######## pc_fetch ########
pc_fetch/clock_nets.png
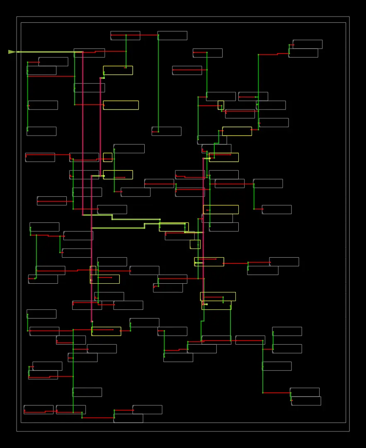
pc_fetch/port_trees.png
Drawn at 3 px/um.
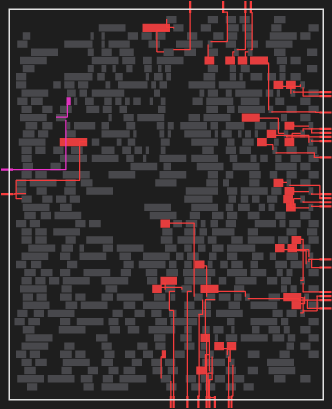
===== src/rtl/pc_fetch_pkg.sv =====
// Shared constants for the instruction fetch stage: FSM encoding, defaults, widths.
package pc_fetch_pkg;

   localparam int unsigned INSTR_W = 32;
   localparam int unsigned PC_W    = 32;
   localparam int unsigned STATE_W = 2;

   localparam logic [PC_W-1:0] DEFAULT_RESET_PC = 32'h0000_0000;
   localparam int unsigned     DEFAULT_TIMEOUT  = 255;

   localparam logic [STATE_W-1:0] ST_FETCH = 2'd0;
   localparam logic [STATE_W-1:0] ST_WAIT  = 2'd1;
   localparam logic [STATE_W-1:0] ST_HOLD  = 2'd2;
   localparam logic [STATE_W-1:0] ST_ERR   = 2'd3;

endpackage


===== src/rtl/pc_fetch_pc_reg.sv =====
// Program counter register: async active-low reset to RESET_PC, loads on enable.
module pc_reg
   import pc_fetch_pkg::*;
#(
   parameter logic [PC_W-1:0] RESET_PC = DEFAULT_RESET_PC
) (
   input  logic            clk,
   input  logic            rst_n,
   input  logic            load,
   input  logic [PC_W-1:0] d,
   output logic [PC_W-1:0] q
);

   always_ff @(posedge clk or negedge rst_n) begin
      if (!rst_n) begin
         q <= RESET_PC;
      end else if (load) begin
         q <= d;
      end
   end

endmodule


===== src/rtl/pc_fetch.sv =====
// Single-outstanding instruction fetch: request, wait for data, hold until retire.
module pc_fetch
   import pc_fetch_pkg::*;
#(
   parameter logic [PC_W-1:0] RESET_PC = DEFAULT_RESET_PC,
   parameter int unsigned     TIMEOUT  = DEFAULT_TIMEOUT
) (
   input  logic               clk,
   input  logic               rst_n,
   input  logic [PC_W-1:0]    pc_in,
   output logic [PC_W-1:0]    pc_out,
   output logic [PC_W-1:0]    pc_plus4,
   output logic               imem_req,
   output logic [PC_W-1:0]    imem_addr,
   input  logic               imem_gnt,
   input  logic               imem_rvalid,
   input  logic [INSTR_W-1:0] imem_rdata,
   output logic [INSTR_W-1:0] instr,
   output logic               instr_valid,
   input  logic               instr_ready,
   output logic               fetch_err
);

   localparam int unsigned      CNT_W    = $clog2(TIMEOUT + 1);
   localparam logic [CNT_W-1:0] CNT_LAST = CNT_W'(TIMEOUT - 1);
   localparam logic [CNT_W-1:0] CNT_MAX  = CNT_W'(TIMEOUT);

   logic [STATE_W-1:0] state_q, state_d;
   logic [CNT_W-1:0]   cnt_q, cnt_d;
   logic [INSTR_W-1:0] instr_q;
   logic               err_q;
   logic               instr_ld;
   logic               pc_ld;

   pc_reg #(.RESET_PC(RESET_PC)) u_pc_reg (
      .clk   (clk),
      .rst_n (rst_n),
      .load  (pc_ld),
      .d     (pc_in),
      .q     (pc_out)
   );

   always_ff @(posedge clk or negedge rst_n) begin
      if (!rst_n) begin
         state_q <= ST_FETCH;
         cnt_q   <= '0;
         instr_q <= '0;
         err_q   <= 1'b0;
      end else begin
         state_q <= state_d;
         cnt_q   <= cnt_d;
         if (instr_ld) begin
            instr_q <= imem_rdata;
         end
         err_q <= err_q | (state_d == ST_ERR);
      end
   end

   // Next state; rvalid only matters in WAIT, the wait counter saturates.
   always_comb begin
      state_d  = state_q;
      cnt_d    = cnt_q;
      instr_ld = 1'b0;
      pc_ld    = 1'b0;
      case (state_q)
         ST_FETCH: begin
            if (imem_gnt) begin
               state_d = ST_WAIT;
               cnt_d   = '0;
            end
         end
         ST_WAIT: begin
            if (imem_rvalid) begin
               state_d  = ST_HOLD;
               instr_ld = 1'b1;
            end else if (cnt_q >= CNT_LAST) begin
               state_d = ST_ERR;
            end else begin
               cnt_d = (cnt_q == CNT_MAX) ? cnt_q : cnt_q + CNT_W'(1);
            end
         end
         ST_HOLD: begin
            if (instr_ready) begin
               pc_ld   = 1'b1;
               state_d = (pc_in[1:0] != 2'b00) ? ST_ERR : ST_FETCH;
            end
         end
         default: begin
            state_d = ST_ERR;
         end
      endcase
   end

   assign pc_plus4    = pc_out + PC_W'(4);
   assign imem_req    = (state_q == ST_FETCH);
   assign imem_addr   = pc_out;
   assign instr       = instr_q;
   assign instr_valid = (state_q == ST_HOLD);
   assign fetch_err   = err_q;

endmodule

===== config.mk =====
export PLATFORM = sky130hd
export DESIGN_NAME = pc_fetch
export DESIGN_NICKNAME = d
export VERILOG_FILES = /design/src/rtl/pc_fetch_pkg.sv /design/src/rtl/pc_fetch_pc_reg.sv /design/src/rtl/pc_fetch.sv
export SDC_FILE = /design/constraint.sdc
export NUM_CORES = 1
export LEC_CHECK = 0
export CAP_MARGIN = 20
export CELL_PAD_IN_SITES_DETAIL_PLACEMENT = 1
export CELL_PAD_IN_SITES_GLOBAL_PLACEMENT = 1
export CORE_ASPECT_RATIO = 1.25
export CORE_UTILIZATION = 30
export DETAILED_ROUTE_END_ITERATION = 10
export HOLD_SLACK_MARGIN = 0.12
export PLACE_DENSITY_LB_ADDON = 0.1
export SETUP_SLACK_MARGIN = 0.3
export SYNTH_ARGS = -nofsm -noshare
export SYNTH_HDL_FRONTEND = slang
export SYNTH_SLANG_ARGS = --single-unit

===== constraint.sdc =====
create_clock -name clk -period 2.3 [get_ports clk]
set_clock_uncertainty 0.1 [all_clocks]
set_input_delay 0.23 -clock clk [delete_from_list [all_inputs] [get_ports clk]]
set_output_delay 0.23 -clock clk [all_outputs]
set_load 0.01 [all_outputs]

==> results.sh <==
# implementation run metrics
export IMPL_num_vias=3415
export IMPL_path_depth=8
export IMPL_crit_chain="ha_2 > and4_4 > nor3b_4 > buf_12 > buf_8 > nand4_1 > xnor2_1 > buf_2"
export IMPL_seq_share=0.282
export IMPL_p_seq_uw=1800
export IMPL_area_dominant_class="buffers"
export IMPL_fa_ha_area_frac=0.00959
export IMPL_wl_met2_mm=6.51
export IMPL_critPathMaxStageDelay_ns=0.36
export IMPL_ff_latch_area_mm2=0.00188
export IMPL_cts_tree="done"
export IMPL_status="finished with violations"
export IMPL_critical_path_top_delay_family="simple AND/OR/NAND/NOR gates"
export IMPL_clockPowerShare=0.276
export IMPL_num_rows=46
export IMPL_layout_top_cells="170 x clkdlybuf4s50_1, 70 x dfrtp_1, 64 x mux2_2"
export IMPL_start_kind="register"
export IMPL_chipHeight_um=130
export IMPL_cts_root_buf="clkbuf_16"
export IMPL_clock_area_frac=0.0512
export IMPL_netlist_instances=324
export IMPL_nets=616
export IMPL_p_int_uw=4070
export IMPL_netlist_cell_type_count=49
export IMPL_fin_ws_ns=-0.00710
export IMPL_p_seq_frac=0.307
export IMPL_antenna_left=0
export IMPL_yosysCellCount=324
export IMPL_fp_util=0.308
export IMPL_drc_errors=0
export IMPL_htreeDepth=3
export IMPL_violations="setup timing"
export IMPL_finalSetupViolCount=1
export IMPL_power_density_mw_per_mm2=876
export IMPL_grtUsageMet1=0.201
export IMPL_synth_area_mux_share=0.187
export IMPL_layout_cells_most_common="clkdlybuf4s50_1"
export IMPL_drive_gt1_frac=0.352
export IMPL_grt_usage=0.184
export IMPL_finalCritPeriodShare=1.00
export IMPL_power_leader="combinational cells"
export IMPL_syn_area_mm2=0.00391
Notes on pc_fetch/clock_nets.png above:
Inserted Clock Buffers: 9
clock buf count: 9
flip-flop and latch count: 75
clock latency (worst-skew pair): 0.33 ns

Notes on pc_fetch/port_trees.png above:
legend:
  red:
    port: pc_plus4
    direction: output
    end_cells: 32
    wire: 747 um
  magenta:
    port: imem_req
    direction: output
    end_cells: 1
    wire: 42.8 um
Port Buffer Count: 199
I/O pin cnt: 200

-- metrics by stage --
step | instance area, um^2 | std cells | utilization | hold WS [ns]
after floorplan | 3910 | 324 | - | -0.166
after CTS | 6530 | 709 | 0.513 | 0.224
after global routing | 6670 | 717 | 0.525 | 0.246
after global placement | 6070 | 675 | 0.478 | 0.0521
final | 6670 | 717 | 0.525 | 0.227
after detailed placement | 6070 | 675 | 0.478 | 0.0499
-- cells in the mapped netlist (2+ instances only) --
cell      instances  share of area
dfrtp_1          75           0.48
xor2_1            3         0.0067
and2_1            3         0.0048
a211oi_1          4         0.0077
o21ai_0           2         0.0026
xnor2_1          25          0.056
nand2b_1          2         0.0032
and4_1            2         0.0045
buf_2             8          0.010
ha_1              3         0.0096
nor2_1            7         0.0067
nand3_1           8          0.010
nand2_1          18          0.017
and3_1            6         0.0096
a21oi_1           6         0.0077
nand4b_1          2         0.0045
o31ai_1           3         0.0058
nor2b_1           4         0.0064
buf_4            34          0.065
mux2_2           64           0.18
inv_1             6         0.0058
nand4_1          10          0.016
a21boi_0          3         0.0058

######## hazard_sequencer ########
hazard_sequencer/port_trees.png
Drawn at 4 px/um.
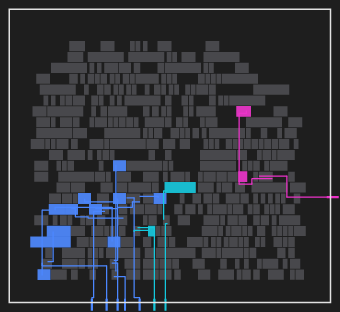
hazard_sequencer/layers.png
Drawn at 8 px/um. Only two layers are drawn.
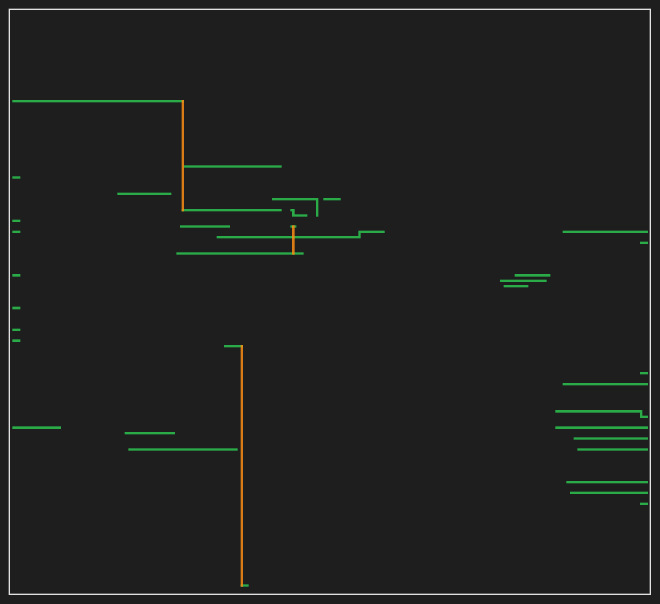
**config.mk**
```make
export PLATFORM = sky130hd
export DESIGN_NAME = hazard_sequencer
export DESIGN_NICKNAME = d
export VERILOG_FILES = /design/src/rtl/hazard_sequencer.sv
export SDC_FILE = /design/constraint.sdc
export NUM_CORES = 1
export LEC_CHECK = 0
export ABC_AREA = 1
export CAP_MARGIN = 20
export CORE_ASPECT_RATIO = 0.9
export CORE_MARGIN = 5
export CORE_UTILIZATION = 42
export CTS_BUF_LIST = sky130_fd_sc_hd__clkbuf_2 sky130_fd_sc_hd__clkbuf_4 sky130_fd_sc_hd__clkbuf_8
export CTS_CLUSTER_DIAMETER = 150
export CTS_CLUSTER_SIZE = 16
export DETAILED_ROUTE_END_ITERATION = 6
export PLACE_DENSITY_LB_ADDON = 0.2
export RECOVER_POWER = 50
export SYNTH_ARGS = -nofsm -noshare
export SYNTH_HDL_FRONTEND = slang
export SYNTH_SLANG_ARGS = --single-unit
```
**constraint.sdc**
```tcl
create_clock -name Clk -period 2.13 [get_ports Clk]
set_input_delay 0.639 -clock Clk [delete_from_list [all_inputs] [get_ports Clk]]
set_output_delay 0.639 -clock Clk [all_outputs]
set_load 0.005 [all_outputs]
```
**src/rtl/hazard_sequencer.sv**
```systemverilog
// Pipeline hazard controller: EX operand-forward selects, PC / IF/ID / ID/EX sequencing.
// Latency: forward selects and RUN-state controls are combinational; mul/div holds EX for MD_LATENCY-1 cycles after issue.
// Backpressure: load-use stalls fetch/decode one cycle; mul/div freezes PC, IF/ID and EX until it completes.
//
// Ports:
//   Clk, Reset                  clock (rising edge), asynchronous active-high reset
//   ID_Rs/ID_Rt/ID_Uses_Rt      source operands of the instruction in ID
//   ID_MD_Start                 ID instruction is a multiply/divide
//   EX_Rs/EX_Rt/EX_Rd           operands and destination of the instruction in EX
//   EX_MemRead/EX_Branch_Taken  EX instruction is a load / branch resolved taken
//   MEM_Rd/WB_Rd, *_RegWrite    pending writebacks used for forwarding
//   Fwd_A_Sel/Fwd_B_Sel         00 regfile, 01 WB result, 10 MEM result
//   PC_Write, IF_ID_Write, IF_ID_Flush, ID_EX_Bubble, EX_Hold, MD_Busy
//   Stall_Count                 saturating count of cycles with PC_Write=0
module hazard_sequencer #(
  parameter int REG_ADDR_W = 5,
  parameter int MD_LATENCY = 4,
  parameter int CNT_W      = 16
) (
  input  logic                  Clk,
  input  logic                  Reset,
  input  logic [REG_ADDR_W-1:0] ID_Rs,
  input  logic [REG_ADDR_W-1:0] ID_Rt,
  input  logic                  ID_Uses_Rt,
  input  logic                  ID_MD_Start,
  input  logic [REG_ADDR_W-1:0] EX_Rs,
  input  logic [REG_ADDR_W-1:0] EX_Rt,
  input  logic [REG_ADDR_W-1:0] EX_Rd,
  input  logic                  EX_MemRead,
  input  logic                  EX_Branch_Taken,
  input  logic [REG_ADDR_W-1:0] MEM_Rd,
  input  logic [REG_ADDR_W-1:0] WB_Rd,
  input  logic                  MEM_RegWrite,
  input  logic                  WB_RegWrite,
  output logic [1:0]            Fwd_A_Sel,
  output logic [1:0]            Fwd_B_Sel,
  output logic                  PC_Write,
  output logic                  IF_ID_Write,
  output logic                  IF_ID_Flush,
  output logic                  ID_EX_Bubble,
  output logic                  EX_Hold,
  output logic                  MD_Busy,
  output logic [CNT_W-1:0]      Stall_Count
);

  typedef enum logic {
    ST_RUN     = 1'b0,
    ST_MD_WAIT = 1'b1
  } state_t;

  localparam logic [3:0] MD_LOAD = 4'(MD_LATENCY - 1);

  state_t           state_q, state_d;
  logic [3:0]       md_cnt_q, md_cnt_d;
  logic [CNT_W-1:0] stall_cnt_q, stall_cnt_d;

  logic             load_use;
  logic [1:0]       fwd_a, fwd_b;

  // MEM holds the younger result, so it wins over WB; r0 is never forwarded.
  function automatic logic [1:0] fwd_sel(input logic [REG_ADDR_W-1:0] src,
                                         input logic                  mem_we,
                                         input logic [REG_ADDR_W-1:0] mem_rd,
                                         input logic                  wb_we,
                                         input logic [REG_ADDR_W-1:0] wb_rd);
    logic [1:0] sel;
    sel = 2'b00;
    if (mem_we && (mem_rd != '0) && (mem_rd == src)) begin
      sel = 2'b10;
    end else if (wb_we && (wb_rd != '0) && (wb_rd == src)) begin
      sel = 2'b01;
    end
    return sel;
  endfunction

  assign fwd_a = fwd_sel(EX_Rs, MEM_RegWrite, MEM_Rd, WB_RegWrite, WB_Rd);
  assign fwd_b = fwd_sel(EX_Rt, MEM_RegWrite, MEM_Rd, WB_RegWrite, WB_Rd);

  assign load_use = EX_MemRead && (EX_Rd != '0) &&
                    ((EX_Rd == ID_Rs) || (ID_Uses_Rt && (EX_Rd == ID_Rt)));

  always_comb begin
    state_d      = state_q;
    md_cnt_d     = md_cnt_q;
    Fwd_A_Sel    = fwd_a;
    Fwd_B_Sel    = fwd_b;
    PC_Write     = 1'b1;
    IF_ID_Write  = 1'b1;
    IF_ID_Flush  = 1'b0;
    ID_EX_Bubble = 1'b0;
    EX_Hold      = 1'b0;
    MD_Busy      = 1'b0;

    case (state_q)
      ST_RUN: begin
        if (EX_Branch_Taken) begin
          // Wrong-path instructions in IF and ID are squashed; the branch
          // outranks any hazard raised by the instruction it is killing.
          IF_ID_Flush  = 1'b1;
          ID_EX_Bubble = 1'b1;
        end else if (load_use) begin
          // One bubble is enough: next cycle the load is in MEM and forwards.
          PC_Write     = 1'b0;
          IF_ID_Write  = 1'b0;
          ID_EX_Bubble = 1'b1;
        end else if (ID_MD_Start) begin
          // The issue cycle advances normally and counts as the first EX cycle.
          state_d  = ST_MD_WAIT;
          md_cnt_d = MD_LOAD;
        end
      end
      ST_MD_WAIT: begin
        // A taken branch cannot be resolved while EX is frozen; ignore it.
        PC_Write    = 1'b0;
        IF_ID_Write = 1'b0;
        EX_Hold     = 1'b1;
        MD_Busy     = 1'b1;
        if (md_cnt_q == 4'd1) begin
          state_d  = ST_RUN;
          md_cnt_d = 4'd0;
        end else begin
          md_cnt_d = md_cnt_q - 4'd1;
        end
      end
      default: begin
        state_d  = ST_RUN;
        md_cnt_d = 4'd0;
      end
    endcase

    // Reset keeps the pipeline quiescent: nothing fetched, IF/ID and ID/EX emptied.
    if (Reset) begin
      Fwd_A_Sel    = 2'b00;
      Fwd_B_Sel    = 2'b00;
      PC_Write     = 1'b0;
      IF_ID_Write  = 1'b0;
      IF_ID_Flush  = 1'b1;
      ID_EX_Bubble = 1'b1;
      EX_Hold      = 1'b0;
      MD_Busy      = 1'b0;
    end
  end

  always_comb begin
    stall_cnt_d = stall_cnt_q;
    if (!PC_Write && (stall_cnt_q != {CNT_W{1'b1}})) begin
      stall_cnt_d = stall_cnt_q + 1'b1;
    end
  end

  always_ff @(posedge Clk or posedge Reset) begin
    if (Reset) begin
      state_q     <= ST_RUN;
      md_cnt_q    <= 4'd0;
      stall_cnt_q <= '0;
    end else begin
      state_q     <= state_d;
      md_cnt_q    <= md_cnt_d;
      stall_cnt_q <= stall_cnt_d;
    end
  end

  assign Stall_Count = stall_cnt_q;

endmodule

```
==> results.sh <==
# implementation run metrics
export IMPL_placed_cell_area_mm2=0.00269
export IMPL_chipHeight_um=73.0
export IMPL_fin_ws_ns=-0.203
export IMPL_cts_num_sinks=21
export IMPL_ys_seq_share=0.284
export IMPL_nets=414
export IMPL_path_depth=8
export IMPL_clock_latency_ns=0.27
export IMPL_drv_slew=0
export IMPL_status="finished with violations"
export IMPL_cts_root_buf="clkbuf_8"
export IMPL_cts_buffer_depth=2
export IMPL_violations="setup timing"
export IMPL_fp_util=0.445
export IMPL_p_int_uw=1070
export IMPL_reg2reg_slack_ns=0.17
export IMPL_netlist_cell_type_count=28
export IMPL_numCtsBuffers=3
export IMPL_finalSetupViolCount=5
export IMPL_netlist_instances=278
export IMPL_r2r_cells=9
## Picture notes: hazard_sequencer/port_trees.png
legend:
  magenta:
    port: ID_MD_Start
    direction: input
    end_cells: 2
    wire: 52.4 um
  cyan:
    port: Fwd_A_Sel
    direction: output
    end_cells: 2
    wire: 54.4 um
  blue:
    port: EX_Rs
    direction: input
    end_cells: 11
    wire: 234 um
I/O pin cnt: 69
Port Buffer Count: 68

## Picture notes: hazard_sequencer/layers.png
legend:
  orange:
    layer: M4
    wire_length: 46.9 um
  green:
    layer: M3
    wire_length: 235 um
Vias: 2014
DR WL/cell: 12.5 um
global router's overall resource usage: 0.190

## metal layers
metal,vias up,global-route usage,wire [um]
li1,1064,-,-
met1,891,0.257,2410
met3,6,0.0321,234
met4,0,0.0244,46
met2,53,0.327,2650
met5,-,0,0
## final cells by class
type / instances / area, um^2
inverters: 39 / 154
well taps: 60 / 75.1
clock buffers: 3 / 41.3
clock inverters: 1 / 5.00
repair buffers: 91 / 761
fillers: 367 / 1340
flip-flops and latches: 21 / 526
multi-input cells: 212 / 1250
## logic make-up (layout without fill, tap and decap cells)
family          Yosys count  count (layout)  synth area share
flops                    21              21             0.284
xor+xnor                 29              29             0.137
fa+ha+maj                 3               3            0.0203
simple gates            171             171             0.418
compound gates            9               9            0.0325
buf+inv                  45             134             0.108
## through the flow
| stage | setup slack (ns) | hold slack [ns] | util |
|---|---|---|---|
| after global routing | -0.258 | 0.519 | 0.678 |
| final | -0.203 | 0.488 | 0.678 |
| after global placement | -0.912 | 0.478 | 0.647 |
| after detailed placement | -0.943 | 0.480 | 0.647 |
| after CTS | -0.230 | 0.499 | 0.655 |
| after floorplan | 0.0194 | 0.484 | - |
## sequential cells by signal, summed over array words and instances (netlist names)
name	cells
state_q	1
Stall_Count	16
md_cnt_q	4

######## clk_gate_ctrl ########
`config.mk`:
```
export PLATFORM = sky130hd
export DESIGN_NAME = clk_gate_ctrl
export DESIGN_NICKNAME = d
export VERILOG_FILES = /design/src/rtl/clk_gate_ctrl_pkg.sv /design/src/rtl/clk_gate_ctrl.sv
export SDC_FILE = /design/constraint.sdc
export NUM_CORES = 1
export LEC_CHECK = 0
export CAP_MARGIN = 5
export CORE_MARGIN = 5
export CORE_UTILIZATION = 30
export CTS_BUF_LIST = sky130_fd_sc_hd__clkbuf_4 sky130_fd_sc_hd__clkbuf_8
export CTS_CLUSTER_DIAMETER = 200
export DETAILED_ROUTE_END_ITERATION = 6
export PLACE_DENSITY = 0.62
export SKIP_LAST_GASP = 1
export SYNTH_ARGS = -nofsm -noshare
export SYNTH_HDL_FRONTEND = slang
export SYNTH_SLANG_ARGS = --single-unit
```
`constraint.sdc`:
```
create_clock -name clk_i -period 2.4 [get_ports clk_i]
set_input_delay 0.24 -clock clk_i [delete_from_list [all_inputs] [get_ports clk_i]]
set_output_delay 0.24 -clock clk_i [all_outputs]
set_load 0.05 [all_outputs]
```
`src/rtl/clk_gate_ctrl_pkg.sv`:
```
// Shared types and widths for the clock-gate controller.
//   state_e    : controller FSM state encoding
//   CntWidth   : width of the idle/wake cycle counter
//   StatWidth  : width of the saturating gated-cycle statistics counter
package clk_gate_ctrl_pkg;

  localparam int CntWidth  = 8;
  localparam int StatWidth = 16;

  typedef enum logic [1:0] {
    ST_RUN      = 2'd0,
    ST_IDLE_CNT = 2'd1,
    ST_GATED    = 2'd2,
    ST_WAKE     = 2'd3
  } state_e;

endpackage

```
`src/rtl/clk_gate_ctrl.sv`:
```
// Clock-gate controller: decides when the core clock may be stopped, and
// sequences the wake back to a ready core. It does no gating itself. Its
// enable outputs drive an external prim_clock_gating cell.
//
// Ports
//   clk_i        free-running clock
//   rst_ni       synchronous active-low reset
//   idle_i       core reports idle (WFI)
//   wake_req_i   level wake request (IRQ / debug)
//   test_en_i    scan mode; forces en_o high
//   clr_i        synchronous clear of gated_cnt_o
//   en_o         clock enable to the gating cell
//   test_en_o    test enable to the gating cell
//   ready_o      core clock running and stable (RUN only)
//   wake_ack_o   one-cycle pulse when a wake sequence completes
//   gated_cnt_o  saturating count of cycles spent gated
//
// state    | meaning
// ---------+----------------------------------------------------------
// RUN      | clock running, core ready
// IDLE_CNT | core idle, counting IdleCycles before the clock is gated
// GATED    | clock enable low (unless test_en_i)
// WAKE     | clock re-enabled, counting WakeCycles before ready
module clk_gate_ctrl
  import clk_gate_ctrl_pkg::*;
#(
  parameter int IdleCycles = 4,
  parameter int WakeCycles = 2
) (
  input  logic                 clk_i,
  input  logic                 rst_ni,
  input  logic                 idle_i,
  input  logic                 wake_req_i,
  input  logic                 test_en_i,
  input  logic                 clr_i,
  output logic                 en_o,
  output logic                 test_en_o,
  output logic                 ready_o,
  output logic                 wake_ack_o,
  output logic [StatWidth-1:0] gated_cnt_o
);

  if (IdleCycles < 1 || IdleCycles > 255) begin : g_bad_idle
    $error("clk_gate_ctrl: IdleCycles=%0d outside 1..255", IdleCycles);
  end
  if (WakeCycles < 1 || WakeCycles > 255) begin : g_bad_wake
    $error("clk_gate_ctrl: WakeCycles=%0d outside 1..255", WakeCycles);
  end

  localparam logic [CntWidth-1:0] IdleLast = CntWidth'(IdleCycles - 1);
  localparam logic [CntWidth-1:0] WakeLast = CntWidth'(WakeCycles - 1);

  state_e              state, state_nxt;
  logic [CntWidth-1:0] cnt, cnt_nxt;

  always_ff @(posedge clk_i) begin
    if (!rst_ni) begin
      state       <= ST_RUN;
      cnt         <= '0;
      wake_ack_o  <= 1'b0;
      gated_cnt_o <= '0;
    end else begin
      state      <= state_nxt;
      cnt        <= cnt_nxt;
      // Only a completed wake acknowledges; an aborted idle count does not.
      wake_ack_o <= (state == ST_WAKE) && (state_nxt == ST_RUN);
      if (clr_i) begin
        gated_cnt_o <= '0;
      end else if (state == ST_GATED && gated_cnt_o != '1) begin
        gated_cnt_o <= gated_cnt_o + 1'b1;
      end
    end
  end

  always_comb begin
    state_nxt = state;
    cnt_nxt   = cnt;
    unique case (state)
      ST_RUN: begin
        if (idle_i && !wake_req_i) begin
          state_nxt = ST_IDLE_CNT;
          cnt_nxt   = '0;
        end
      end
      ST_IDLE_CNT: begin
        if (!idle_i || wake_req_i) begin
          state_nxt = ST_RUN;
        end else if (cnt == IdleLast) begin
          state_nxt = ST_GATED;
        end else begin
          cnt_nxt = cnt + 1'b1;
        end
      end
      ST_GATED: begin
        if (wake_req_i || !idle_i) begin
          state_nxt = ST_WAKE;
          cnt_nxt   = '0;
        end
      end
      ST_WAKE: begin
        // Inputs are deliberately ignored so the wake always runs to completion.
        if (cnt == WakeLast) begin
          state_nxt = ST_RUN;
        end else begin
          cnt_nxt = cnt + 1'b1;
        end
      end
      default: begin
        state_nxt = ST_RUN;
        cnt_nxt   = '0;
      end
    endcase
  end

  // Enable comes from registered state; test_en_i is the only direct path.
  assign en_o      = (state != ST_GATED) || test_en_i;
  assign test_en_o = test_en_i;
  assign ready_o   = (state == ST_RUN);

endmodule

```
clk_gate_ctrl/m2.png
Drawn at 4 px/um. Cells faint in the background.
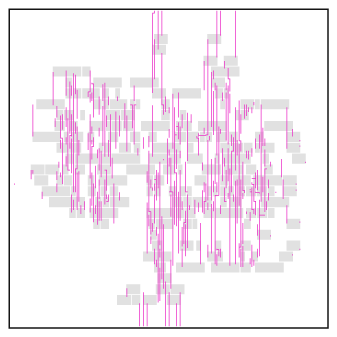
longest straight run: 29.6 um
wire length on this layer: 1650 um
share of all routed wire: 50%

==> results.sh <==
# implementation run metrics
export IMPL_status="complete, no violations"
export IMPL_fin_crit_ns=2.11
export IMPL_synthToLayoutAreaGrowth_pct=24.7
export IMPL_rsz0062_at_grt="false"
export IMPL_synthAoiAreaFrac=0.233
export IMPL_highest_layer="met4"
export IMPL_synth_async_reset_ratio=0
export IMPL_placed_cell_area_mm2=0.00175
export IMPL_grt_pass1_wl_mm=5.38
export IMPL_drv_cap=0
export IMPL_holdPathStages=2
export IMPL_r2r_cells=4
export IMPL_yosys_area_top_type="dfxtp_1"
export IMPL_yosysCellCount=167
export IMPL_htreeDepth=1
export IMPL_grt_usage=0.105
export IMPL_place_hpwl_mm=2.51
export IMPL_synth_flops=27
export IMPL_die_width_um=79.3
export IMPL_start_kind="register"
export IMPL_r2r_start="state[0]"
export IMPL_wl_met1_mm=1.46
export IMPL_cts_resized=0
export IMPL_hold_buffers=0
export IMPL_cts_root_buf="clkbuf_8"
export IMPL_antenna_left=0
export IMPL_crit_buf_inv=2
export IMPL_numCtsBuffers=3
export IMPL_drc_errors=0
export IMPL_fin_hold_ws_ns=0.484
export IMPL_syn_area_mm2=0.00144
export IMPL_area_leaders="dfxtp_1 38%, a21oi_1 5.2%, or3_1 3.9%"
export IMPL_fa_ha_area_frac=0.0260
export IMPL_cts_num_sinks=27
export IMPL_wl_met2_mm=1.65
export IMPL_critical_path_class="register to output port"
export IMPL_synth_area_mux_share=0.0139
export IMPL_top_cell="dfxtp_1"
export IMPL_finalSetupViolCount=0
export IMPL_flop_cell="dfxtp_1"
export IMPL_reg2reg_slack_ns=0.57
export IMPL_wl_met3_um=161
export IMPL_power_density_mw_per_mm2=427
export IMPL_cts_setup_buffers=0
export IMPL_gr_total_overflow=0
export IMPL_tns_ns=0
export IMPL_num_vias=1366
export IMPL_routedWlPerCell_um=13.2
export IMPL_power_leakage_uw=0.000567
export IMPL_layout_top_cells="27 x dfxtp_1, 25 x clkdlybuf4s50_1, 15 x a21oi_1"
export IMPL_logic_family="simple AND/OR/NAND/NOR gates"
export IMPL_drtIter0Drc=73
export IMPL_ioPinCount=26
export IMPL_ys_warn_count=0
export IMPL_layout_cells_most_common="dfxtp_1"
export IMPL_worstReg2RegEnd="gated_cnt_o[11]"
export IMPL_required_ns=2.16
export IMPL_crit_chain="buf_4 > and2b_2 > nand2b_1 > clkdlybuf4s50_1"
export IMPL_openroad_warnings=27
export IMPL_finalHoldViolCount=0
export IMPL_slowest_stage="clkdlybuf4s50_1"
export IMPL_drive_gt1_frac=0.0825
export IMPL_die_area_mm2=0.00629
export IMPL_worstMarginPinSlew_ns=0.654
export IMPL_num_rows=25
export IMPL_clock_latency_ns=0.27
==> area by class of cell <==
cell class                 instances  area (um^2)  share of cell area
clock buffer                       4         48.8              0.0272
inverter                           4         15.0             0.00836
multi-input combinational        130          845               0.470
sequential                        27          541               0.301
tap                               54         67.6              0.0376
timing repair buffer              29          280               0.156
==> registers in the layout (all words and copies together), names as in the netlist <==
name,flops
cnt,8
gated_cnt_o,16
state,2
wake_ack_o,1
==> worst min-delay path: cells and delay by family, from the launching register on <==
family	cells	cell delay [ns]
AOI/OAI and AO/OA	2	0.12
DFF	1	0.32
==> layer usage <==
layer / vias up / track usage
li1: 713 / -
met1: 628 / 0.124
met2: 23 / 0.189
met3: 2 / 0.0283
met4: 0 / 0.0241
met5: - / 0
==> per-stage QoR <==
stage / setup slack, ns / power [uW] / std cells / util
final: 0.295 / 768 / 248 / 0.383
after global routing: 0.217 / 809 / 248 / 0.383
after CTS: 0.279 / 782 / 248 / 0.383
after detailed placement: 0.454 / 505 / 244 / 0.373
after global placement: 0.411 / 505 / 244 / 0.373
after floorplan: 0.387 / 488 / 167 / -
==> where the power goes <==
part	internal [uW]	switching (uW)
Clock	130	143
Combinational	18.1	24.3
Sequential	450	2.33
Total	598	170

######## otter_crypto_ctrl ########
[src/rtl/otter_crypto_pkg.sv]
// ---------------------------------------------------------------------------
// otter_crypto_pkg
// Shared types and constants for the ENCRY sequencer in the OTTER core:
//   crypto_state_t   - sequencer FSM states (IDLE, RUN, DONE)
//   CRYPTO_ENC/DEC   - encoding of the CU's cryptoSelOut direction bit
//   OP_ENCRY         - opcode of the custom ENCRY instruction
//   RF_WR_SEL_CRYPTO - register-file write-mux input carrying the result
//   rotl32/rotr32    - 32-bit rotates, amount taken modulo 32
// ---------------------------------------------------------------------------
package otter_crypto_pkg;

    typedef enum logic [1:0] {
        IDLE = 2'd0,
        RUN  = 2'd1,
        DONE = 2'd2
    } crypto_state_t;

    localparam logic       CRYPTO_ENC       = 1'b0;
    localparam logic       CRYPTO_DEC       = 1'b1;
    localparam logic [6:0] OP_ENCRY         = 7'b1011011;
    localparam logic [2:0] RF_WR_SEL_CRYPTO = 3'd4;

    // Doubling the word turns a rotate into a plain shift; this also makes an
    // amount of 0 return the input unchanged.
    function automatic logic [31:0] rotl32(input logic [31:0] x, input logic [4:0] amt);
        logic [63:0] t;
        t = {x, x} << amt;
        return t[63:32];
    endfunction

    function automatic logic [31:0] rotr32(input logic [31:0] x, input logic [4:0] amt);
        logic [63:0] t;
        t = {x, x} >> amt;
        return t[31:0];
    endfunction

endpackage

[src/rtl/otter_crypto_keysched.sv]
// ---------------------------------------------------------------------------
// otter_crypto_keysched
// Round-key register for the ENCRY sequencer.
//   clk, rst_n - clock, asynchronous active-low reset (key clears to 0)
//   load       - capture key_in as the first round key
//   step       - advance to the next round key (ignored while load is high)
//   dec        - direction: selects initial key on load, rotate sense on step
//   key_in     - raw key operand
//   key_out    - current round key
// Encrypt starts from the raw key and rotates left each round. Decrypt starts
// from the last encrypt key and rotates right, walking the same schedule
// backwards.
// ---------------------------------------------------------------------------
module otter_crypto_keysched
    import otter_crypto_pkg::*;
#(
    parameter int ROUNDS  = 8,
    parameter int KEY_ROT = 3
) (
    input  logic        clk,
    input  logic        rst_n,
    input  logic        load,
    input  logic        step,
    input  logic        dec,
    input  logic [31:0] key_in,
    output logic [31:0] key_out
);

    localparam logic [4:0] STEP_AMT = 5'(KEY_ROT % 32);
    // Total left rotation applied by the time encrypt reaches its last round.
    localparam logic [4:0] LAST_AMT = 5'((KEY_ROT * (ROUNDS - 1)) % 32);

    logic [31:0] key_d;
    logic [31:0] key_q;

    always_comb begin
        key_d = key_q;
        if (load) begin
            key_d = (dec == CRYPTO_DEC) ? rotl32(key_in, LAST_AMT) : key_in;
        end else if (step) begin
            key_d = (dec == CRYPTO_DEC) ? rotr32(key_q, STEP_AMT) : rotl32(key_q, STEP_AMT);
        end
    end

    always_ff @(posedge clk or negedge rst_n) begin
        if (!rst_n) begin
            key_q <= '0;
        end else begin
            key_q <= key_d;
        end
    end

    assign key_out = key_q;

endmodule

[src/rtl/otter_crypto_ctrl.sv]
// ---------------------------------------------------------------------------
// otter_crypto_ctrl
// Multi-cycle sequencer for the ENCRY instruction. Captures operand and key on
// CRYPTO_START, drives an external combinational round function for ROUNDS
// cycles, then holds the result for the register file until CRYPTO_ACK.
//   CLK, RST_N     - clock, asynchronous active-low reset
//   CRYPTO_START   - one-cycle issue strobe from the CU
//   CRYPTO_SEL     - 0 encrypt / 1 decrypt, sampled with START
//   CRYPTO_DATA    - operand (rs1), sampled with START
//   CRYPTO_KEY     - key (rs2), sampled with START
//   CRYPTO_ACK     - core has written the result back
//   CRYPTO_STALL   - hold PC and pipeline
//   CRYPTO_VALID   - result valid
//   CRYPTO_RESULT  - result to RF write mux (0 when not valid)
//   RND_DATA/KEY/IDX/DEC - registered inputs of the external round function
//   RND_NEXT       - round function output
// Timing: START in cycle 0, RUN in cycles 1..ROUNDS, VALID from ROUNDS+1.
// ---------------------------------------------------------------------------
module otter_crypto_ctrl
    import otter_crypto_pkg::*;
#(
    parameter int ROUNDS  = 8,
    parameter int IDX_W   = 3,
    parameter int KEY_ROT = 3
) (
    input  logic             CLK,
    input  logic             RST_N,
    input  logic             CRYPTO_START,
    input  logic             CRYPTO_SEL,
    input  logic [31:0]      CRYPTO_DATA,
    input  logic [31:0]      CRYPTO_KEY,
    input  logic             CRYPTO_ACK,
    output logic             CRYPTO_STALL,
    output logic             CRYPTO_VALID,
    output logic [31:0]      CRYPTO_RESULT,
    output logic [31:0]      RND_DATA,
    output logic [31:0]      RND_KEY,
    output logic [IDX_W-1:0] RND_IDX,
    output logic             RND_DEC,
    input  logic [31:0]      RND_NEXT
);

    localparam logic [IDX_W-1:0] LAST_RND = IDX_W'(ROUNDS - 1);

    crypto_state_t    state_q, state_d;
    logic [31:0]      data_q, data_d;
    logic [31:0]      result_q, result_d;
    logic [IDX_W-1:0] idx_q, idx_d;
    logic [IDX_W-1:0] cnt_q, cnt_d;
    logic             sel_q, sel_d;
    logic             valid_q, valid_d;

    logic             load_go;
    logic             ks_load;
    logic             ks_step;
    logic             ks_dec;
    logic [31:0]      key_cur;

    // A new operation is accepted from IDLE, or from DONE when the core
    // acknowledges the old result in the same cycle (back-to-back ENCRY).
    // START anywhere else is a protocol violation and is dropped.
    assign load_go = CRYPTO_START &
                     ((state_q == IDLE) | ((state_q == DONE) & CRYPTO_ACK));

    always_comb begin
        state_d  = state_q;
        data_d   = data_q;
        result_d = result_q;
        idx_d    = idx_q;
        cnt_d    = cnt_q;
        sel_d    = sel_q;
        ks_load  = 1'b0;
        ks_step  = 1'b0;
        ks_dec   = sel_q;

        if (load_go) begin
            data_d  = CRYPTO_DATA;
            sel_d   = CRYPTO_SEL;
            idx_d   = (CRYPTO_SEL == CRYPTO_DEC) ? LAST_RND : '0;
            cnt_d   = '0;
            ks_load = 1'b1;
            ks_dec  = CRYPTO_SEL;
            state_d = RUN;
        end else begin
            case (state_q)
                RUN: begin
                    data_d  = RND_NEXT;
                    ks_step = 1'b1;
                    idx_d   = (sel_q == CRYPTO_DEC) ? idx_q - 1'b1 : idx_q + 1'b1;
                    cnt_d   = cnt_q + 1'b1;
                    if (cnt_q == LAST_RND) begin
                        result_d = RND_NEXT;
                        cnt_d    = '0;
                        state_d  = DONE;
                    end
                end
                DONE: begin
                    if (CRYPTO_ACK) begin
                        state_d = IDLE;
                    end
                end
                default: begin
                    state_d = IDLE;
                end
            endcase
        end

        valid_d = (state_d == DONE);
    end

    always_ff @(posedge CLK or negedge RST_N) begin
        if (!RST_N) begin
            state_q  <= IDLE;
            data_q   <= '0;
            result_q <= '0;
            idx_q    <= '0;
            cnt_q    <= '0;
            sel_q    <= 1'b0;
            valid_q  <= 1'b0;
        end else begin
            state_q  <= state_d;
            data_q   <= data_d;
            result_q <= result_d;
            idx_q    <= idx_d;
            cnt_q    <= cnt_d;
            sel_q    <= sel_d;
            valid_q  <= valid_d;
        end
    end

    otter_crypto_keysched #(
        .ROUNDS  (ROUNDS),
        .KEY_ROT (KEY_ROT)
    ) u_keysched (
        .clk     (CLK),
        .rst_n   (RST_N),
        .load    (ks_load),
        .step    (ks_step),
        .dec     (ks_dec),
        .key_in  (CRYPTO_KEY),
        .key_out (key_cur)
    );

    // Combinational from START/ACK so the issuing instruction is frozen in
    // the same cycle; forced low while reset is asserted.
    assign CRYPTO_STALL  = RST_N & (load_go | (state_q == RUN));
    assign CRYPTO_VALID  = valid_q;
    assign CRYPTO_RESULT = valid_q ? result_q : '0;

    assign RND_DATA = data_q;
    assign RND_KEY  = key_cur;
    assign RND_IDX  = idx_q;
    assign RND_DEC  = sel_q;

endmodule
[config.mk]
export PLATFORM = sky130hd
export DESIGN_NAME = otter_crypto_ctrl
export DESIGN_NICKNAME = d
export VERILOG_FILES = /design/src/rtl/otter_crypto_pkg.sv /design/src/rtl/otter_crypto_keysched.sv /design/src/rtl/otter_crypto_ctrl.sv
export SDC_FILE = /design/constraint.sdc
export NUM_CORES = 1
export LEC_CHECK = 0
export CAP_MARGIN = 30
export CORE_MARGIN = 4
export CORE_UTILIZATION = 46
export CTS_CLUSTER_DIAMETER = 200
export DETAILED_ROUTE_END_ITERATION = 10
export GPL_TIMING_DRIVEN = 0
export HOLD_SLACK_MARGIN = 0.12
export PLACE_DENSITY_LB_ADDON = 0.08
export SLEW_MARGIN = 10
export SYNTH_ARGS = -nofsm -noshare
export SYNTH_HDL_FRONTEND = slang
export SYNTH_SLANG_ARGS = --single-unit
[constraint.sdc]
create_clock -name CLK -period 2.44 [get_ports CLK]
set_input_delay 0.488 -clock CLK [delete_from_list [all_inputs] [get_ports CLK]]
set_output_delay 0.488 -clock CLK [all_outputs]
set_load 0.01 [all_outputs]
otter_crypto_ctrl/clock_nets.png
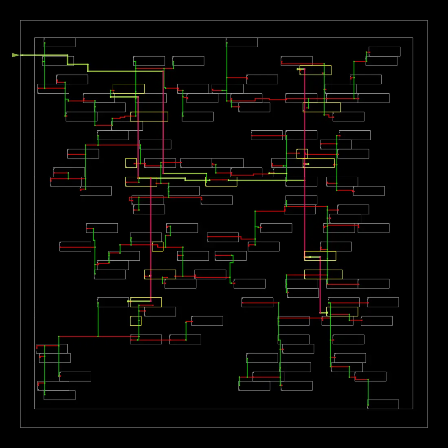
clock buf count: 9
CTS sink cnt: 106
flip-flop and latch count: 106
Clock Skew: 0.00375 ns

==> results.sh <==
# implementation run metrics
export IMPL_slew_headroom=0.627
export IMPL_buffers=249
export IMPL_vias_per_cell=5.56
export IMPL_switchingPower_uw=1880
export IMPL_comb_power_uw=1990
export IMPL_xor_share=0.00307
export IMPL_fin_crit_ns=2.33
export IMPL_drive_gt1_frac=0.115
export IMPL_place_gp_congestion=0.866
export IMPL_syn_area_mm2=0.00570
export IMPL_power_density_mw_per_mm2=732
export IMPL_cp_max_fo=8
export IMPL_netlist_instances=519
export IMPL_logic_area_mm2=0.00277
export IMPL_critical_path_top_delay_family="flip-flops"
export IMPL_ioPinCount=203
export IMPL_synth_simple_area_share=0.0946
export IMPL_vdd_drop_max_mv=0.358
export IMPL_inverters_excl_clock=7
export IMPL_p_seq_uw=2420
export IMPL_nFillCells=921
export IMPL_antenna_left=0
export IMPL_ys_seq_share=0.465
export IMPL_drv_slew=0
export IMPL_cts_buffer_depth=2
export IMPL_num_rows=40
export IMPL_antennaDiodeCount=0
export IMPL_p_seq_frac=0.397
export IMPL_path_clk_slew_ns=0.07
export IMPL_finalSetupViolCount=0
export IMPL_routedWlPerCell_um=19.6
export IMPL_numCtsBuffers=9
export IMPL_first_pass_iters=6
export IMPL_clock_area_frac=0.0421
export IMPL_cts_root_buf="clkbuf_16"
export IMPL_drtIter0Drc=329
export IMPL_grt_usage=0.247
export IMPL_worstReg2RegEnd="result_q[0]"
export IMPL_power_leakage_uw=0.00352
export IMPL_coreArea_mm2=0.0121
export IMPL_area_dominant_class="multi-input combinational cells"
export IMPL_synth_flops=106
export IMPL_logic_family="multiplexers"
export IMPL_start_kind="register"
export IMPL_finalHoldViolCount=0
export IMPL_flop_cell="dfrtp_1"
export IMPL_chipHeight_um=119
export IMPL_htreeDepth=3
export IMPL_status="complete, no violations"
export IMPL_top_cell="dfrtp_1"
export IMPL_seq_share=0.319
export IMPL_netlist_cell_type_count=30
what timing repair did:
| action | CTS | global route |
|---|---|---|
| gates cloned | 0 | 0 |
| hold buffers | 2 | 0 |
| resized | 3 | 8 |
| hold endpoints to repair | 30 | 0 |
| endpoints found under the setup margin | 2 | 21 |
per-layer routing:
| layer | vias to the layer above | wire length, um | part of all wire | track usage |
|---|---|---|---|---|
| met2 | 210 | 8650 | 0.49 | 0.416 |
| met5 | - | 0 | 0 | 0 |
| li1 | 2302 | - | - | - |
| met4 | 0 | 491 | 0.028 | 0.0952 |
| met1 | 2472 | 7590 | 0.43 | 0.315 |
| met3 | 43 | 957 | 0.054 | 0.0484 |
per-stage QoR:
stage | TNS, ns | cells | hold slack, ns | util | setup WS, ns
after floorplan | 0 | 519 | 0.192 | - | 0.520
after global placement | -342.83 | 887 | 0.460 | 0.656 | -3.51
after detailed placement | -0.297 | 888 | 0.386 | 0.658 | -0.297
after CTS | 0 | 904 | 0.137 | 0.689 | 0.000562
after global routing | -0.000202 | 904 | 0.143 | 0.690 | -0.000202
final | 0 | 904 | 0.127 | 0.690 | 0.112

######## note_sequencer ########
note_sequencer/m2.png
Drawn at 2 px/um. Cells faint in the background.
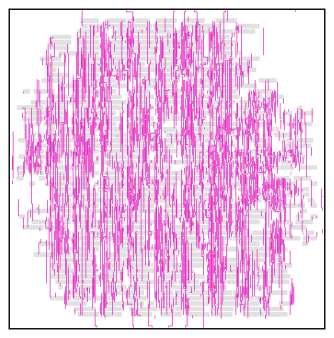
note_sequencer/closeup.png
Window x 108 to 128, y 109 to 129 um. Cells in gray, sequential cells in the stronger gray; small squares are vias.
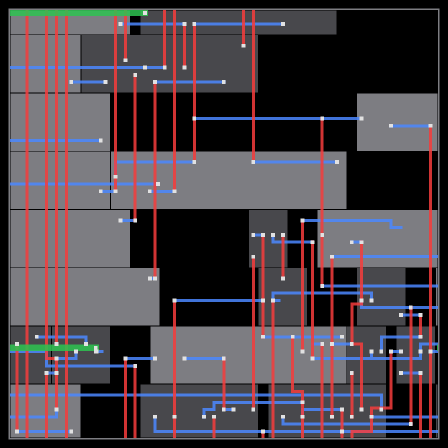
### config.mk
export PLATFORM = sky130hd
export DESIGN_NAME = note_sequencer
export DESIGN_NICKNAME = d
export VERILOG_FILES = /design/src/rtl/note_sequencer.sv
export SDC_FILE = /design/constraint.sdc
export NUM_CORES = 1
export LEC_CHECK = 0
export CORE_AREA = 3 3 154 156
export CTS_CLUSTER_SIZE = 20
export DETAILED_ROUTE_END_ITERATION = 7
export DIE_AREA = 0 0 157 159
export MAX_ROUTING_LAYER = met4
export PLACE_DENSITY = 0.86
export RECOVER_POWER = 25
export SLEW_MARGIN = 20
export SYNTH_ARGS = -nofsm -noshare
export SYNTH_HDL_FRONTEND = slang
export SYNTH_SLANG_ARGS = --single-unit
export TNS_END_PERCENT = 20
### constraint.sdc
create_clock -name clk -period 3.47 [get_ports clk]
set_input_delay 0.694 -clock clk [delete_from_list [all_inputs] [get_ports clk]]
set_output_delay 0.694 -clock clk [all_outputs]
set_load 0.005 [all_outputs]
### src/rtl/note_sequencer.sv
// Melody sequencer: steps a (note, duration) table and drives the tone generator's note select.
// Optional NOTE_GAP_EN inserts GAP_T ena ticks of silence after every note.
module note_sequencer #(
    parameter int DEPTH = 16,
    parameter int DUR_W = 16,
    parameter int GAP_T = 64
) (
    input  logic                     clk,
    input  logic                     rst_n,
    input  logic                     ena,
    input  logic                     wr_en,
    input  logic [$clog2(DEPTH)-1:0] wr_addr,
    input  logic [2:0]               wr_note,
    input  logic [DUR_W-1:0]         wr_dur,
    input  logic                     start,
    input  logic                     stop,
    input  logic                     loop,
    output logic [2:0]               f_ent,
    output logic                     playing,
    output logic                     done,
    output logic [$clog2(DEPTH)-1:0] cur_idx
);

    localparam int AW    = $clog2(DEPTH);
    localparam int GAP_W = $clog2(GAP_T + 1);
    // One down-counter times both notes and gaps, so it must hold either load value.
    localparam int CNT_W = (DUR_W > GAP_W) ? DUR_W : GAP_W;

    typedef enum logic [1:0] {
        S_IDLE,
        S_FETCH,
        S_PLAY,
        S_GAP
    } state_t;

    state_t             state;
    logic [CNT_W-1:0]   cnt;
    logic [2:0]         note_mem [DEPTH];
    logic [DUR_W-1:0]   dur_mem  [DEPTH];
    logic [2:0]         rd_note;
    logic [DUR_W-1:0]   rd_dur;

    // Table storage is not reset; a write in the fetch cycle lands after the read.
    always_ff @(posedge clk) begin
        if (wr_en) begin
            note_mem[wr_addr] <= wr_note;
            dur_mem[wr_addr]  <= wr_dur;
        end
    end

    assign rd_note = note_mem[cur_idx];
    assign rd_dur  = dur_mem[cur_idx];

    always_ff @(posedge clk or negedge rst_n) begin
        if (!rst_n) begin
            state   <= S_IDLE;
            cnt     <= '0;
            cur_idx <= '0;
            f_ent   <= '0;
            playing <= 1'b0;
            done    <= 1'b0;
        end else begin
            done <= 1'b0;
            if (stop) begin
                state   <= S_IDLE;
                f_ent   <= '0;
                playing <= 1'b0;
            end else if (start) begin
                state   <= S_FETCH;
                cur_idx <= '0;
                playing <= 1'b1;
            end else begin
                case (state)
                    S_IDLE: begin
                        f_ent <= '0;
                    end
                    S_FETCH: begin
                        if (rd_dur == '0) begin
                            if (loop) begin
                                cur_idx <= '0;
                            end else begin
                                state   <= S_IDLE;
                                f_ent   <= '0;
                                playing <= 1'b0;
                                done    <= 1'b1;
                            end
                        end else begin
                            f_ent <= rd_note;
                            cnt   <= CNT_W'(rd_dur);
                            state <= S_PLAY;
                        end
                    end
                    S_PLAY: begin
                        if (ena) begin
                            if (cnt == CNT_W'(1)) begin
`ifdef NOTE_GAP_EN
                                state <= S_GAP;
                                f_ent <= '0;
                                cnt   <= CNT_W'(GAP_T);
`else
                                state   <= S_FETCH;
                                cur_idx <= cur_idx + AW'(1);
`endif
                            end else begin
                                cnt <= cnt - CNT_W'(1);
                            end
                        end
                    end
`ifdef NOTE_GAP_EN
                    S_GAP: begin
                        if (ena) begin
                            if (cnt == CNT_W'(1)) begin
                                state   <= S_FETCH;
                                cur_idx <= cur_idx + AW'(1);
                            end else begin
                                cnt <= cnt - CNT_W'(1);
                            end
                        end
                    end
`endif
                    default: begin
                        state <= S_IDLE;
                    end
                endcase
            end
        end
    end

endmodule

==> results.sh <==
# implementation run metrics
export IMPL_power_leakage_uw=0.00484
export IMPL_finalPower_uw=8220
export IMPL_finalCritPeriodShare=1.01
export IMPL_fin_ws_ns=-0.0205
export IMPL_status="finished with violations"
export IMPL_design_seq_count=331
export IMPL_portBuffers=38
export IMPL_vias_per_cell=6.85
export IMPL_cts_buffer_depth=3
export IMPL_fp_util=0.598
export IMPL_grt_pass1_vias=7586
export IMPL_ys_warn_count=0
export IMPL_nonClkBufAreaFrac=0.0442
export IMPL_drc_errors=0
export IMPL_netlist_instances=692
export IMPL_yosysCellCount=692
export IMPL_top_cell_area_share=0.678
export IMPL_violations="capacitance limit, slew limit, setup timing"
export IMPL_worstMarginPinSlew_ns=1.55
export IMPL_skew_ns=0.0123
export IMPL_yosys_area_top_type="edfxtp_1"
export IMPL_nFillCells=1344
export IMPL_cp_end_kind="register"
export IMPL_numCtsBuffers=31
export IMPL_ioPinCount=39
export IMPL_holdPathStages=1
export IMPL_synth_area_mux_share=0.146
export IMPL_drv_slew=28
export IMPL_required_ns=3.92
export IMPL_place_gp_congestion=0.875
export IMPL_grt_max_degree=46
export IMPL_fa_ha_area_frac=0.00558
export IMPL_logic_area_mm2=0.00343
export IMPL_first_pass_iters=7
export IMPL_drv_cap=1
export IMPL_num_rows=55
export IMPL_power_density_mw_per_mm2=539
export IMPL_logic_family="multiplexers"
export IMPL_r2r_cells=9
export IMPL_synth_async_reset_ratio=0.0816
export IMPL_nets=798
export IMPL_cts_setup_buffers=0
export IMPL_drtIter0Drc=924
export IMPL_grt_usage=0.261
export IMPL_synth_simple_area_share=0.0526
export IMPL_place_hpwl_mm=17.7
export IMPL_finalSetupViolCount=1
About note_sequencer/m2.png:
nets with wire on the layer: 738
longest straight run: 54.2 um
main direction: vertical
share of all routed wire: 49%
Vias: 7348
met2 Use GR: 0.395
final wirelength: 31.0 mm

About note_sequencer/closeup.png:
legend:
  green:
    layer: M3
  blue:
    layer: M1
  red:
    layer: M2
most frequent: a21oi_1 (3), edfxtp_1 (3)
netlist names of flops here include: dur_mem (3), cnt (2)
sequential cells in the window: 5
cells with their middle in the window: 14

[worst max-delay path, stage by stage, from the launching register on]
cell and delay [ns]:
dfrtp_2 0.61, buf_12 0.31, mux4_2 0.35, a22o_1 0.26, a221oi_1 0.51, nand3_1 0.25, nor2_1 0.23, and2_1 0.36
o211ai_1 0.19, o2bb2ai_1 0.27
[metal layers]
metal	track usage	up-vias	share of wire
li1	-	3018	-
met1	0.369	3794	0.38
met2	0.395	457	0.49
met3	0.0462	79	0.10
met4	0.0871	0	0.027
met5	-	-	0
[through the flow]
stage | TNS, ns | hold slack (ns) | instance area, um^2
6_report | -0.0205 | 0.536 | 15200
5_1_grt | -0.436 | 0.555 | 15200
4_1_cts | 0 | 0.522 | 15200
3_5_place_dp | 0 | 0.525 | 14300
3_3_place_gp | 0 | 0.508 | 14300
2_1_floorplan | 0 | 0.398 | 13500
[state kept, by name (all words and copies together), names as in the netlist]
name      count
dur_mem     256
done          1
state         2
f_ent         3
playing       1
cur_idx       4
cnt          16
note_mem     48
[where the power goes]
part / total (uW) / internal [uW] / switching (uW)
combinational: 446 / 191 / 255
clock: 3150 / 1720 / 1430
sequential: 4630 / 4510 / 115
total: 8220 / 6420 / 1800

######## boot_loader ########
boot_loader/closeup.png
Window x 70 to 90, y 70 to 90 um. Cells in gray, sequential cells in the stronger gray; small squares are vias.
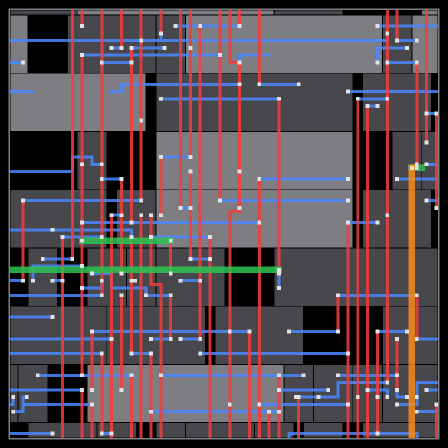
boot_loader/m2.png
Drawn at 3 px/um. Cells faint in the background.
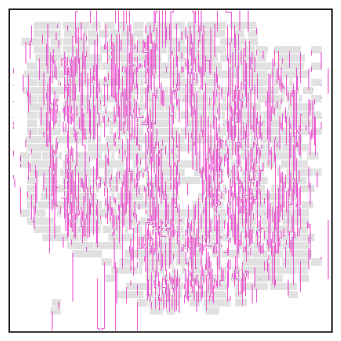
**src/rtl/boot_loader.sv**
```systemverilog
// Byte-stream boot loader for MIPS_Single_Cycle.
// Takes a length-prefixed image over valid/ready and packs it into big-endian
// 32-bit words for instruction memory. The CPU is held in reset until the
// trailing XOR checksum matches.
module boot_loader #(
    parameter int unsigned ADDR_WIDTH    = 8,
    parameter int unsigned BASE_ADDR     = 0,
    parameter int unsigned RELEASE_DELAY = 4
) (
    input  logic                  clk,
    input  logic                  reset,
    input  logic                  rx_valid,
    input  logic [7:0]            rx_data,
    output logic                  rx_ready,
    output logic                  imem_we,
    output logic [ADDR_WIDTH-1:0] imem_addr,
    output logic [31:0]           imem_wdata,
    output logic                  cpu_reset,
    output logic                  done,
    output logic                  error
);

    // Word counter is one bit wider than the 16-bit length so N == 2**ADDR_WIDTH fits
    localparam int unsigned CNT_W     = 17;
    localparam int unsigned LEN_W     = 16;
    localparam int unsigned MAX_WORDS = 32'(1) << ADDR_WIDTH;
    localparam int unsigned REL_W     = $clog2(RELEASE_DELAY + 1);

    typedef enum logic [2:0] {
        S_INIT,
        S_LEN_HI,
        S_LEN_LO,
        S_DATA,
        S_CSUM,
        S_RELEASE,
        S_RUN,
        S_ERROR
    } state_e;

    state_e                state_q,      state_d;
    logic [LEN_W-1:0]      len_q,        len_d;
    logic [1:0]            byte_cnt_q,   byte_cnt_d;
    logic [CNT_W-1:0]      word_cnt_q,   word_cnt_d;
    logic [31:0]           shift_q,      shift_d;
    logic [7:0]            acc_q,        acc_d;
    logic                  pend_q,       pend_d;
    logic [REL_W-1:0]      rel_cnt_q,    rel_cnt_d;

    logic                  rx_ready_q,   rx_ready_d;
    logic                  imem_we_q,    imem_we_d;
    logic [ADDR_WIDTH-1:0] imem_addr_q,  imem_addr_d;
    logic [31:0]           imem_wdata_q, imem_wdata_d;
    logic                  cpu_reset_q,  cpu_reset_d;
    logic                  done_q,       done_d;
    logic                  error_q,      error_d;

    logic                  xfer;
    logic [LEN_W-1:0]      len_new;
    logic [CNT_W-1:0]      word_cnt_inc;

    assign xfer = rx_valid & rx_ready_q;

    // Next-state, datapath and registered-output computation
    always_comb begin
        state_d      = state_q;
        len_d        = len_q;
        byte_cnt_d   = byte_cnt_q;
        word_cnt_d   = word_cnt_q;
        shift_d      = shift_q;
        acc_d        = acc_q;
        pend_d       = 1'b0;
        rel_cnt_d    = rel_cnt_q;
        imem_we_d    = 1'b0;
        imem_addr_d  = imem_addr_q;
        imem_wdata_d = imem_wdata_q;
        len_new      = {len_q[LEN_W-1:8], rx_data};
        word_cnt_inc = word_cnt_q + CNT_W'(1);

        // A word completed on the previous edge is written one cycle later;
        // word_cnt_q has already advanced, so the index is word_cnt_q - 1.
        if (pend_q) begin
            imem_we_d    = 1'b1;
            imem_addr_d  = ADDR_WIDTH'(BASE_ADDR)
                         + ADDR_WIDTH'(word_cnt_q - CNT_W'(1));
            imem_wdata_d = shift_q;
        end

        case (state_q)
            S_INIT: begin
                state_d = S_LEN_HI;
            end
            S_LEN_HI: begin
                if (xfer) begin
                    len_d   = {rx_data, 8'h00};
                    state_d = S_LEN_LO;
                end
            end
            S_LEN_LO: begin
                if (xfer) begin
                    len_d = len_new;
                    if (32'(len_new) > MAX_WORDS) begin
                        state_d = S_ERROR;
                    end else if (len_new == '0) begin
                        state_d = S_CSUM;
                    end else begin
                        state_d = S_DATA;
                    end
                end
            end
            S_DATA: begin
                if (xfer) begin
                    shift_d    = {shift_q[23:0], rx_data};
                    acc_d      = acc_q ^ rx_data;
                    byte_cnt_d = byte_cnt_q + 2'd1;
                    if (byte_cnt_q == 2'd3) begin
                        pend_d     = 1'b1;
                        word_cnt_d = word_cnt_inc;
                        if (word_cnt_inc == CNT_W'(len_q)) begin
                            state_d = S_CSUM;
                        end
                    end
                end
            end
            S_CSUM: begin
                if (xfer) begin
                    if (rx_data == acc_q) begin
                        state_d   = S_RELEASE;
                        rel_cnt_d = REL_W'(1);
                    end else begin
                        state_d = S_ERROR;
                    end
                end
            end
            S_RELEASE: begin
                if (rel_cnt_q == REL_W'(RELEASE_DELAY)) begin
                    state_d = S_RUN;
                end else begin
                    rel_cnt_d = rel_cnt_q + REL_W'(1);
                end
            end
            S_RUN: begin
                state_d = S_RUN;
            end
            S_ERROR: begin
                state_d = S_ERROR;
            end
            default: begin
                state_d = S_ERROR;
            end
        endcase

        // Status outputs follow the state being entered so they change on the same edge
        rx_ready_d  = (state_d == S_LEN_HI) || (state_d == S_LEN_LO)
                   || (state_d == S_DATA)   || (state_d == S_CSUM);
        cpu_reset_d = (state_d != S_RUN);
        done_d      = (state_d == S_RUN);
        error_d     = (state_d == S_ERROR);
    end

    // State and output registers with asynchronous reset
    always_ff @(posedge clk or posedge reset) begin
        if (reset) begin
            state_q      <= S_INIT;
            len_q        <= '0;
            byte_cnt_q   <= '0;
            word_cnt_q   <= '0;
            shift_q      <= '0;
            acc_q        <= '0;
            pend_q       <= 1'b0;
            rel_cnt_q    <= '0;
            rx_ready_q   <= 1'b0;
            imem_we_q    <= 1'b0;
            imem_addr_q  <= ADDR_WIDTH'(BASE_ADDR);
            imem_wdata_q <= '0;
            cpu_reset_q  <= 1'b1;
            done_q       <= 1'b0;
            error_q      <= 1'b0;
        end else begin
            state_q      <= state_d;
            len_q        <= len_d;
            byte_cnt_q   <= byte_cnt_d;
            word_cnt_q   <= word_cnt_d;
            shift_q      <= shift_d;
            acc_q        <= acc_d;
            pend_q       <= pend_d;
            rel_cnt_q    <= rel_cnt_d;
            rx_ready_q   <= rx_ready_d;
            imem_we_q    <= imem_we_d;
            imem_addr_q  <= imem_addr_d;
            imem_wdata_q <= imem_wdata_d;
            cpu_reset_q  <= cpu_reset_d;
            done_q       <= done_d;
            error_q      <= error_d;
        end
    end

    assign rx_ready   = rx_ready_q;
    assign imem_we    = imem_we_q;
    assign imem_addr  = imem_addr_q;
    assign imem_wdata = imem_wdata_q;
    assign cpu_reset  = cpu_reset_q;
    assign done       = done_q;
    assign error      = error_q;

endmodule

```
**config.mk**
```make
export PLATFORM = sky130hd
export DESIGN_NAME = boot_loader
export DESIGN_NICKNAME = d
export VERILOG_FILES = /design/src/rtl/boot_loader.sv
export SDC_FILE = /design/constraint.sdc
export NUM_CORES = 1
export LEC_CHECK = 0
export CAP_MARGIN = 0
export CORE_MARGIN = 3
export CORE_UTILIZATION = 57
export DETAILED_ROUTE_END_ITERATION = 6
export GPL_TIMING_DRIVEN = 0
export PLACE_DENSITY = 0.82
export SLEW_MARGIN = 20
export SYNTH_ARGS = -nofsm -noshare
export SYNTH_HDL_FRONTEND = slang
export SYNTH_SLANG_ARGS = --single-unit
```
**constraint.sdc**
```tcl
create_clock -name clk -period 5.3 [get_ports clk]
set_clock_uncertainty 0.1 [all_clocks]
set_input_delay 1.06 -clock clk [delete_from_list [all_inputs] [get_ports clk]]
set_output_delay 1.06 -clock clk [all_outputs]
set_load 0.1 [all_outputs]
```
==> results.sh <==
# implementation run metrics
export IMPL_status="complete, no violations"
export IMPL_ioPinCount=56
export IMPL_coreArea_mm2=0.00986
export IMPL_buffers=84
export IMPL_finalSetupViolCount=0
export IMPL_pre_cts_slack_ns=1.56
export IMPL_grt_max_degree=81
export IMPL_drive_gt1_frac=0.150
export IMPL_placed_cell_area_mm2=0.00658
export IMPL_grt_pass1_vias=4382
export IMPL_openroad_warnings=28
export IMPL_htreeDepth=4
export IMPL_drtIter0Drc=322
export IMPL_inverters_excl_clock=11
export IMPL_design_seq_count=127
export IMPL_required_ns=4.14
export IMPL_holdPathStages=0
export IMPL_syn_num_nets=562
export IMPL_hold_buffers=0
export IMPL_hp_class="register to register"
export IMPL_rsz0062_at_grt="false"
export IMPL_num_rows=36
export IMPL_drt_wl_total_mm=13.1
export IMPL_yosysCellCount=546
export IMPL_chipHeight_um=107
export IMPL_power_leader="combinational cells"
export IMPL_p_seq_frac=0.306
export IMPL_cts_root_buf="clkbuf_8"
export IMPL_synthToLayoutAreaGrowth_pct=22.7
export IMPL_clock_area_frac=0.0805
export IMPL_cts_buffer_depth=2
export IMPL_sh_comb_area=0.336
export IMPL_fp_util=0.591
export IMPL_drv_cap=0
export IMPL_final_area_mm2=0.00715
export IMPL_path_depth=1
export IMPL_r2r_start="word_cnt_q[0]"
export IMPL_flop_cell="dfrtp_1"
export IMPL_nonClkBufAreaFrac=0.109
export IMPL_synth_flops=127
export IMPL_netlist_instances=546
export IMPL_tns_ns=0
export IMPL_comb_power_uw=2000
export IMPL_area_leaders="dfrtp_1 54%, nand2_1 8.7%, mux2_2 6.6%"
export IMPL_critPathMaxStageDelay_ns=1.13
export IMPL_yosys_area_mm2=0.00583
export IMPL_fmax_ghz=0.301
export IMPL_die_width_um=107
export IMPL_worstMarginPinSlew_ns=0.996
export IMPL_nets=637
export IMPL_top_cell_area_share=0.541
export IMPL_portBuffers=55
export IMPL_synth_async_reset_ratio=1.00
export IMPL_slew_headroom=0.334
export IMPL_cts_num_sinks=127
export IMPL_cp_max_fo=1
export IMPL_hold_end="imem_we"
export IMPL_pg_clk_uw=1110
export IMPL_place_hpwl_mm=8.78
export IMPL_ys_seq_share=0.546
export IMPL_critical_path_class="register to output port"
export IMPL_finish_utilization=0.725
export IMPL_logic_area_mm2=0.00240
## Picture notes: boot_loader/closeup.png
legend:
  blue:
    layer: M1
  red:
    layer: M2
  orange:
    layer: M4
  green:
    layer: M3
sequential cells in the window: 5
most frequent: dfrtp_1 (5), inv_1 (4), xnor2_1 (4)
netlist names of flops here include: word_cnt_q (2)
cells with their middle in the window: 29

## Picture notes: boot_loader/m2.png
main direction: vertical
wire length on this layer: 6740 um
nets with wire on the layer: 573
longest straight run: 35.5 um
met2 Use GR: 0.408
Vias: 4357

==> worst max-delay path by stage <==
stage / from / endpoint / slack (ns)
after floorplan: reset / acc_q[0] / 0.76
after global placement: reset / imem_addr[0] / -0.80
after detailed placement: rx_valid / word_cnt_q[15] / 1.56
after CTS: cpu_reset / cpu_reset / 1.95
after global routing: rx_valid / word_cnt_q[15] / 1.88
final: cpu_reset / cpu_reset / 1.98
==> registers in the layout, indices dropped and copies added (netlist names) <==
register	flops
imem_wdata	32
shift_q	32
word_cnt_q	17
len_q	16
acc_q	8
imem_addr	8
rel_cnt_q	3
state_q	3
byte_cnt_q	2
cpu_reset	1
done	1
error	1
imem_we	1
pend_q	1
rx_ready	1
==> cells by family after synthesis <==
logic type | share of synthesized area
simple gates | 0.182
compound gates | 0.0588
xor+xnor | 0.0917
buf+inv | 0.0417
fa+ha+maj | 0.0107
flops | 0.546
mux | 0.0691
==> layer usage <==
layer / global-route usage / wire (um) / vias to the layer above
li1: - / - / 2003
met1: 0.318 / 5500 / 2175
met2: 0.408 / 6740 / 159
met3: 0.0433 / 613 / 20
met4: 0.0858 / 227 / 0
met5: 0 / 0 / -

######## pipe_stage_reg ########
pipe_stage_reg/clock_nets.png
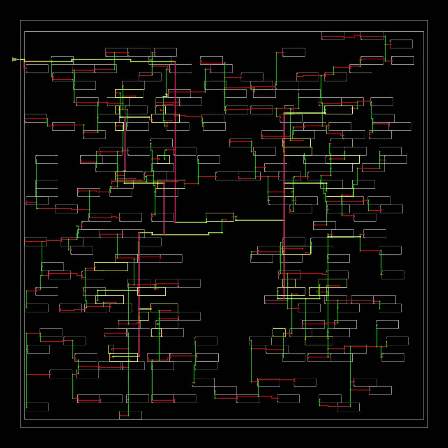
===== config.mk =====
export PLATFORM = sky130hd
export DESIGN_NAME = pipe_stage_reg
export DESIGN_NICKNAME = d
export VERILOG_FILES = /design/src/rtl/rv_pipe_pkg.sv /design/src/rtl/pipe_stage_entry.sv /design/src/rtl/pipe_stage_reg.sv
export SDC_FILE = /design/constraint.sdc
export NUM_CORES = 1
export LEC_CHECK = 0
export CORE_UTILIZATION = 51
export DETAILED_ROUTE_END_ITERATION = 8
export GPL_ROUTABILITY_DRIVEN = 0
export HOLD_SLACK_MARGIN = 0.03
export PLACE_DENSITY = 0.81
export SYNTH_ARGS = -nofsm -noshare
export SYNTH_HDL_FRONTEND = slang
export SYNTH_SLANG_ARGS = --single-unit

===== constraint.sdc =====
create_clock -name PS_clk -period 3.3 [get_ports PS_clk]
set_input_delay 0.33 -clock PS_clk [delete_from_list [all_inputs] [get_ports PS_clk]]
set_output_delay 0.33 -clock PS_clk [all_outputs]
set_load 0.03 [all_outputs]

===== src/rtl/rv_pipe_pkg.sv =====
// Shared definitions for the rv32im inter-stage pipeline registers:
// occupancy-state encoding and the payload widths of each stage boundary.
package rv_pipe_pkg;

  localparam logic [1:0] ST_EMPTY = 2'd0;
  localparam logic [1:0] ST_ONE   = 2'd1;
  localparam logic [1:0] ST_TWO   = 2'd2;

  localparam int unsigned XLEN     = 32;
  localparam int unsigned IFID_W   = 3 * XLEN;          // pc, pc+4, instruction
  localparam int unsigned IDEX_W   = 4 * XLEN + 32;     // pc, rs1, rs2, imm, control word
  localparam int unsigned EXMEM_W  = 3 * XLEN + 8;      // pc+4, alu result, store data, control
  localparam int unsigned MEMWB_W  = 2 * XLEN + 8;      // result, pc+4, writeback control

  typedef enum logic [1:0] {
    S_EMPTY = ST_EMPTY,
    S_ONE   = ST_ONE,
    S_TWO   = ST_TWO
  } pipe_state_e;

  typedef struct packed {
    logic [XLEN-1:0] pc;
    logic [XLEN-1:0] pc_plus4;
    logic [XLEN-1:0] instr;
  } ifid_payload_t;

  function automatic logic [1:0] occ_of(input pipe_state_e st);
    logic [1:0] occ;
    case (st)
      S_EMPTY: occ = 2'd0;
      S_ONE:   occ = 2'd1;
      S_TWO:   occ = 2'd2;
      default: occ = 2'd0;
    endcase
    return occ;
  endfunction

endpackage


===== src/rtl/pipe_stage_entry.sv =====
// One payload slot of a pipeline stage: loads, clears to the bubble value,
// or holds. Clear wins over load so a kill never lets a new entry slip in.
module pipe_stage_entry #(
  parameter int unsigned         DATA_W     = 96,
  parameter logic [DATA_W-1:0]   BUBBLE_VAL = {DATA_W{1'b0}}
) (
  input  logic              clk_i,
  input  logic              load_i,
  input  logic              clear_i,
  input  logic [DATA_W-1:0] d_i,
  output logic [DATA_W-1:0] q_o
);

  logic [DATA_W-1:0] data_q;
  logic [DATA_W-1:0] data_d;

  // Next-value selection: clear, load or hold.
  always_comb begin
    data_d = data_q;
    if (clear_i) begin
      data_d = BUBBLE_VAL;
    end else if (load_i) begin
      data_d = d_i;
    end else begin
      data_d = data_q;
    end
  end

  // Payload storage.
  always_ff @(posedge clk_i) begin
    data_q <= data_d;
  end

  assign q_o = data_q;

endmodule


===== src/rtl/pipe_stage_reg.sv =====
// Inter-stage pipeline register with valid/ready handshake, flush-to-bubble,
// clock-enable freeze and an optional skid entry that keeps in_ready registered.
module pipe_stage_reg
  import rv_pipe_pkg::*;
#(
  parameter int unsigned       DATA_W     = IFID_W,
  parameter logic [DATA_W-1:0] BUBBLE_VAL = {DATA_W{1'b0}},
  parameter bit                SKID_EN    = 1'b1
) (
  input  logic              PS_clk,
  input  logic              PS_rst,
  input  logic              PS_ce,
  input  logic              PS_flush,
  input  logic              in_valid,
  output logic              in_ready,
  input  logic [DATA_W-1:0] in_data,
  output logic              out_valid,
  input  logic              out_ready,
  output logic [DATA_W-1:0] out_data,
  output logic [1:0]        occ
);

  pipe_state_e       state_q;
  pipe_state_e       state_d;
  logic              out_valid_q;
  logic [1:0]        occ_q;

  logic              in_ready_s;
  logic              in_fire_s;
  logic              out_fire_s;

  logic              main_load_s;
  logic              main_clear_s;
  logic              main_from_skid_s;
  logic              skid_load_s;
  logic              skid_clear_s;
  logic [DATA_W-1:0] main_d_s;
  logic [DATA_W-1:0] main_q_s;
  logic [DATA_W-1:0] skid_q_s;

  // Upstream ready: registered-only in skid mode, pass-through of out_ready otherwise.
  always_comb begin
    in_ready_s = 1'b0;
    if (SKID_EN) begin
      in_ready_s = PS_ce & ~PS_rst & (state_q != S_TWO);
    end else begin
      in_ready_s = PS_ce & ~PS_rst & (~out_valid_q | out_ready);
    end
  end

  assign in_fire_s  = in_valid & in_ready_s;
  assign out_fire_s = out_valid_q & out_ready & PS_ce;

  // Occupancy FSM and slot controls; reset and flush dominate the freeze.
  always_comb begin
    state_d          = state_q;
    main_load_s      = 1'b0;
    main_clear_s     = 1'b0;
    main_from_skid_s = 1'b0;
    skid_load_s      = 1'b0;
    skid_clear_s     = 1'b0;
    if (PS_rst || PS_flush) begin
      state_d      = S_EMPTY;
      main_clear_s = 1'b1;
      skid_clear_s = 1'b1;
    end else if (!PS_ce) begin
      state_d = state_q;
    end else begin
      case (state_q)
        S_EMPTY: begin
          if (in_fire_s) begin
            state_d     = S_ONE;
            main_load_s = 1'b1;
          end else begin
            state_d = S_EMPTY;
          end
        end
        S_ONE: begin
          if (in_fire_s && out_fire_s) begin
            state_d     = S_ONE;
            main_load_s = 1'b1;
          end else if (in_fire_s) begin
            // Without a skid slot this arm is unreachable: in_ready implies out_fire.
            if (SKID_EN) begin
              state_d     = S_TWO;
              skid_load_s = 1'b1;
            end else begin
              state_d = S_ONE;
            end
          end else if (out_fire_s) begin
            state_d      = S_EMPTY;
            main_clear_s = 1'b1;
          end else begin
            state_d = S_ONE;
          end
        end
        S_TWO: begin
          if (out_fire_s) begin
            state_d          = S_ONE;
            main_load_s      = 1'b1;
            main_from_skid_s = 1'b1;
            skid_clear_s     = 1'b1;
          end else begin
            state_d = S_TWO;
          end
        end
        default: begin
          state_d      = S_EMPTY;
          main_clear_s = 1'b1;
          skid_clear_s = 1'b1;
        end
      endcase
    end
  end

  // State and registered status outputs.
  always_ff @(posedge PS_clk) begin
    if (PS_rst) begin
      state_q     <= S_EMPTY;
      out_valid_q <= 1'b0;
      occ_q       <= 2'd0;
    end else begin
      state_q     <= state_d;
      out_valid_q <= (state_d != S_EMPTY);
      occ_q       <= occ_of(state_d);
    end
  end

  assign main_d_s = main_from_skid_s ? skid_q_s : in_data;

  pipe_stage_entry #(
    .DATA_W     (DATA_W),
    .BUBBLE_VAL (BUBBLE_VAL)
  ) u_main (
    .clk_i   (PS_clk),
    .load_i  (main_load_s),
    .clear_i (main_clear_s),
    .d_i     (main_d_s),
    .q_o     (main_q_s)
  );

  generate
    if (SKID_EN) begin : g_skid
      pipe_stage_entry #(
        .DATA_W     (DATA_W),
        .BUBBLE_VAL (BUBBLE_VAL)
      ) u_skid (
        .clk_i   (PS_clk),
        .load_i  (skid_load_s),
        .clear_i (skid_clear_s),
        .d_i     (in_data),
        .q_o     (skid_q_s)
      );
    end else begin : g_no_skid
      logic unused_skid_ctrl_s;
      assign unused_skid_ctrl_s = skid_load_s ^ skid_clear_s;
      assign skid_q_s           = BUBBLE_VAL;
    end
  endgenerate

  assign in_ready  = in_ready_s;
  assign out_valid = out_valid_q;
  assign out_data  = main_q_s;
  assign occ       = occ_q;

endmodule


==> results.sh <==
# implementation run metrics
export IMPL_seq_share=0.341
export IMPL_tap_cells=220
export IMPL_flop_cell="dfxtp_1"
export IMPL_rsz0062_at_grt="false"
export IMPL_first_pass_iters=4
export IMPL_reg2reg_slack_ns=0.47
export IMPL_grt_usage=0.279
export IMPL_holdPathStages=2
export IMPL_worstMarginPinSlew_ns=1.16
export IMPL_die_width_um=134
export IMPL_min_delay_start="g_skid.u_skid.q_o[3]"
export IMPL_ys_warn_count=0
export IMPL_place_inst=1444
export IMPL_fp_util=0.530
export IMPL_drv_slew=0
export IMPL_finalCritPeriodShare=0.859
export IMPL_netlist_instances=1115
export IMPL_finalPower_uw=4830
export IMPL_r2r_cells=8
export IMPL_cts_resized=0
export IMPL_start_kind="register"
export IMPL_cp_max_fo=96
export IMPL_power_leakage_uw=0.00435
export IMPL_netlist_cell_type_count=35
export IMPL_crit_path_end="u_main.q_o[30]"
export IMPL_hp_class="register to register"
export IMPL_status="complete, no violations"
export IMPL_vdd_drop_max_mv=0.357
export IMPL_nFillCells=1380
export IMPL_layout_top_cells="290 x nand2_1, 201 x clkdlybuf4s50_1, 197 x dfxtp_1"
export IMPL_crit_chain="nor2_1 > nor2_1 > inv_1 > ha_1 > nor2_1 > o21a_4 > nand2_1 > mux2i_1"
export IMPL_slowest_stage="o21a_4"
export IMPL_vias_per_cell=5.67
export IMPL_cts_tree="done"
export IMPL_critical_path_class="register to register"
export IMPL_yosysCellCount=1115
export IMPL_drc_errors=0
export IMPL_num_rows=47
export IMPL_drt_wl_total_mm=24.6
export IMPL_ioPinCount=202
export IMPL_chipHeight_um=134
export IMPL_path_clk_slew_ns=0.07
export IMPL_hold_end="g_skid.u_skid.q_o[3]"
export IMPL_finalHoldViolCount=0
export IMPL_top_cell="nand2_1"
export IMPL_final_area_mm2=0.0116
export IMPL_cp_common_cell="nor2_1"
export IMPL_synthToLayoutAreaGrowth_pct=29.7
export IMPL_crit_start="state_q[0]"
Notes on pipe_stage_reg/clock_nets.png above:
CTS sink cnt: 197
Clock Skew: 0.00971 ns
clock latency (worst-skew pair): 0.43 ns
clock buf count: 18

report_power, final:
group | switching (uW) | leakage (uW) | internal (uW)
clock | 968 | 0.000291 | 1140
combinational | 160 | 0.00247 | 175
sequential | 2.69 | 0.00159 | 2380
registers in the layout, summed over array words and instances, names as in the netlist:
| signal | count |
|---|---|
| state_q | 2 |
| u_main.q_o | 96 |
| g_skid.u_skid.q_o | 96 |
| out_valid | 1 |
| occ | 2 |
layer usage:
layer / up-vias / routed length [um] / share of wire / GRT usage
met5: - / 0 / 0 / 0
met4: 0 / 434 / 0.018 / 0.112
met3: 34 / 1900 / 0.077 / 0.0642
met2: 326 / 11600 / 0.47 / 0.467
met1: 3977 / 10700 / 0.43 / 0.346
li1: 4032 / - / - / -
cell families (layout without fill, tap and decap cells):
logic type,after synthesis,count (layout),share of synthesized area
multiplexers,96,96,0.108
flip-flops,197,197,0.442
AND-OR/OR-AND,300,300,0.198
adder cells (fa/ha/maj),3,3,0.00421
buffers and inverters,113,254,0.0571
AND/OR/NAND/NOR,406,406,0.191

######## mem_arbiter ########
mem_arbiter/clock_nets.png
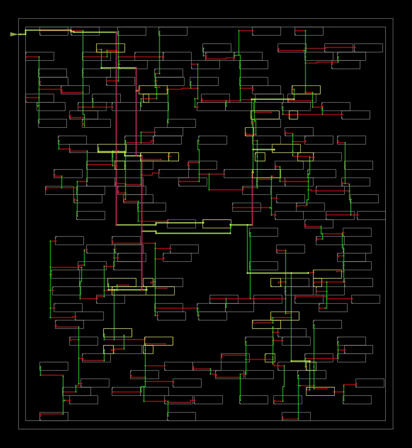
mem_arbiter/layers.png
Drawn at 4 px/um. Only two layers are drawn.
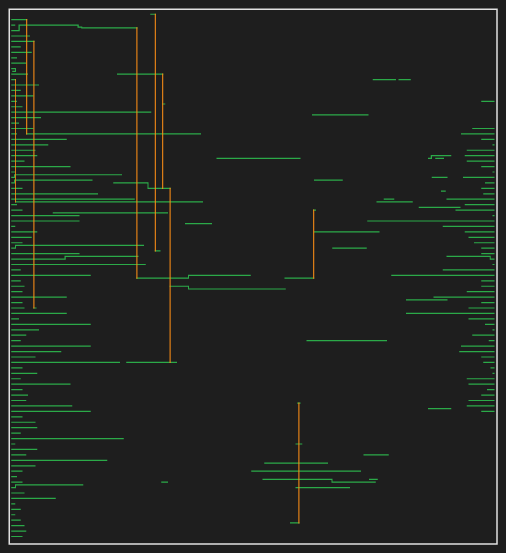
===== src/rtl/mem_arbiter.sv =====
// mem_arbiter: round-robin arbiter sharing one memory port between a fetch and a data requester
module mem_arbiter #(
    parameter int TIMEOUT = 15
) (
    input  logic        clk,
    input  logic        rst,
    input  logic        f_read,
    input  logic [23:0] f_addr,
    input  logic [1:0]  f_count,
    output logic [31:0] f_data,
    output logic        f_done,
    input  logic        d_read,
    input  logic        d_write,
    input  logic [23:0] d_addr,
    input  logic [1:0]  d_count,
    input  logic [31:0] d_wdata,
    output logic [31:0] d_rdata,
    output logic        d_done,
    output logic        err,
    output logic        busy,
    output logic [23:0] m_address,
    output logic        m_read,
    output logic        m_write,
    output logic [31:0] m_dataIn,
    output logic [1:0]  m_byteCount,
    input  logic [31:0] m_dataOut,
    input  logic        m_dataOutReady,
    input  logic        m_dataInReady
);
    localparam int CW = $clog2(TIMEOUT + 1);
    typedef enum logic [1:0] {IDLE, BUSY, RECOVER} state_t;
    state_t state, state_nxt;
    logic [CW-1:0] cnt;
    logic last_data, owner_data, is_write, rdy_q;
    logic [31:0] rdata_q;
    logic pick_data, pick_write, grant, hit, take, finish, wait_more, abort;

    // state register
    always_ff @(posedge clk or posedge rst)
        if (rst) state <= IDLE;
        else state <= state_nxt;

    // next state: one BUSY transaction, always followed by a single RECOVER cycle
    always_comb begin
        state_nxt = state == IDLE ? (grant ? BUSY : IDLE) :
                    state == BUSY ? (finish || abort ? RECOVER : BUSY) : IDLE;
    end

    // control decode: data wins only if fetch is idle or fetch had the last grant
    always_comb begin
        pick_data  = (d_read | d_write) & (~f_read | ~last_data);
        pick_write = pick_data & d_write & ~d_read;
        grant      = (state == IDLE) & (f_read | d_read | d_write);
        hit        = is_write ? m_dataInReady : m_dataOutReady;
        take       = (state == BUSY) & ~rdy_q & hit;
        finish     = (state == BUSY) & rdy_q;
        wait_more  = (state == BUSY) & ~rdy_q & ~hit;
        abort      = wait_more & (cnt == CW'(TIMEOUT - 1));
    end

    // capture the expected ready and its data; readies outside BUSY never register
    always_ff @(posedge clk or posedge rst)
        if (rst) begin
            rdy_q   <= 1'b0;
            rdata_q <= '0;
        end else begin
            rdy_q <= take;
            if (take) rdata_q <= m_dataOut;
        end

    // timeout counter: counts BUSY cycles that saw no expected ready
    always_ff @(posedge clk or posedge rst)
        if (rst) cnt <= '0;
        else if (grant) cnt <= '0;
        else if (wait_more) cnt <= cnt + 1'b1;

    // latch the winner's request and drive the memory strobes
    always_ff @(posedge clk or posedge rst)
        if (rst) begin
            m_address   <= '0;
            m_byteCount <= '0;
            m_dataIn    <= '0;
            m_read      <= 1'b0;
            m_write     <= 1'b0;
            owner_data  <= 1'b0;
            is_write    <= 1'b0;
            last_data   <= 1'b1;
        end else if (grant) begin
            m_address   <= pick_data ? d_addr : f_addr;
            m_byteCount <= pick_data ? d_count : f_count;
            if (pick_data) m_dataIn <= d_wdata;
            m_read      <= ~pick_write;
            m_write     <= pick_write;
            owner_data  <= pick_data;
            is_write    <= pick_write;
            last_data   <= pick_data;
        end else if (finish || abort) begin
            m_read  <= 1'b0;
            m_write <= 1'b0;
        end

    // completion pulses, error flag, busy and returned read data
    always_ff @(posedge clk or posedge rst)
        if (rst) begin
            f_done  <= 1'b0;
            d_done  <= 1'b0;
            err     <= 1'b0;
            busy    <= 1'b0;
            f_data  <= '0;
            d_rdata <= '0;
        end else begin
            f_done <= (finish | abort) & ~owner_data;
            d_done <= (finish | abort) & owner_data;
            err    <= abort;
            busy   <= state_nxt != IDLE;
            if ((finish & ~is_write) | abort) begin
                if (owner_data) d_rdata <= abort ? 32'd0 : rdata_q;
                else f_data <= abort ? 32'd0 : rdata_q;
            end
        end
endmodule


===== config.mk =====
export PLATFORM = sky130hd
export DESIGN_NAME = mem_arbiter
export DESIGN_NICKNAME = d
export VERILOG_FILES = /design/src/rtl/mem_arbiter.sv
export SDC_FILE = /design/constraint.sdc
export NUM_CORES = 1
export LEC_CHECK = 0
export CAP_MARGIN = 10
export CORE_ASPECT_RATIO = 1.1
export CORE_MARGIN = 2
export CORE_UTILIZATION = 50
export DETAILED_ROUTE_END_ITERATION = 8
export GPL_ROUTABILITY_DRIVEN = 0
export PLACE_DENSITY = 0.85
export SYNTH_ARGS = -nofsm -noshare
export SYNTH_HDL_FRONTEND = slang
export SYNTH_SLANG_ARGS = --single-unit

===== constraint.sdc =====
create_clock -name clk -period 12.5 [get_ports clk]
set_clock_uncertainty 0.1 [all_clocks]
set_input_delay 1.25 -clock clk [delete_from_list [all_inputs] [get_ports clk]]
set_output_delay 1.25 -clock clk [all_outputs]
set_load 0.005 [all_outputs]

==> results.sh <==
# implementation run metrics
export IMPL_status="complete, no violations"
export IMPL_cts_root_buf="clkbuf_16"
export IMPL_die_width_um=122
export IMPL_top_cell="dfrtp_1"
export IMPL_syn_area_mm2=0.00760
export IMPL_area_dominant_class="sequential cells"
export IMPL_tns_ns=0
export IMPL_finalPower_uw=2730
export IMPL_antennaDiodeCount=1
export IMPL_layout_cells_most_common="clkdlybuf4s50_1"
export IMPL_worstPathArrival_ns=3.78
export IMPL_cts_num_sinks=170
export IMPL_fin_hold_ws_ns=0.400
export IMPL_comb_multi_input_count=442
export IMPL_num_rows=47
About mem_arbiter/clock_nets.png:
flip-flop and latch count: 170
Clock Power: 512 uW
clock latency (worst-skew pair): 0.42 ns

About mem_arbiter/layers.png:
legend:
  orange:
    layer: M4
    wire_length: 367 um
  green:
    layer: M3
    wire_length: 1630 um
final wirelength: 20.1 mm
Vias: 6076
global router's overall resource usage: 0.254
DR WL/cell: 18.2 um

-- kinds of logic (layout without fill, tap and decap cells) --
logic type                 Yosys count  in the layout  share of synthesized area
AOI/OAI and AO/OA                  198            198                      0.168
DFF                                170            170                      0.560
and+or+nand+nor                    150            150                     0.0923
muxes                               92             92                      0.132
buffers and inverters               64            296                     0.0446
adders and majority gates            2              2                    0.00329
other                                0              1                          0
-- worst max-delay path, stage by stage --
cell             delay [ns]
clkdlybuf4s50_1        0.51
o2bb2ai_4              0.81
or2_2                  0.76
mux2_2                 0.42
-- where the power goes --
| part | switching, uW | internal [uW] |
|---|---|---|
| clock network | 228 | 284 |
| registers | 172 | 805 |
| logic | 537 | 709 |
-- metrics by stage --
stage | setup slack (ns) | utilization | area, um^2
after floorplan | 6.55 | - | 7600
after detailed placement | 8.48 | 0.679 | 10100
final | 8.93 | 0.718 | 10700
after global placement | 8.54 | 0.679 | 10100
after CTS | 8.96 | 0.718 | 10700
after global routing | 8.84 | 0.718 | 10700
-- sequential cells by signal, indices dropped and copies added (netlist names), 2 cells and up --
signal / flops
cnt: 4
d_rdata: 32
f_data: 32
m_address: 24
m_byteCount: 2
m_dataIn: 32
rdata_q: 32
state: 2

######## integer_execute ########
<file path="config.mk">
export PLATFORM = sky130hd
export DESIGN_NAME = integer_execute
export DESIGN_NICKNAME = d
export VERILOG_FILES = /design/src/rtl/integer_execute_pkg.sv /design/src/rtl/integer_execute_int_alu.sv /design/src/rtl/integer_execute.sv
export SDC_FILE = /design/constraint.sdc
export NUM_CORES = 1
export LEC_CHECK = 0
export ABC_AREA = 1
export CAP_MARGIN = 20
export CORE_ASPECT_RATIO = 2
export CORE_MARGIN = 3
export CORE_UTILIZATION = 24
export CTS_CLUSTER_DIAMETER = 30
export DETAILED_ROUTE_END_ITERATION = 16
export PLACE_DENSITY = 0.46
export SLEW_MARGIN = 20
export SYNTH_ARGS = -nofsm -noshare
export SYNTH_HDL_FRONTEND = slang
export SYNTH_SLANG_ARGS = --single-unit
</file>
<file path="constraint.sdc">
create_clock -name clk -period 6.8 [get_ports clk]
set_clock_uncertainty 0.05 [all_clocks]
set_input_delay 0.68 -clock clk [delete_from_list [all_inputs] [get_ports clk]]
set_output_delay 0.68 -clock clk [all_outputs]
set_load 0.03 [all_outputs]
</file>
<file path="src/rtl/integer_execute_pkg.sv">
// integer_execute_pkg
//   Shared definitions for the integer execute stage: datapath widths, the
//   packed issue-buffer record handed over by the integer issue queue, and
//   the funct3 encodings used by the ALU and by the branch comparator.
package integer_execute_pkg;

  localparam int XLEN         = 32;
  localparam int ROB_ID_WIDTH = 6;

  // ALU operation encodings (funct3)
  localparam logic [2:0] F3_ADD_SUB = 3'b000;
  localparam logic [2:0] F3_SLL     = 3'b001;
  localparam logic [2:0] F3_SLT     = 3'b010;
  localparam logic [2:0] F3_SLTU    = 3'b011;
  localparam logic [2:0] F3_XOR     = 3'b100;
  localparam logic [2:0] F3_SRL_SRA = 3'b101;
  localparam logic [2:0] F3_OR      = 3'b110;
  localparam logic [2:0] F3_AND     = 3'b111;

  // Branch comparison encodings (funct3)
  localparam logic [2:0] F3_BEQ  = 3'b000;
  localparam logic [2:0] F3_BNE  = 3'b001;
  localparam logic [2:0] F3_BLT  = 3'b100;
  localparam logic [2:0] F3_BGE  = 3'b101;
  localparam logic [2:0] F3_BLTU = 3'b110;
  localparam logic [2:0] F3_BGEU = 3'b111;

  // One issued integer instruction as held in the issue queue's issue buffer.
  // is_j_type marks jal; jalr has its own flag because its target is
  // register-relative.
  typedef struct packed {
    logic                    entry_valid;
    logic [ROB_ID_WIDTH-1:0] rob_id;
    logic [XLEN-1:0]         pc;
    logic [XLEN-1:0]         src1_data;
    logic [XLEN-1:0]         src2_data;
    logic [XLEN-1:0]         imm;
    logic [2:0]              funct3;
    logic                    is_r_type;
    logic                    is_u_type;
    logic                    is_lui;
    logic                    is_b_type;
    logic                    is_j_type;
    logic                    is_jalr;
    logic                    is_sub;
    logic                    is_sra_srai;
    logic                    dst_valid;
    logic                    br_dir_pred;
    logic [XLEN-1:0]         br_target_pred;
  } iiq_issue_data_t;

  localparam int IIQ_ISSUE_DATA_WIDTH = $bits(iiq_issue_data_t);

endpackage

</file>
<file path="src/rtl/integer_execute_int_alu.sv">
// int_alu
//   Purely combinational datapath of the integer execute stage: operand
//   select, ALU, U-type / link results, branch compare, actual direction and
//   target, and misprediction detection.
// Ports:
//   pc, src1_data, src2_data, imm  instruction operands
//   funct3, is_*                   decoded instruction class and op flags
//   br_dir_pred, br_target_pred    front-end prediction
//   result                         value written to the destination register
//   taken                          actual direction (1 for jal/jalr)
//   redirect_pc                    correct next PC (target or pc+4)
//   mispred                        control instruction was mispredicted
module int_alu
  import integer_execute_pkg::*;
(
  input  logic [XLEN-1:0] pc,
  input  logic [XLEN-1:0] src1_data,
  input  logic [XLEN-1:0] src2_data,
  input  logic [XLEN-1:0] imm,
  input  logic [2:0]      funct3,
  input  logic            is_r_type,
  input  logic            is_u_type,
  input  logic            is_lui,
  input  logic            is_b_type,
  input  logic            is_j_type,
  input  logic            is_jalr,
  input  logic            is_sub,
  input  logic            is_sra_srai,
  input  logic            br_dir_pred,
  input  logic [XLEN-1:0] br_target_pred,
  output logic [XLEN-1:0] result,
  output logic            taken,
  output logic [XLEN-1:0] redirect_pc,
  output logic            mispred
);

  logic [XLEN-1:0] op_b;
  logic [4:0]      shamt;
  logic [XLEN-1:0] alu_out;
  logic [XLEN-1:0] pc_plus_imm;
  logic [XLEN-1:0] pc_plus_4;
  logic [XLEN-1:0] jalr_sum;
  logic [XLEN-1:0] target;
  logic            br_cond;
  logic            is_ctrl;

  // Branches compare two registers, so they take src2 like R-type ops.
  assign op_b  = (is_r_type | is_b_type) ? src2_data : imm;
  assign shamt = op_b[4:0];

  assign pc_plus_imm = pc + imm;
  assign pc_plus_4   = pc + XLEN'(4);
  assign jalr_sum    = src1_data + imm;
  assign target      = is_jalr ? {jalr_sum[XLEN-1:1], 1'b0} : pc_plus_imm;

  always_comb begin
    alu_out = '0;
    case (funct3)
      F3_ADD_SUB: alu_out = (is_r_type & is_sub) ? (src1_data - op_b)
                                                 : (src1_data + op_b);
      F3_SLL:     alu_out = src1_data << shamt;
      F3_SLT:     alu_out = {{(XLEN-1){1'b0}}, ($signed(src1_data) < $signed(op_b))};
      F3_SLTU:    alu_out = {{(XLEN-1){1'b0}}, (src1_data < op_b)};
      F3_XOR:     alu_out = src1_data ^ op_b;
      F3_SRL_SRA: alu_out = is_sra_srai ? XLEN'($signed(src1_data) >>> shamt)
                                        : (src1_data >> shamt);
      F3_OR:      alu_out = src1_data | op_b;
      F3_AND:     alu_out = src1_data & op_b;
      default:    alu_out = '0;
    endcase
  end

  always_comb begin
    br_cond = 1'b0;
    case (funct3)
      F3_BEQ:  br_cond = (src1_data == src2_data);
      F3_BNE:  br_cond = (src1_data != src2_data);
      F3_BLT:  br_cond = ($signed(src1_data) <  $signed(src2_data));
      F3_BGE:  br_cond = ($signed(src1_data) >= $signed(src2_data));
      F3_BLTU: br_cond = (src1_data <  src2_data);
      F3_BGEU: br_cond = (src1_data >= src2_data);
      default: br_cond = 1'b0;
    endcase
  end

  // Branches have no destination; their writeback carries 0.
  always_comb begin
    result = alu_out;
    if (is_u_type)
      result = is_lui ? imm : pc_plus_imm;
    else if (is_j_type | is_jalr)
      result = pc_plus_4;
    else if (is_b_type)
      result = '0;
  end

  assign is_ctrl     = is_b_type | is_j_type | is_jalr;
  assign taken       = is_b_type ? br_cond : (is_j_type | is_jalr);
  assign redirect_pc = taken ? target : pc_plus_4;

  // A correctly predicted not-taken branch is fine whatever target was guessed.
  assign mispred = is_ctrl & ((taken != br_dir_pred) |
                              (taken & (target != br_target_pred)));

endmodule

</file>
<file path="src/rtl/integer_execute.sv">
// integer_execute
//   Single-cycle integer execute stage fed by the integer issue buffer.
//   Broadcasts the result combinationally for capture/bypass, registers the
//   ROB writeback and fetch redirect, and keeps saturating branch counters.
// Ports:
//   clk, rst_aL                 clock, synchronous active-low reset
//   issue_data                  packed iiq_issue_data_t from the issue buffer
//   alu_broadcast_*             same-cycle result broadcast
//   rob_wb_*                    registered ROB completion
//   fetch_redirect_valid/pc     registered one-cycle redirect (pipeline flush)
//   br_count, mispred_count     saturating performance counters
module integer_execute
  import integer_execute_pkg::*;
#(
  parameter int CNT_WIDTH = 32
) (
  input  logic                            clk,
  input  logic                            rst_aL,
  input  logic [IIQ_ISSUE_DATA_WIDTH-1:0] issue_data,
  output logic                            alu_broadcast_valid,
  output logic [ROB_ID_WIDTH-1:0]         alu_broadcast_rob_id,
  output logic [XLEN-1:0]                 alu_broadcast_reg_data,
  output logic                            rob_wb_valid,
  output logic [ROB_ID_WIDTH-1:0]         rob_wb_rob_id,
  output logic [XLEN-1:0]                 rob_wb_data,
  output logic                            rob_wb_mispred,
  output logic                            fetch_redirect_valid,
  output logic [XLEN-1:0]                 fetch_redirect_pc,
  output logic [CNT_WIDTH-1:0]            br_count,
  output logic [CNT_WIDTH-1:0]            mispred_count
);

  iiq_issue_data_t iss;
  logic [XLEN-1:0] result;
  logic            taken;
  logic [XLEN-1:0] redirect_pc;
  logic            mispred;
  logic            exec_ok;
  logic            is_ctrl;

  logic                    reg_wb_valid;
  logic [ROB_ID_WIDTH-1:0] reg_wb_rob_id;
  logic [XLEN-1:0]         reg_wb_data;
  logic                    reg_wb_mispred;
  logic                    reg_redirect_valid;
  logic [XLEN-1:0]         reg_redirect_pc;
  logic [CNT_WIDTH-1:0]    reg_br_count;
  logic [CNT_WIDTH-1:0]    reg_mispred_count;

  assign iss = iiq_issue_data_t'(issue_data);

  int_alu u_int_alu (
    .pc             (iss.pc),
    .src1_data      (iss.src1_data),
    .src2_data      (iss.src2_data),
    .imm            (iss.imm),
    .funct3         (iss.funct3),
    .is_r_type      (iss.is_r_type),
    .is_u_type      (iss.is_u_type),
    .is_lui         (iss.is_lui),
    .is_b_type      (iss.is_b_type),
    .is_j_type      (iss.is_j_type),
    .is_jalr        (iss.is_jalr),
    .is_sub         (iss.is_sub),
    .is_sra_srai    (iss.is_sra_srai),
    .br_dir_pred    (iss.br_dir_pred),
    .br_target_pred (iss.br_target_pred),
    .result         (result),
    .taken          (taken),
    .redirect_pc    (redirect_pc),
    .mispred        (mispred)
  );

  // While our own redirect is high, the issue buffer holds a wrong-path
  // instruction younger than the branch; it must leave no trace at all.
  assign exec_ok = iss.entry_valid & ~reg_redirect_valid;
  assign is_ctrl = iss.is_b_type | iss.is_j_type | iss.is_jalr;

  assign alu_broadcast_valid    = exec_ok & iss.dst_valid;
  assign alu_broadcast_rob_id   = iss.rob_id;
  assign alu_broadcast_reg_data = result;

  always_ff @(posedge clk) begin
    if (!rst_aL) begin
      reg_wb_valid       <= 1'b0;
      reg_wb_rob_id      <= '0;
      reg_wb_data        <= '0;
      reg_wb_mispred     <= 1'b0;
      reg_redirect_valid <= 1'b0;
      reg_redirect_pc    <= '0;
      reg_br_count       <= '0;
      reg_mispred_count  <= '0;
    end else begin
      reg_wb_valid       <= exec_ok;
      reg_redirect_valid <= exec_ok & mispred;
      reg_redirect_pc    <= redirect_pc;
      if (exec_ok) begin
        reg_wb_rob_id  <= iss.rob_id;
        reg_wb_data    <= result;
        reg_wb_mispred <= mispred;
      end
      if (exec_ok & is_ctrl & (reg_br_count != '1))
        reg_br_count <= reg_br_count + 1'b1;
      if (exec_ok & mispred & (reg_mispred_count != '1))
        reg_mispred_count <= reg_mispred_count + 1'b1;
    end
  end

  assign rob_wb_valid         = reg_wb_valid;
  assign rob_wb_rob_id        = reg_wb_rob_id;
  assign rob_wb_data          = reg_wb_data;
  assign rob_wb_mispred       = reg_wb_mispred;
  assign fetch_redirect_valid = reg_redirect_valid;
  assign fetch_redirect_pc    = reg_redirect_pc;
  assign br_count             = reg_br_count;
  assign mispred_count        = reg_mispred_count;

endmodule

</file>
integer_execute/layers.png
Drawn at 1.5 px/um. Only two layers are drawn.
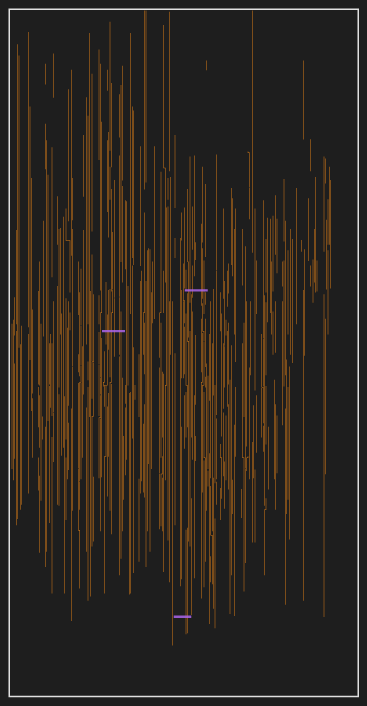
legend:
  orange:
    layer: M4
    wire_length: 25.6 mm
  purple:
    layer: M5
    wire_length: 37.7 um
Vias: 33400
final wirelength: 183 mm
global router's overall resource usage: 0.334

==> results.sh <==
# implementation run metrics
export IMPL_hold_buffers=0
export IMPL_synth_async_reset_ratio=0
export IMPL_critical_path_top_delay_family="AND-OR/OR-AND gates"
export IMPL_fp_util=0.243
export IMPL_coreArea_mm2=0.100
export IMPL_fa_ha_area_frac=0.102
export IMPL_stdcell_count=6270
export IMPL_buffers=479
export IMPL_holdPathStages=2
export IMPL_reg2reg_slack_ns=3.63
export IMPL_fin_crit_ns=6.49
export IMPL_nets=5294
export IMPL_comb_multi_input_count=3583
export IMPL_grt_pass1_wl_mm=246
export IMPL_r2r_cells=16
export IMPL_cts_root_buf="clkbuf_16"
export IMPL_drc_errors=0
export IMPL_synth_flops=137
export IMPL_crit_buf_inv=5
export IMPL_yosysCellCount=4595
export IMPL_crit_start="issue_data[41]"
export IMPL_pre_cts_slack_ns=0.544
export IMPL_finalHoldViolCount=0
export IMPL_crit_chain="clkdlybuf4s50_1 > nor2_4 > buf_4 > nand2_1 > o21ai_0 > inv_1 > ha_1 > a21oi_1 > o21ai_0 > nor2_1 > o21ai_0 > o21ai_0 > buf_4 > nand2_1 > nand2_1 > nand3_1 > nand2_1 > nand2_1 > nand3_1 > nand3_1 > nand2_1 > nand2_1 > nand2_1 > buf_12"
export IMPL_fin_ws_ns=0.311
export IMPL_finalSetupViolCount=0
export IMPL_portBuffers=357
export IMPL_required_ns=6.07
export IMPL_htreeDepth=4
export IMPL_openroad_warnings=92
export IMPL_final_area_mm2=0.0307
export IMPL_sh_comb_area=0.598
export IMPL_yosys_area_mm2=0.0244
export IMPL_chipHeight_um=457
export IMPL_status="complete, no violations"
export IMPL_cp_common_cell="nand2_1"
export IMPL_num_rows=164
export IMPL_fin_hold_ws_ns=0.429
export IMPL_antennaDiodeCount=15
export IMPL_crit_path_end="alu_broadcast_reg_data[29]"
integer_execute/m2.png
Drawn at 1 px/um. Cells faint in the background.
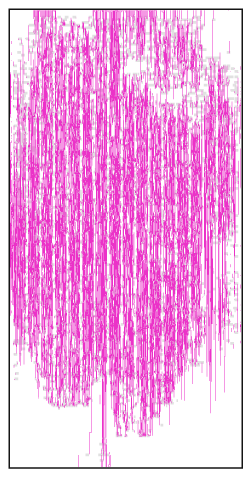
share of all routed wire: 49%
nets with wire on the layer: 4275
wire length on this layer: 90.0 mm
longest straight run: 211 um
met2 Use GR: 0.591

## report_power, final
part / total (uW) / internal [uW] / switching, uW
Clock: 995 / 487 / 508
Sequential: 873 / 850 / 23.2
Combinational: 2910 / 841 / 2070
## metal layers
metal | vias up | share of wire | GRT usage
li1 | 15600 | - | -
met1 | 15400 | 0.31 | 0.293
met2 | 1655 | 0.49 | 0.591
met3 | 707 | 0.062 | 0.0652
met4 | 6 | 0.14 | 0.379
met5 | - | 0.00020 | 0.000466
## cells in the mapped netlist (all sizes together) (3+ instances only)
cell	n	area, um^2
buf	74	403
nor2	408	1590
clkbuf	105	394
a21oi	242	1240
a21o	9	67.6
a31oi	35	219
o31ai	4	30.0
and2	10	62.6
clkinv	6	22.5
nor3b	4	30.0
inv	690	2590
ha	195	2440
mux2i	18	180
nor3	67	352
nand2	1466	5520
nor4	22	153
o21a	7	52.6
fa	3	60.1
o21ai	374	1880
nand3	393	1990
o221ai	7	61.3
a21boi	5	37.5
or2	8	50.1
a211oi	23	173
nand3b	18	135
o22ai	24	150
o21bai	14	105
xnor2	21	184
o211ai	58	440
xor2	51	447
dfxtp	137	2740
nand4	92	582

######## decimal_keypad_debouncer_flat ########
===== config.mk =====
export PLATFORM = sky130hd
export DESIGN_NAME = decimal_keypad_debouncer_flat
export DESIGN_NICKNAME = d
export VERILOG_FILES = /design/src/rtl/keypad_pkg.sv /design/src/rtl/decimal_keypad_debouncer_if.sv /design/src/rtl/sync_2ff.sv /design/src/rtl/decimal_keypad_debouncer.sv /design/src/flat_wrapper.sv
export SDC_FILE = /design/constraint.sdc
export NUM_CORES = 1
export LEC_CHECK = 0
export CELL_PAD_IN_SITES_DETAIL_PLACEMENT = 0
export CELL_PAD_IN_SITES_GLOBAL_PLACEMENT = 2
export CORE_MARGIN = 2
export CORE_UTILIZATION = 38
export CTS_CLUSTER_SIZE = 10
export DETAILED_ROUTE_END_ITERATION = 12
export PLACE_DENSITY_LB_ADDON = 0.12
export SLEW_MARGIN = 30
export SYNTH_ARGS = -nofsm -noshare
export SYNTH_HDL_FRONTEND = slang
export SYNTH_HIERARCHICAL = 1
export SYNTH_SLANG_ARGS = --single-unit

===== constraint.sdc =====
create_clock -name clk -period 3.33 [get_ports clk]
set_clock_uncertainty 0.2 [all_clocks]
set_input_delay 0.333 -clock clk [delete_from_list [all_inputs] [get_ports clk]]
set_output_delay 0.333 -clock clk [all_outputs]
set_load 0.005 [all_outputs]

===== src/rtl/keypad_pkg.sv =====
// Shared definitions for the decimal keypad front-end: key count,
// FSM state encoding and a one-hot test.
package keypad_pkg;

    localparam int NUM_KEYS = 10;

    // IDLE     : no key seen on the synchronised lines
    // DB_PRESS : candidate pattern being checked for stability
    // PRESSED  : press accepted or rejected, waiting for full release
    // DB_REL   : all-zero seen, checking release for stability
    typedef enum logic [1:0] {
        IDLE     = 2'd0,
        DB_PRESS = 2'd1,
        PRESSED  = 2'd2,
        DB_REL   = 2'd3
    } state_e;

    // True iff exactly one bit of v is set. Clearing the lowest set bit
    // of a non-zero word leaves zero only when one bit was set.
    function automatic logic is_onehot(input logic [NUM_KEYS-1:0] v);
        return (v != '0) && ((v & (v - NUM_KEYS'(1))) == '0);
    endfunction

endpackage


===== src/rtl/decimal_keypad_debouncer_if.sv =====
// Keypad bus: raw key lines in, debounced one-hot key and strobes out.
// dbg_state mirrors the debouncer FSM state for observation.
//
// Handshake: there is no back-pressure. key_valid is a one-cycle strobe
// that qualifies a new value on decimal_out; the consumer must take it on
// that cycle or lose the event (decimal_out itself is held until the next
// accepted press). multi_err is a one-cycle strobe and is never high in the
// same cycle as key_valid.
interface decimal_keypad_debouncer_if;
    import keypad_pkg::*;

    logic [NUM_KEYS-1:0] key_raw;
    logic [NUM_KEYS-1:0] decimal_out;
    logic                key_valid;
    logic                key_held;
    logic                multi_err;
    state_e              dbg_state;

    // Keypad side / test driver: supplies raw lines, observes results.
    modport master (
        output key_raw,
        input  decimal_out,
        input  key_valid,
        input  key_held,
        input  multi_err,
        input  dbg_state
    );

    // Debouncer side.
    modport slave (
        input  key_raw,
        output decimal_out,
        output key_valid,
        output key_held,
        output multi_err,
        output dbg_state
    );

endinterface


===== src/rtl/sync_2ff.sv =====
// Two-flop synchroniser for a bus of independent asynchronous bits.
// Each bit is synchronised on its own; no coherence across bits is implied.
module sync_2ff #(
    parameter int WIDTH = 1
) (
    input  logic             clk,
    input  logic             rst_n,
    input  logic [WIDTH-1:0] d,
    output logic [WIDTH-1:0] q
);

    logic [WIDTH-1:0] meta_d, meta_q;
    logic [WIDTH-1:0] sync_d, sync_q;

    // Next values: shift the raw input one stage down the chain.
    always_comb begin
        meta_d = d;
        sync_d = meta_q;
    end

    // Synchroniser flops, cleared immediately on reset.
    always_ff @(posedge clk or negedge rst_n) begin
        if (!rst_n) begin
            meta_q <= '0;
            sync_q <= '0;
        end else begin
            meta_q <= meta_d;
            sync_q <= sync_d;
        end
    end

    assign q = sync_q;

endmodule


===== src/rtl/decimal_keypad_debouncer.sv =====
// Decimal keypad front-end: synchronises ten raw key lines, debounces
// press and release, and accepts one key at a time. A stable one-hot
// pattern loads decimal_out and strobes key_valid; a stable multi-key
// pattern strobes multi_err instead. A full release is required between
// presses, so roll-over to another key is ignored.
module decimal_keypad_debouncer
    import keypad_pkg::*;
#(
    parameter int DEBOUNCE_CYCLES = 20000
) (
    input  logic                        clk,
    input  logic                        rst_n,
    decimal_keypad_debouncer_if.slave   kp
);

    localparam int CNT_W = $clog2(DEBOUNCE_CYCLES + 1);
    localparam logic [CNT_W-1:0] CNT_LAST = CNT_W'(DEBOUNCE_CYCLES - 1);
    localparam logic [CNT_W-1:0] CNT_ONE  = CNT_W'(1);

    logic [NUM_KEYS-1:0] sync;

    state_e              state_d, state_q;
    logic [NUM_KEYS-1:0] pat_d, pat_q;
    logic [CNT_W-1:0]    cnt_d, cnt_q;
    logic [NUM_KEYS-1:0] decimal_out_d, decimal_out_q;
    logic                key_valid_d, key_valid_q;
    logic                key_held_d, key_held_q;
    logic                multi_err_d, multi_err_q;

    sync_2ff #(
        .WIDTH (NUM_KEYS)
    ) u_sync (
        .clk   (clk),
        .rst_n (rst_n),
        .d     (kp.key_raw),
        .q     (sync)
    );

    // Next state, candidate pattern, counter and output strobes.
    always_comb begin
        state_d       = state_q;
        pat_d         = pat_q;
        cnt_d         = cnt_q;
        decimal_out_d = decimal_out_q;
        key_valid_d   = 1'b0;
        multi_err_d   = 1'b0;

        unique case (state_q)
            IDLE: begin
                if (sync != '0) begin
                    pat_d   = sync;
                    cnt_d   = CNT_ONE;
                    state_d = DB_PRESS;
                end
            end

            DB_PRESS: begin
                if (sync == '0) begin
                    // Released before it was stable: treat as a glitch.
                    state_d = IDLE;
                end else if (sync != pat_q) begin
                    // Pattern still moving: restart the stability window.
                    pat_d = sync;
                    cnt_d = CNT_ONE;
                end else if (cnt_q != CNT_LAST) begin
                    cnt_d = cnt_q + CNT_ONE;
                end else begin
                    // Stable for the full window: accept or reject.
                    if (is_onehot(pat_q)) begin
                        decimal_out_d = pat_q;
                        key_valid_d   = 1'b1;
                    end else begin
                        multi_err_d   = 1'b1;
                    end
                    state_d = PRESSED;
                end
            end

            PRESSED: begin
                // Only an all-zero pattern starts release; other changes
                // (including roll-over) are ignored.
                if (sync == '0) begin
                    cnt_d   = CNT_ONE;
                    state_d = DB_REL;
                end
            end

            DB_REL: begin
                if (sync != '0) begin
                    state_d = PRESSED;
                end else if (cnt_q != CNT_LAST) begin
                    cnt_d = cnt_q + CNT_ONE;
                end else begin
                    state_d = IDLE;
                end
            end

            default: begin
                state_d = IDLE;
            end
        endcase

        // Registered from the next state so it lines up with state_q.
        key_held_d = (state_d == PRESSED) || (state_d == DB_REL);
    end

    // State, pattern, counter and registered outputs; async clear.
    always_ff @(posedge clk or negedge rst_n) begin
        if (!rst_n) begin
            state_q       <= IDLE;
            pat_q         <= '0;
            cnt_q         <= '0;
            decimal_out_q <= '0;
            key_valid_q   <= 1'b0;
            key_held_q    <= 1'b0;
            multi_err_q   <= 1'b0;
        end else begin
            state_q       <= state_d;
            pat_q         <= pat_d;
            cnt_q         <= cnt_d;
            decimal_out_q <= decimal_out_d;
            key_valid_q   <= key_valid_d;
            key_held_q    <= key_held_d;
            multi_err_q   <= multi_err_d;
        end
    end

    assign kp.decimal_out = decimal_out_q;
    assign kp.key_valid   = key_valid_q;
    assign kp.key_held    = key_held_q;
    assign kp.multi_err   = multi_err_q;
    assign kp.dbg_state   = state_q;

endmodule


===== src/flat_wrapper.sv =====
// flat-port wrapper written by rule: the top's interface ports become plain ports
module decimal_keypad_debouncer_flat import keypad_pkg::*;
#(
    parameter int DEBOUNCE_CYCLES = 20000
)
  (clk, rst_n, kp_key_raw, kp_decimal_out, kp_key_valid, kp_key_held, kp_multi_err, kp_dbg_state);
  decimal_keypad_debouncer_if kp_i ();
  input  logic clk;
  input  logic rst_n;
  input wire logic [$bits(kp_i.key_raw)-1:0] kp_key_raw;
  output wire logic [$bits(kp_i.decimal_out)-1:0] kp_decimal_out;
  output wire logic [$bits(kp_i.key_valid)-1:0] kp_key_valid;
  output wire logic [$bits(kp_i.key_held)-1:0] kp_key_held;
  output wire logic [$bits(kp_i.multi_err)-1:0] kp_multi_err;
  output wire logic [$bits(kp_i.dbg_state)-1:0] kp_dbg_state;
  assign kp_i.key_raw = kp_key_raw;
  assign kp_decimal_out = kp_i.decimal_out;
  assign kp_key_valid = kp_i.key_valid;
  assign kp_key_held = kp_i.key_held;
  assign kp_multi_err = kp_i.multi_err;
  assign kp_dbg_state = kp_i.dbg_state;
  decimal_keypad_debouncer #(.DEBOUNCE_CYCLES(DEBOUNCE_CYCLES)) u_core (.clk(clk), .rst_n(rst_n), .kp(kp_i));
endmodule

decimal_keypad_debouncer_flat/closeup.png
Window x 55 to 75, y 55 to 75 um. Cells in gray, sequential cells in the stronger gray; small squares are vias.
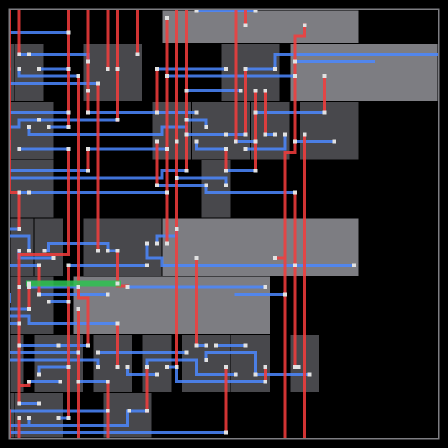
legend:
  red:
    layer: M2
  green:
    layer: M3
  blue:
    layer: M1
netlist names of flops here include: u_core/cnt_q (4)
sequential cells in the window: 4
most frequent: dfrtp_1 (4), nand2_1 (3)
cells with their middle in the window: 24

==> results.sh <==
# implementation run metrics
export IMPL_coreArea_mm2=0.00672
export IMPL_drive_gt1_frac=0.195
export IMPL_comb_power_uw=63.7
export IMPL_ff_latch_area_mm2=0.00150
export IMPL_critPathMaxStageDelay_ns=0.62
export IMPL_synth_area_mux_share=0.0860
export IMPL_top_cell_area_share=0.574
export IMPL_flop_cell="dfrtp_1"
export IMPL_openroad_warnings=26
export IMPL_r2r_cells=5
export IMPL_drt_wl_total_mm=5.42
export IMPL_crit_path_end="u_core/pat_q[0]"
export IMPL_antenna_left=0
export IMPL_routedWlPerCell_um=15.7
export IMPL_htreeDepth=3
export IMPL_hp_class="register to register"
export IMPL_ys_warn_count=6
export IMPL_layout_top_cells="60 x dfrtp_1, 25 x clkdlybuf4s50_1, 20 x mux2_2"
export IMPL_critical_path_class="register to register"
export IMPL_hold_buffers=1
export IMPL_finalCritPeriodShare=0.829
export IMPL_status="complete, no violations"
export IMPL_fa_ha_area_frac=0.00478
export IMPL_r2r_start="u_core/u_sync/q[0]"
export IMPL_clockPowerShare=0.417
export IMPL_avgSynthCellArea_um2=11.8
export IMPL_synthAoiAreaFrac=0.0899
export IMPL_fmax_ghz=0.362
export IMPL_worstMarginPinSlew_ns=0.823
export IMPL_synth_async_reset_ratio=1.00
export IMPL_power_density_mw_per_mm2=448
export IMPL_p_sw_frac=0.258
export IMPL_synthToLayoutAreaGrowth_pct=21.4
export IMPL_syn_num_nets=235
export IMPL_cp_end_kind="register"
export IMPL_cts_buffer_depth=2
export IMPL_place_gp_congestion=0.753
export IMPL_first_pass_iters=5
export IMPL_yosys_area_mm2=0.00262
export IMPL_cts_setup_buffers=0
export IMPL_vdd_drop_max_mv=0.223
export IMPL_vias_per_cell=5.30
[layer usage]
metal / vias to the layer above / wire (um) / GRT usage
li1: 903 / - / -
met2: 34 / 2250 / 0.228
met4: 0 / 101 / 0.0724
met3: 9 / 166 / 0.0493
met5: - / 0 / 0
met1: 889 / 2900 / 0.236
[per-stage QoR]
stage               total power, uW  setup WS [ns]
CTS                            1450          0.537
global route                   1500          0.439
floorplan                       804          0.924
detailed placement              844          0.567
global placement                844          0.591
finish                         1420          0.569
[cell families (layout without fill, tap and decap cells)]
logic type,Yosys count,in the layout
AOI/OAI and AO/OA,34,34
xor gates and xnor gates,14,14
adders and majority gates,1,1
buffers and inverters,7,51
DFF,60,60
muxes,20,20
and+or+nand+nor,86,86
[cell type report]
| class | count | share of cell area |
|---|---|---|
| multi-input combinational | 155 | 0.340 |
| clock inverter | 7 | 0.0185 |
| timing repair buffer | 32 | 0.0953 |
| tap | 80 | 0.0315 |
| clock buffer | 9 | 0.0390 |
| inverter | 3 | 0.00354 |
| sequential | 60 | 0.472 |

######## reg_bank_mux ########
File: src/rtl/reg_bank_pkg.sv
// reg_bank_pkg: shared constants and helpers for the reg_bank_mux slice.
// Holds the select-width derivation, the parameter limits and the
// reserved "zero" select code helper used by the top.
// Configuration macro: REG_BANK_BYPASS_EN (used by reg_bank_mux only).

package reg_bank_pkg;

    // Legal parameter ranges for the bank
    localparam int MIN_NUM_CH = 2;
    localparam int MAX_NUM_CH = 16;
    localparam int MIN_DWELL  = 1;
    localparam int MAX_DWELL  = 256;

    // Select width must be able to encode every channel plus the zero code
    function automatic int sel_width(input int num_ch);
        return $clog2(num_ch + 1);
    endfunction

    // The first code past the last channel is reserved as "output zero"
    function automatic int zero_code(input int num_ch);
        return num_ch;
    endfunction

    // Dwell counter width; a dwell of one still needs a one-bit counter
    function automatic int dwell_width(input int dwell);
        return (dwell > 1) ? $clog2(dwell) : 1;
    endfunction

endpackage : reg_bank_pkg

File: src/rtl/reg_bank_cell.sv
// reg_bank_cell: one DATA_W-bit storage register with a load enable.
// Captures d on a rising edge when ld is high, otherwise holds.
// Configuration macro: REG_BANK_BYPASS_EN (no effect on this cell).

module reg_bank_cell
    import reg_bank_pkg::*;
#(
    parameter int DATA_W = 16
) (
    input  logic              Clock,
    input  logic              Reset,
    input  logic              ld,
    input  logic [DATA_W-1:0] d,
    output logic [DATA_W-1:0] q
);

    logic [DATA_W-1:0] store_d;
    logic [DATA_W-1:0] store_q;

    // Next stored value: new data when loading, else keep the old value
    always_comb begin
        store_d = store_q;
        if (ld) begin
            store_d = d;
        end
    end

    // Storage flop, cleared asynchronously by reset
    always_ff @(posedge Clock or posedge Reset) begin
        if (Reset) begin
            store_q <= '0;
        end else begin
            store_q <= store_d;
        end
    end

    assign q = store_q;

endmodule : reg_bank_cell

File: src/rtl/reg_bank_mux.sv
// reg_bank_mux: NUM_CH load-enabled channel registers with a registered
// output selector. The selection comes from output_sel or, when scan_en is
// high, from an internal sequencer that holds each channel for DWELL cycles.
// Selecting the reserved zero code (NUM_CH) outputs zero with out_valid low.
// Configuration macro: REG_BANK_BYPASS_EN - when defined, a channel being
// loaded on the same edge it is selected is written through to data_out.

module reg_bank_mux
    import reg_bank_pkg::*;
#(
    parameter  int NUM_CH = 4,
    parameter  int DATA_W = 16,
    parameter  int DWELL  = 4,
    localparam int SEL_W  = sel_width(NUM_CH)
) (
    input  logic                     Clock,
    input  logic                     Reset,
    input  logic [NUM_CH*DATA_W-1:0] Data_in,
    input  logic [NUM_CH-1:0]        ld,
    input  logic [SEL_W-1:0]         output_sel,
    input  logic                     scan_en,
    output logic [DATA_W-1:0]        data_out,
    output logic [SEL_W-1:0]         out_ch,
    output logic                     out_valid
);

    localparam int                   DWELL_W    = dwell_width(DWELL);
    localparam logic [DWELL_W-1:0]   DWELL_LAST = DWELL_W'(DWELL - 1);
    localparam logic [SEL_W-1:0]     LAST_CH    = SEL_W'(NUM_CH - 1);
    localparam logic [SEL_W-1:0]     ZERO_CODE  = SEL_W'(zero_code(NUM_CH));

    // Channel storage outputs
    logic [DATA_W-1:0] ch_q [NUM_CH];

    // Scan sequencer state
    logic [SEL_W-1:0]   scan_ptr_d;
    logic [SEL_W-1:0]   scan_ptr_q;
    logic [DWELL_W-1:0] dwell_cnt_d;
    logic [DWELL_W-1:0] dwell_cnt_q;

    // Output stage
    logic [DATA_W-1:0] data_out_d;
    logic [DATA_W-1:0] data_out_q;
    logic [SEL_W-1:0]  out_ch_d;
    logic [SEL_W-1:0]  out_ch_q;
    logic              out_valid_d;
    logic              out_valid_q;

    // Selection datapath
    logic [SEL_W-1:0]  eff_sel;
    logic              sel_in_range;
    logic [DATA_W-1:0] sel_data;

    // One storage cell per channel, each loading its own Data_in slice
    for (genvar g = 0; g < NUM_CH; g++) begin : g_cell
        reg_bank_cell #(
            .DATA_W (DATA_W)
        ) u_cell (
            .Clock (Clock),
            .Reset (Reset),
            .ld    (ld[g]),
            .d     (Data_in[g*DATA_W +: DATA_W]),
            .q     (ch_q[g])
        );
    end

    // Effective select: the sequencer owns selection while scanning
    always_comb begin
        eff_sel      = scan_en ? scan_ptr_q : output_sel;
        sel_in_range = (eff_sel < ZERO_CODE);
    end

`ifdef REG_BANK_BYPASS_EN
    // Channel mux with write-through: a channel loading this edge shows new data
    always_comb begin
        sel_data = '0;
        for (int k = 0; k < NUM_CH; k++) begin
            if (eff_sel == SEL_W'(k)) begin
                if (ld[k]) begin
                    sel_data = Data_in[k*DATA_W +: DATA_W];
                end else begin
                    sel_data = ch_q[k];
                end
            end
        end
    end
`else
    // Channel mux reading stored values only; a same-edge load shows next cycle
    always_comb begin
        sel_data = '0;
        for (int k = 0; k < NUM_CH; k++) begin
            if (eff_sel == SEL_W'(k)) begin
                sel_data = ch_q[k];
            end
        end
    end
`endif

    // Sequencer next state: count dwell, advance and wrap pointer, freeze when idle
    always_comb begin
        scan_ptr_d  = scan_ptr_q;
        dwell_cnt_d = dwell_cnt_q;
        if (scan_en) begin
            if (dwell_cnt_q == DWELL_LAST) begin
                dwell_cnt_d = '0;
                if (scan_ptr_q == LAST_CH) begin
                    scan_ptr_d = '0;
                end else begin
                    scan_ptr_d = scan_ptr_q + SEL_W'(1);
                end
            end else begin
                dwell_cnt_d = dwell_cnt_q + DWELL_W'(1);
            end
        end
    end

    // Output next state: out-of-range codes present zero and flag invalid
    always_comb begin
        data_out_d  = sel_in_range ? sel_data : '0;
        out_ch_d    = eff_sel;
        out_valid_d = sel_in_range;
    end

    // Sequencer and output registers; reset restarts scanning at channel 0
    always_ff @(posedge Clock or posedge Reset) begin
        if (Reset) begin
            scan_ptr_q  <= '0;
            dwell_cnt_q <= '0;
            data_out_q  <= '0;
            out_ch_q    <= '0;
            out_valid_q <= 1'b0;
        end else begin
            scan_ptr_q  <= scan_ptr_d;
            dwell_cnt_q <= dwell_cnt_d;
            data_out_q  <= data_out_d;
            out_ch_q    <= out_ch_d;
            out_valid_q <= out_valid_d;
        end
    end

    assign data_out  = data_out_q;
    assign out_ch    = out_ch_q;
    assign out_valid = out_valid_q;

endmodule : reg_bank_mux

File: config.mk
export PLATFORM = sky130hd
export DESIGN_NAME = reg_bank_mux
export DESIGN_NICKNAME = d
export VERILOG_FILES = /design/src/rtl/reg_bank_pkg.sv /design/src/rtl/reg_bank_cell.sv /design/src/rtl/reg_bank_mux.sv
export SDC_FILE = /design/constraint.sdc
export NUM_CORES = 1
export LEC_CHECK = 0
export CAP_MARGIN = 10
export CORE_MARGIN = 1.5
export CORE_UTILIZATION = 43
export CTS_CLUSTER_SIZE = 40
export DETAILED_ROUTE_END_ITERATION = 7
export GPL_TIMING_DRIVEN = 0
export PLACE_DENSITY = 0.75
export SLEW_MARGIN = 10
export SYNTH_ARGS = -nofsm -noshare
export SYNTH_HDL_FRONTEND = slang
export SYNTH_SLANG_ARGS = --single-unit
export TNS_END_PERCENT = 10
File: constraint.sdc
create_clock -name Clock -period 3 [get_ports Clock]
set_input_delay 0.6 -clock Clock [delete_from_list [all_inputs] [get_ports Clock]]
set_output_delay 0.6 -clock Clock [all_outputs]
set_load 0.01 [all_outputs]
reg_bank_mux/m2.png
Drawn at 4 px/um. Cells faint in the background.
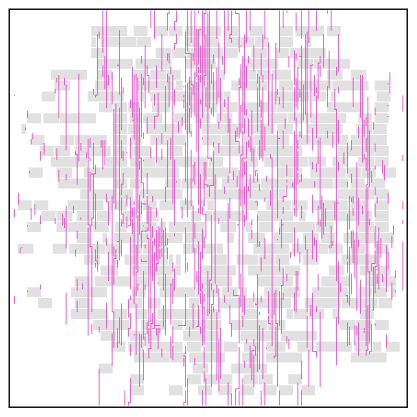
wire length on this layer: 4230 um
longest straight run: 47.0 um
main direction: vertical
nets with wire on the layer: 411
share of all routed wire: 49%
final wirelength: 8.71 mm
Vias: 2666
met2 Use GR: 0.300

reg_bank_mux/clock_nets.png
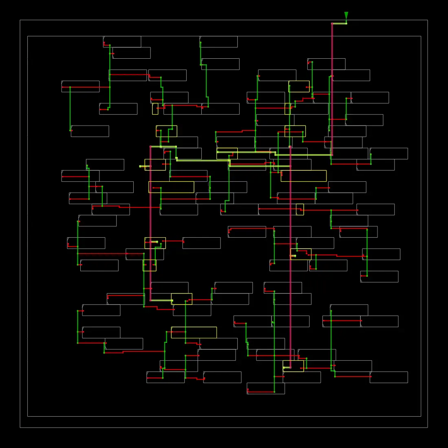
clock latency (worst-skew pair): 0.35 ns
Inserted Clock Buffers: 9
clock buf count: 11
Clock Power: 964 uW

==> results.sh <==
# implementation run metrics
export IMPL_chipHeight_um=99.1
export IMPL_synth_async_reset_ratio=1.00
export IMPL_top_cell_area_share=0.560
export IMPL_avgSynthCellArea_um2=14.3
export IMPL_flop_cell="dfrtp_1"
export IMPL_antenna_found_initial=0
export IMPL_ys_warn_count=0
export IMPL_die_width_um=99.1
export IMPL_tns_ns=0
export IMPL_synth_simple_area_share=0.0674
export IMPL_antennaDiodeCount=0
export IMPL_netlist_cell_type_count=25
export IMPL_synthToLayoutAreaGrowth_pct=32.1
export IMPL_buffers=111
export IMPL_rsz0062_at_grt="false"
export IMPL_status="complete, no violations"
export IMPL_fin_crit_ns=2.04
export IMPL_drive_gt1_frac=0.295
export IMPL_cts_root_buf="clkbuf_8"
export IMPL_logic_area_mm2=0.00160
export IMPL_synth_flops=89
export IMPL_critical_path_class="input port to register"
export IMPL_design_seq_count=89
export IMPL_start_kind="input port"
export IMPL_ff_latch_area_mm2=0.00223
export IMPL_finalCritPeriodShare=0.679
export IMPL_wl_met1_mm=3.87
export IMPL_finish_utilization=0.593
export IMPL_first_pass_iters=4
export IMPL_yosys_area_top_type="dfrtp_1"
export IMPL_cts_tree="done"
export IMPL_fa_ha_area_frac=0.00630
export IMPL_syn_area_mm2=0.00397
export IMPL_routedWlPerCell_um=17.7
export IMPL_holdPathStages=1
export IMPL_fmax_ghz=0.491
export IMPL_crit_buf_inv=2
export IMPL_yosysCellCount=278
export IMPL_cts_num_sinks=89
export IMPL_grt_pass1_wl_mm=14.3
export IMPL_drtIter0Drc=83
export IMPL_slew_headroom=0.494
export IMPL_cts_buffer_depth=2
[cell usage in the layout, fill, tap and decap left out, drive strengths merged]
cell type	count
clkinv	2
dfrtp	89
or4b	16
nor2	2
o311ai	16
buf	13
o21ai	2
nor3	16
bufinv	3
ha	2
clkdlybuf4s50	88
inv	6
a31oi	1
mux2i	19
a21o	1
mux2	66
clkbuf	21
nand2b	1
nand2	3
a211oi	16
[registers in the layout, summed over array words and instances (netlist names)]
| name | flops |
|---|---|
| scan_ptr_q | 3 |
| g_cell.u_cell.q | 64 |
| dwell_cnt_q | 2 |
| out_valid | 1 |
| data_out | 16 |
| out_ch | 3 |
[metrics by stage]
| step | hold slack (ns) | setup slack (ns) |
|---|---|---|
| floorplan | 0.480 | 0.0931 |
| global placement | 0.489 | -1.20 |
| detailed placement | 0.495 | 0.609 |
| CTS | 0.513 | 0.981 |
| global route | 0.523 | 0.868 |
| finish | 0.511 | 0.962 |
[per-layer routing]
layer	GRT usage	vias up
met5	0	-
met4	0.0769	0
li1	-	1246
met3	0.0344	14
met1	0.254	1325
met2	0.300	81
[power breakdown]
part           total, uW  switching, uW  internal (uW)
Clock                964            410            554
Sequential          1510            109           1410
Combinational        990            467            523
Total               3470            986           2480


==> screenshots <==
Signal wires on met2.
image #1
Drawn at 4 px/um. Cells faint in the background.
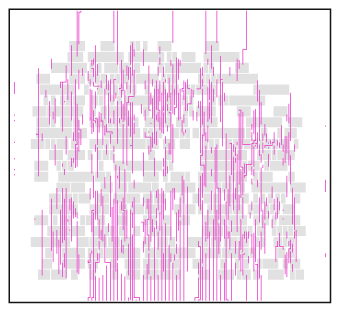
image #2
Drawn at 3 px/um. Cells faint in the background.
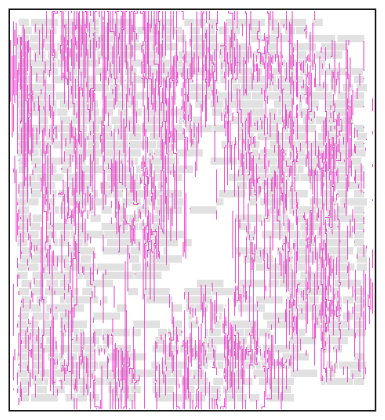
image #3
Drawn at 3 px/um. Cells faint in the background.
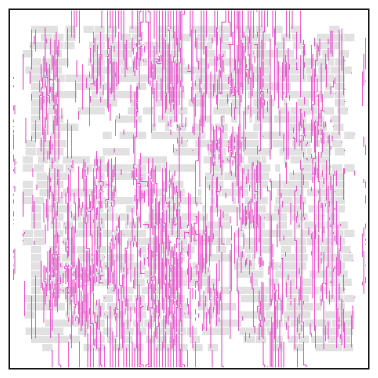
image #4
Drawn at 3 px/um. Cells faint in the background.
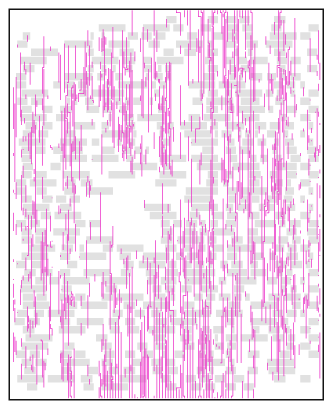
image #5
Drawn at 3 px/um. Cells faint in the background.
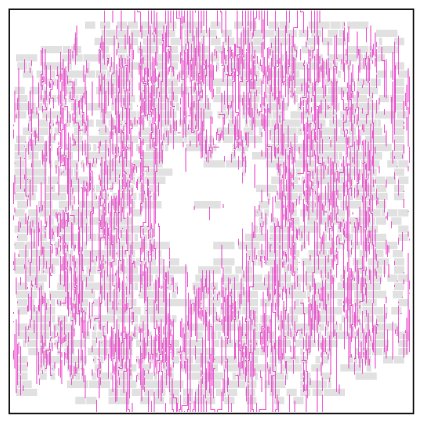
image #6
Drawn at 4 px/um. Cells faint in the background.
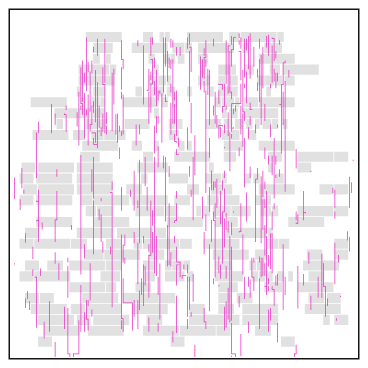
decimal_keypad_debouncer_flat: image #6
mem_arbiter: image #2
pipe_stage_reg: image #5
hazard_sequencer: image #1
otter_crypto_ctrl: image #3
pc_fetch: image #4

Key to image #2:
share of all routed wire: 50%
longest straight run: 61.4 um
nets with wire on the layer: 877
main direction: vertical
wire length on this layer: 10200 um


==> layout pictures side by side <==
Signal wires by layer.
Plate I
Drawn at 4 px/um. Only two layers are drawn.
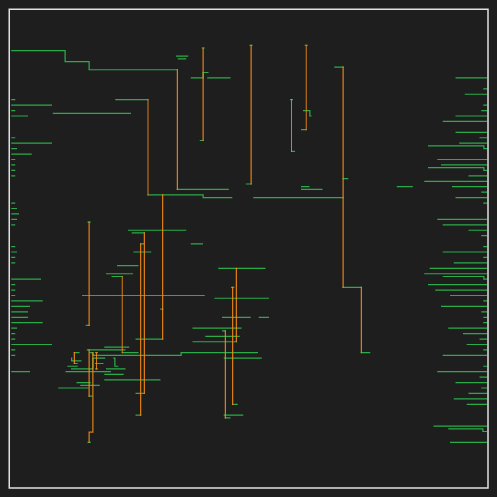
Plate II
Drawn at 8 px/um. Only two layers are drawn.
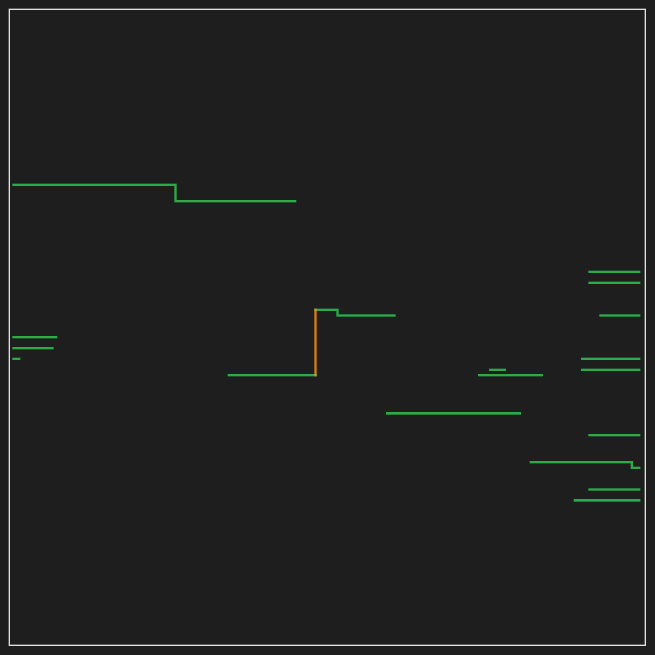
Plate III
Drawn at 4 px/um. Only two layers are drawn.
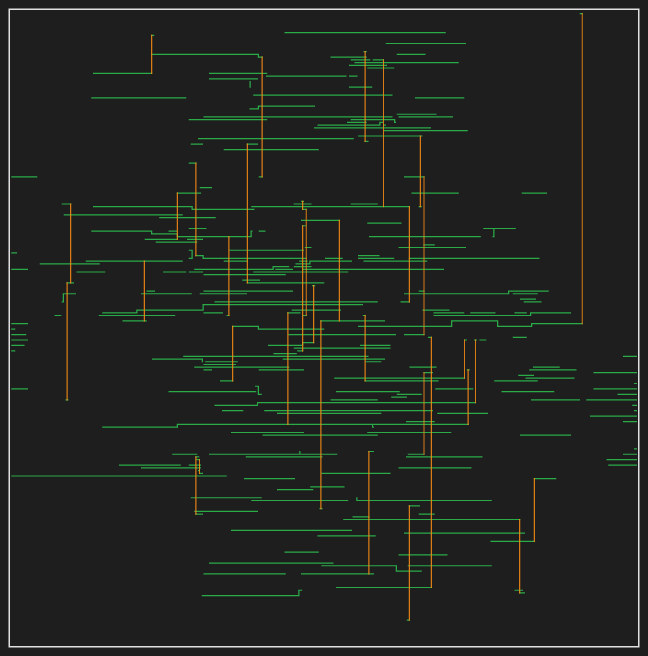
Plate IV
Drawn at 4 px/um. Only two layers are drawn.
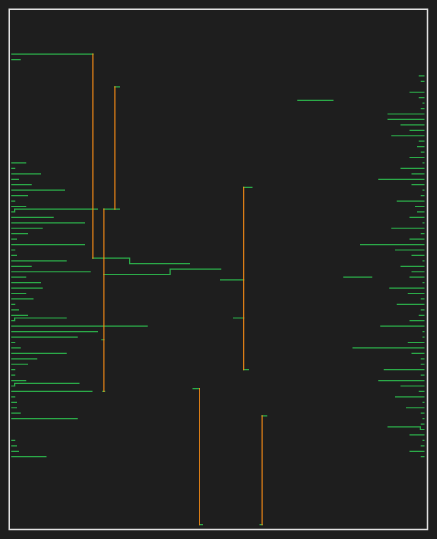
Plate V
Drawn at 6 px/um. Only two layers are drawn.
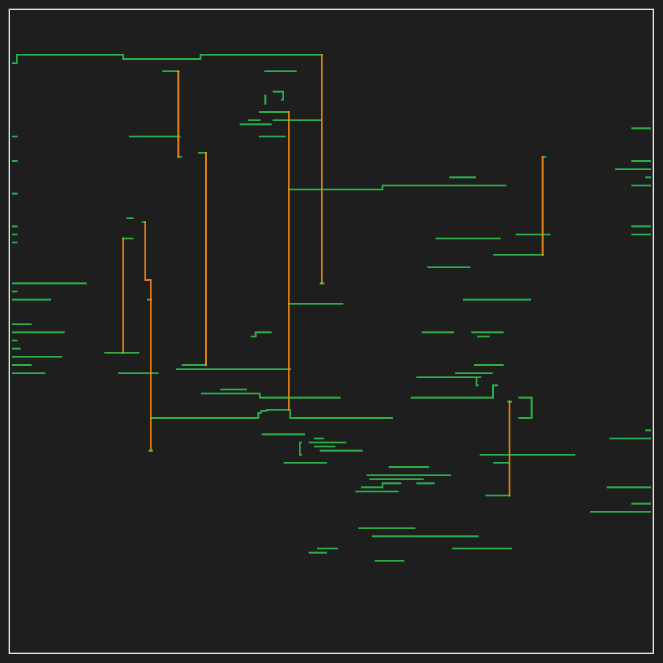
Plate I -> otter_crypto_ctrl
Plate III -> note_sequencer
Plate V -> boot_loader
Plate II -> clk_gate_ctrl
Plate IV -> pc_fetch
The one with the least wire is Plate II.

Key to Plate III:
legend:
  green:
    layer: M3
    wire_length: 3160 um
  orange:
    layer: M4
    wire_length: 847 um

Power is estimated from default activity; no workload was simulated.
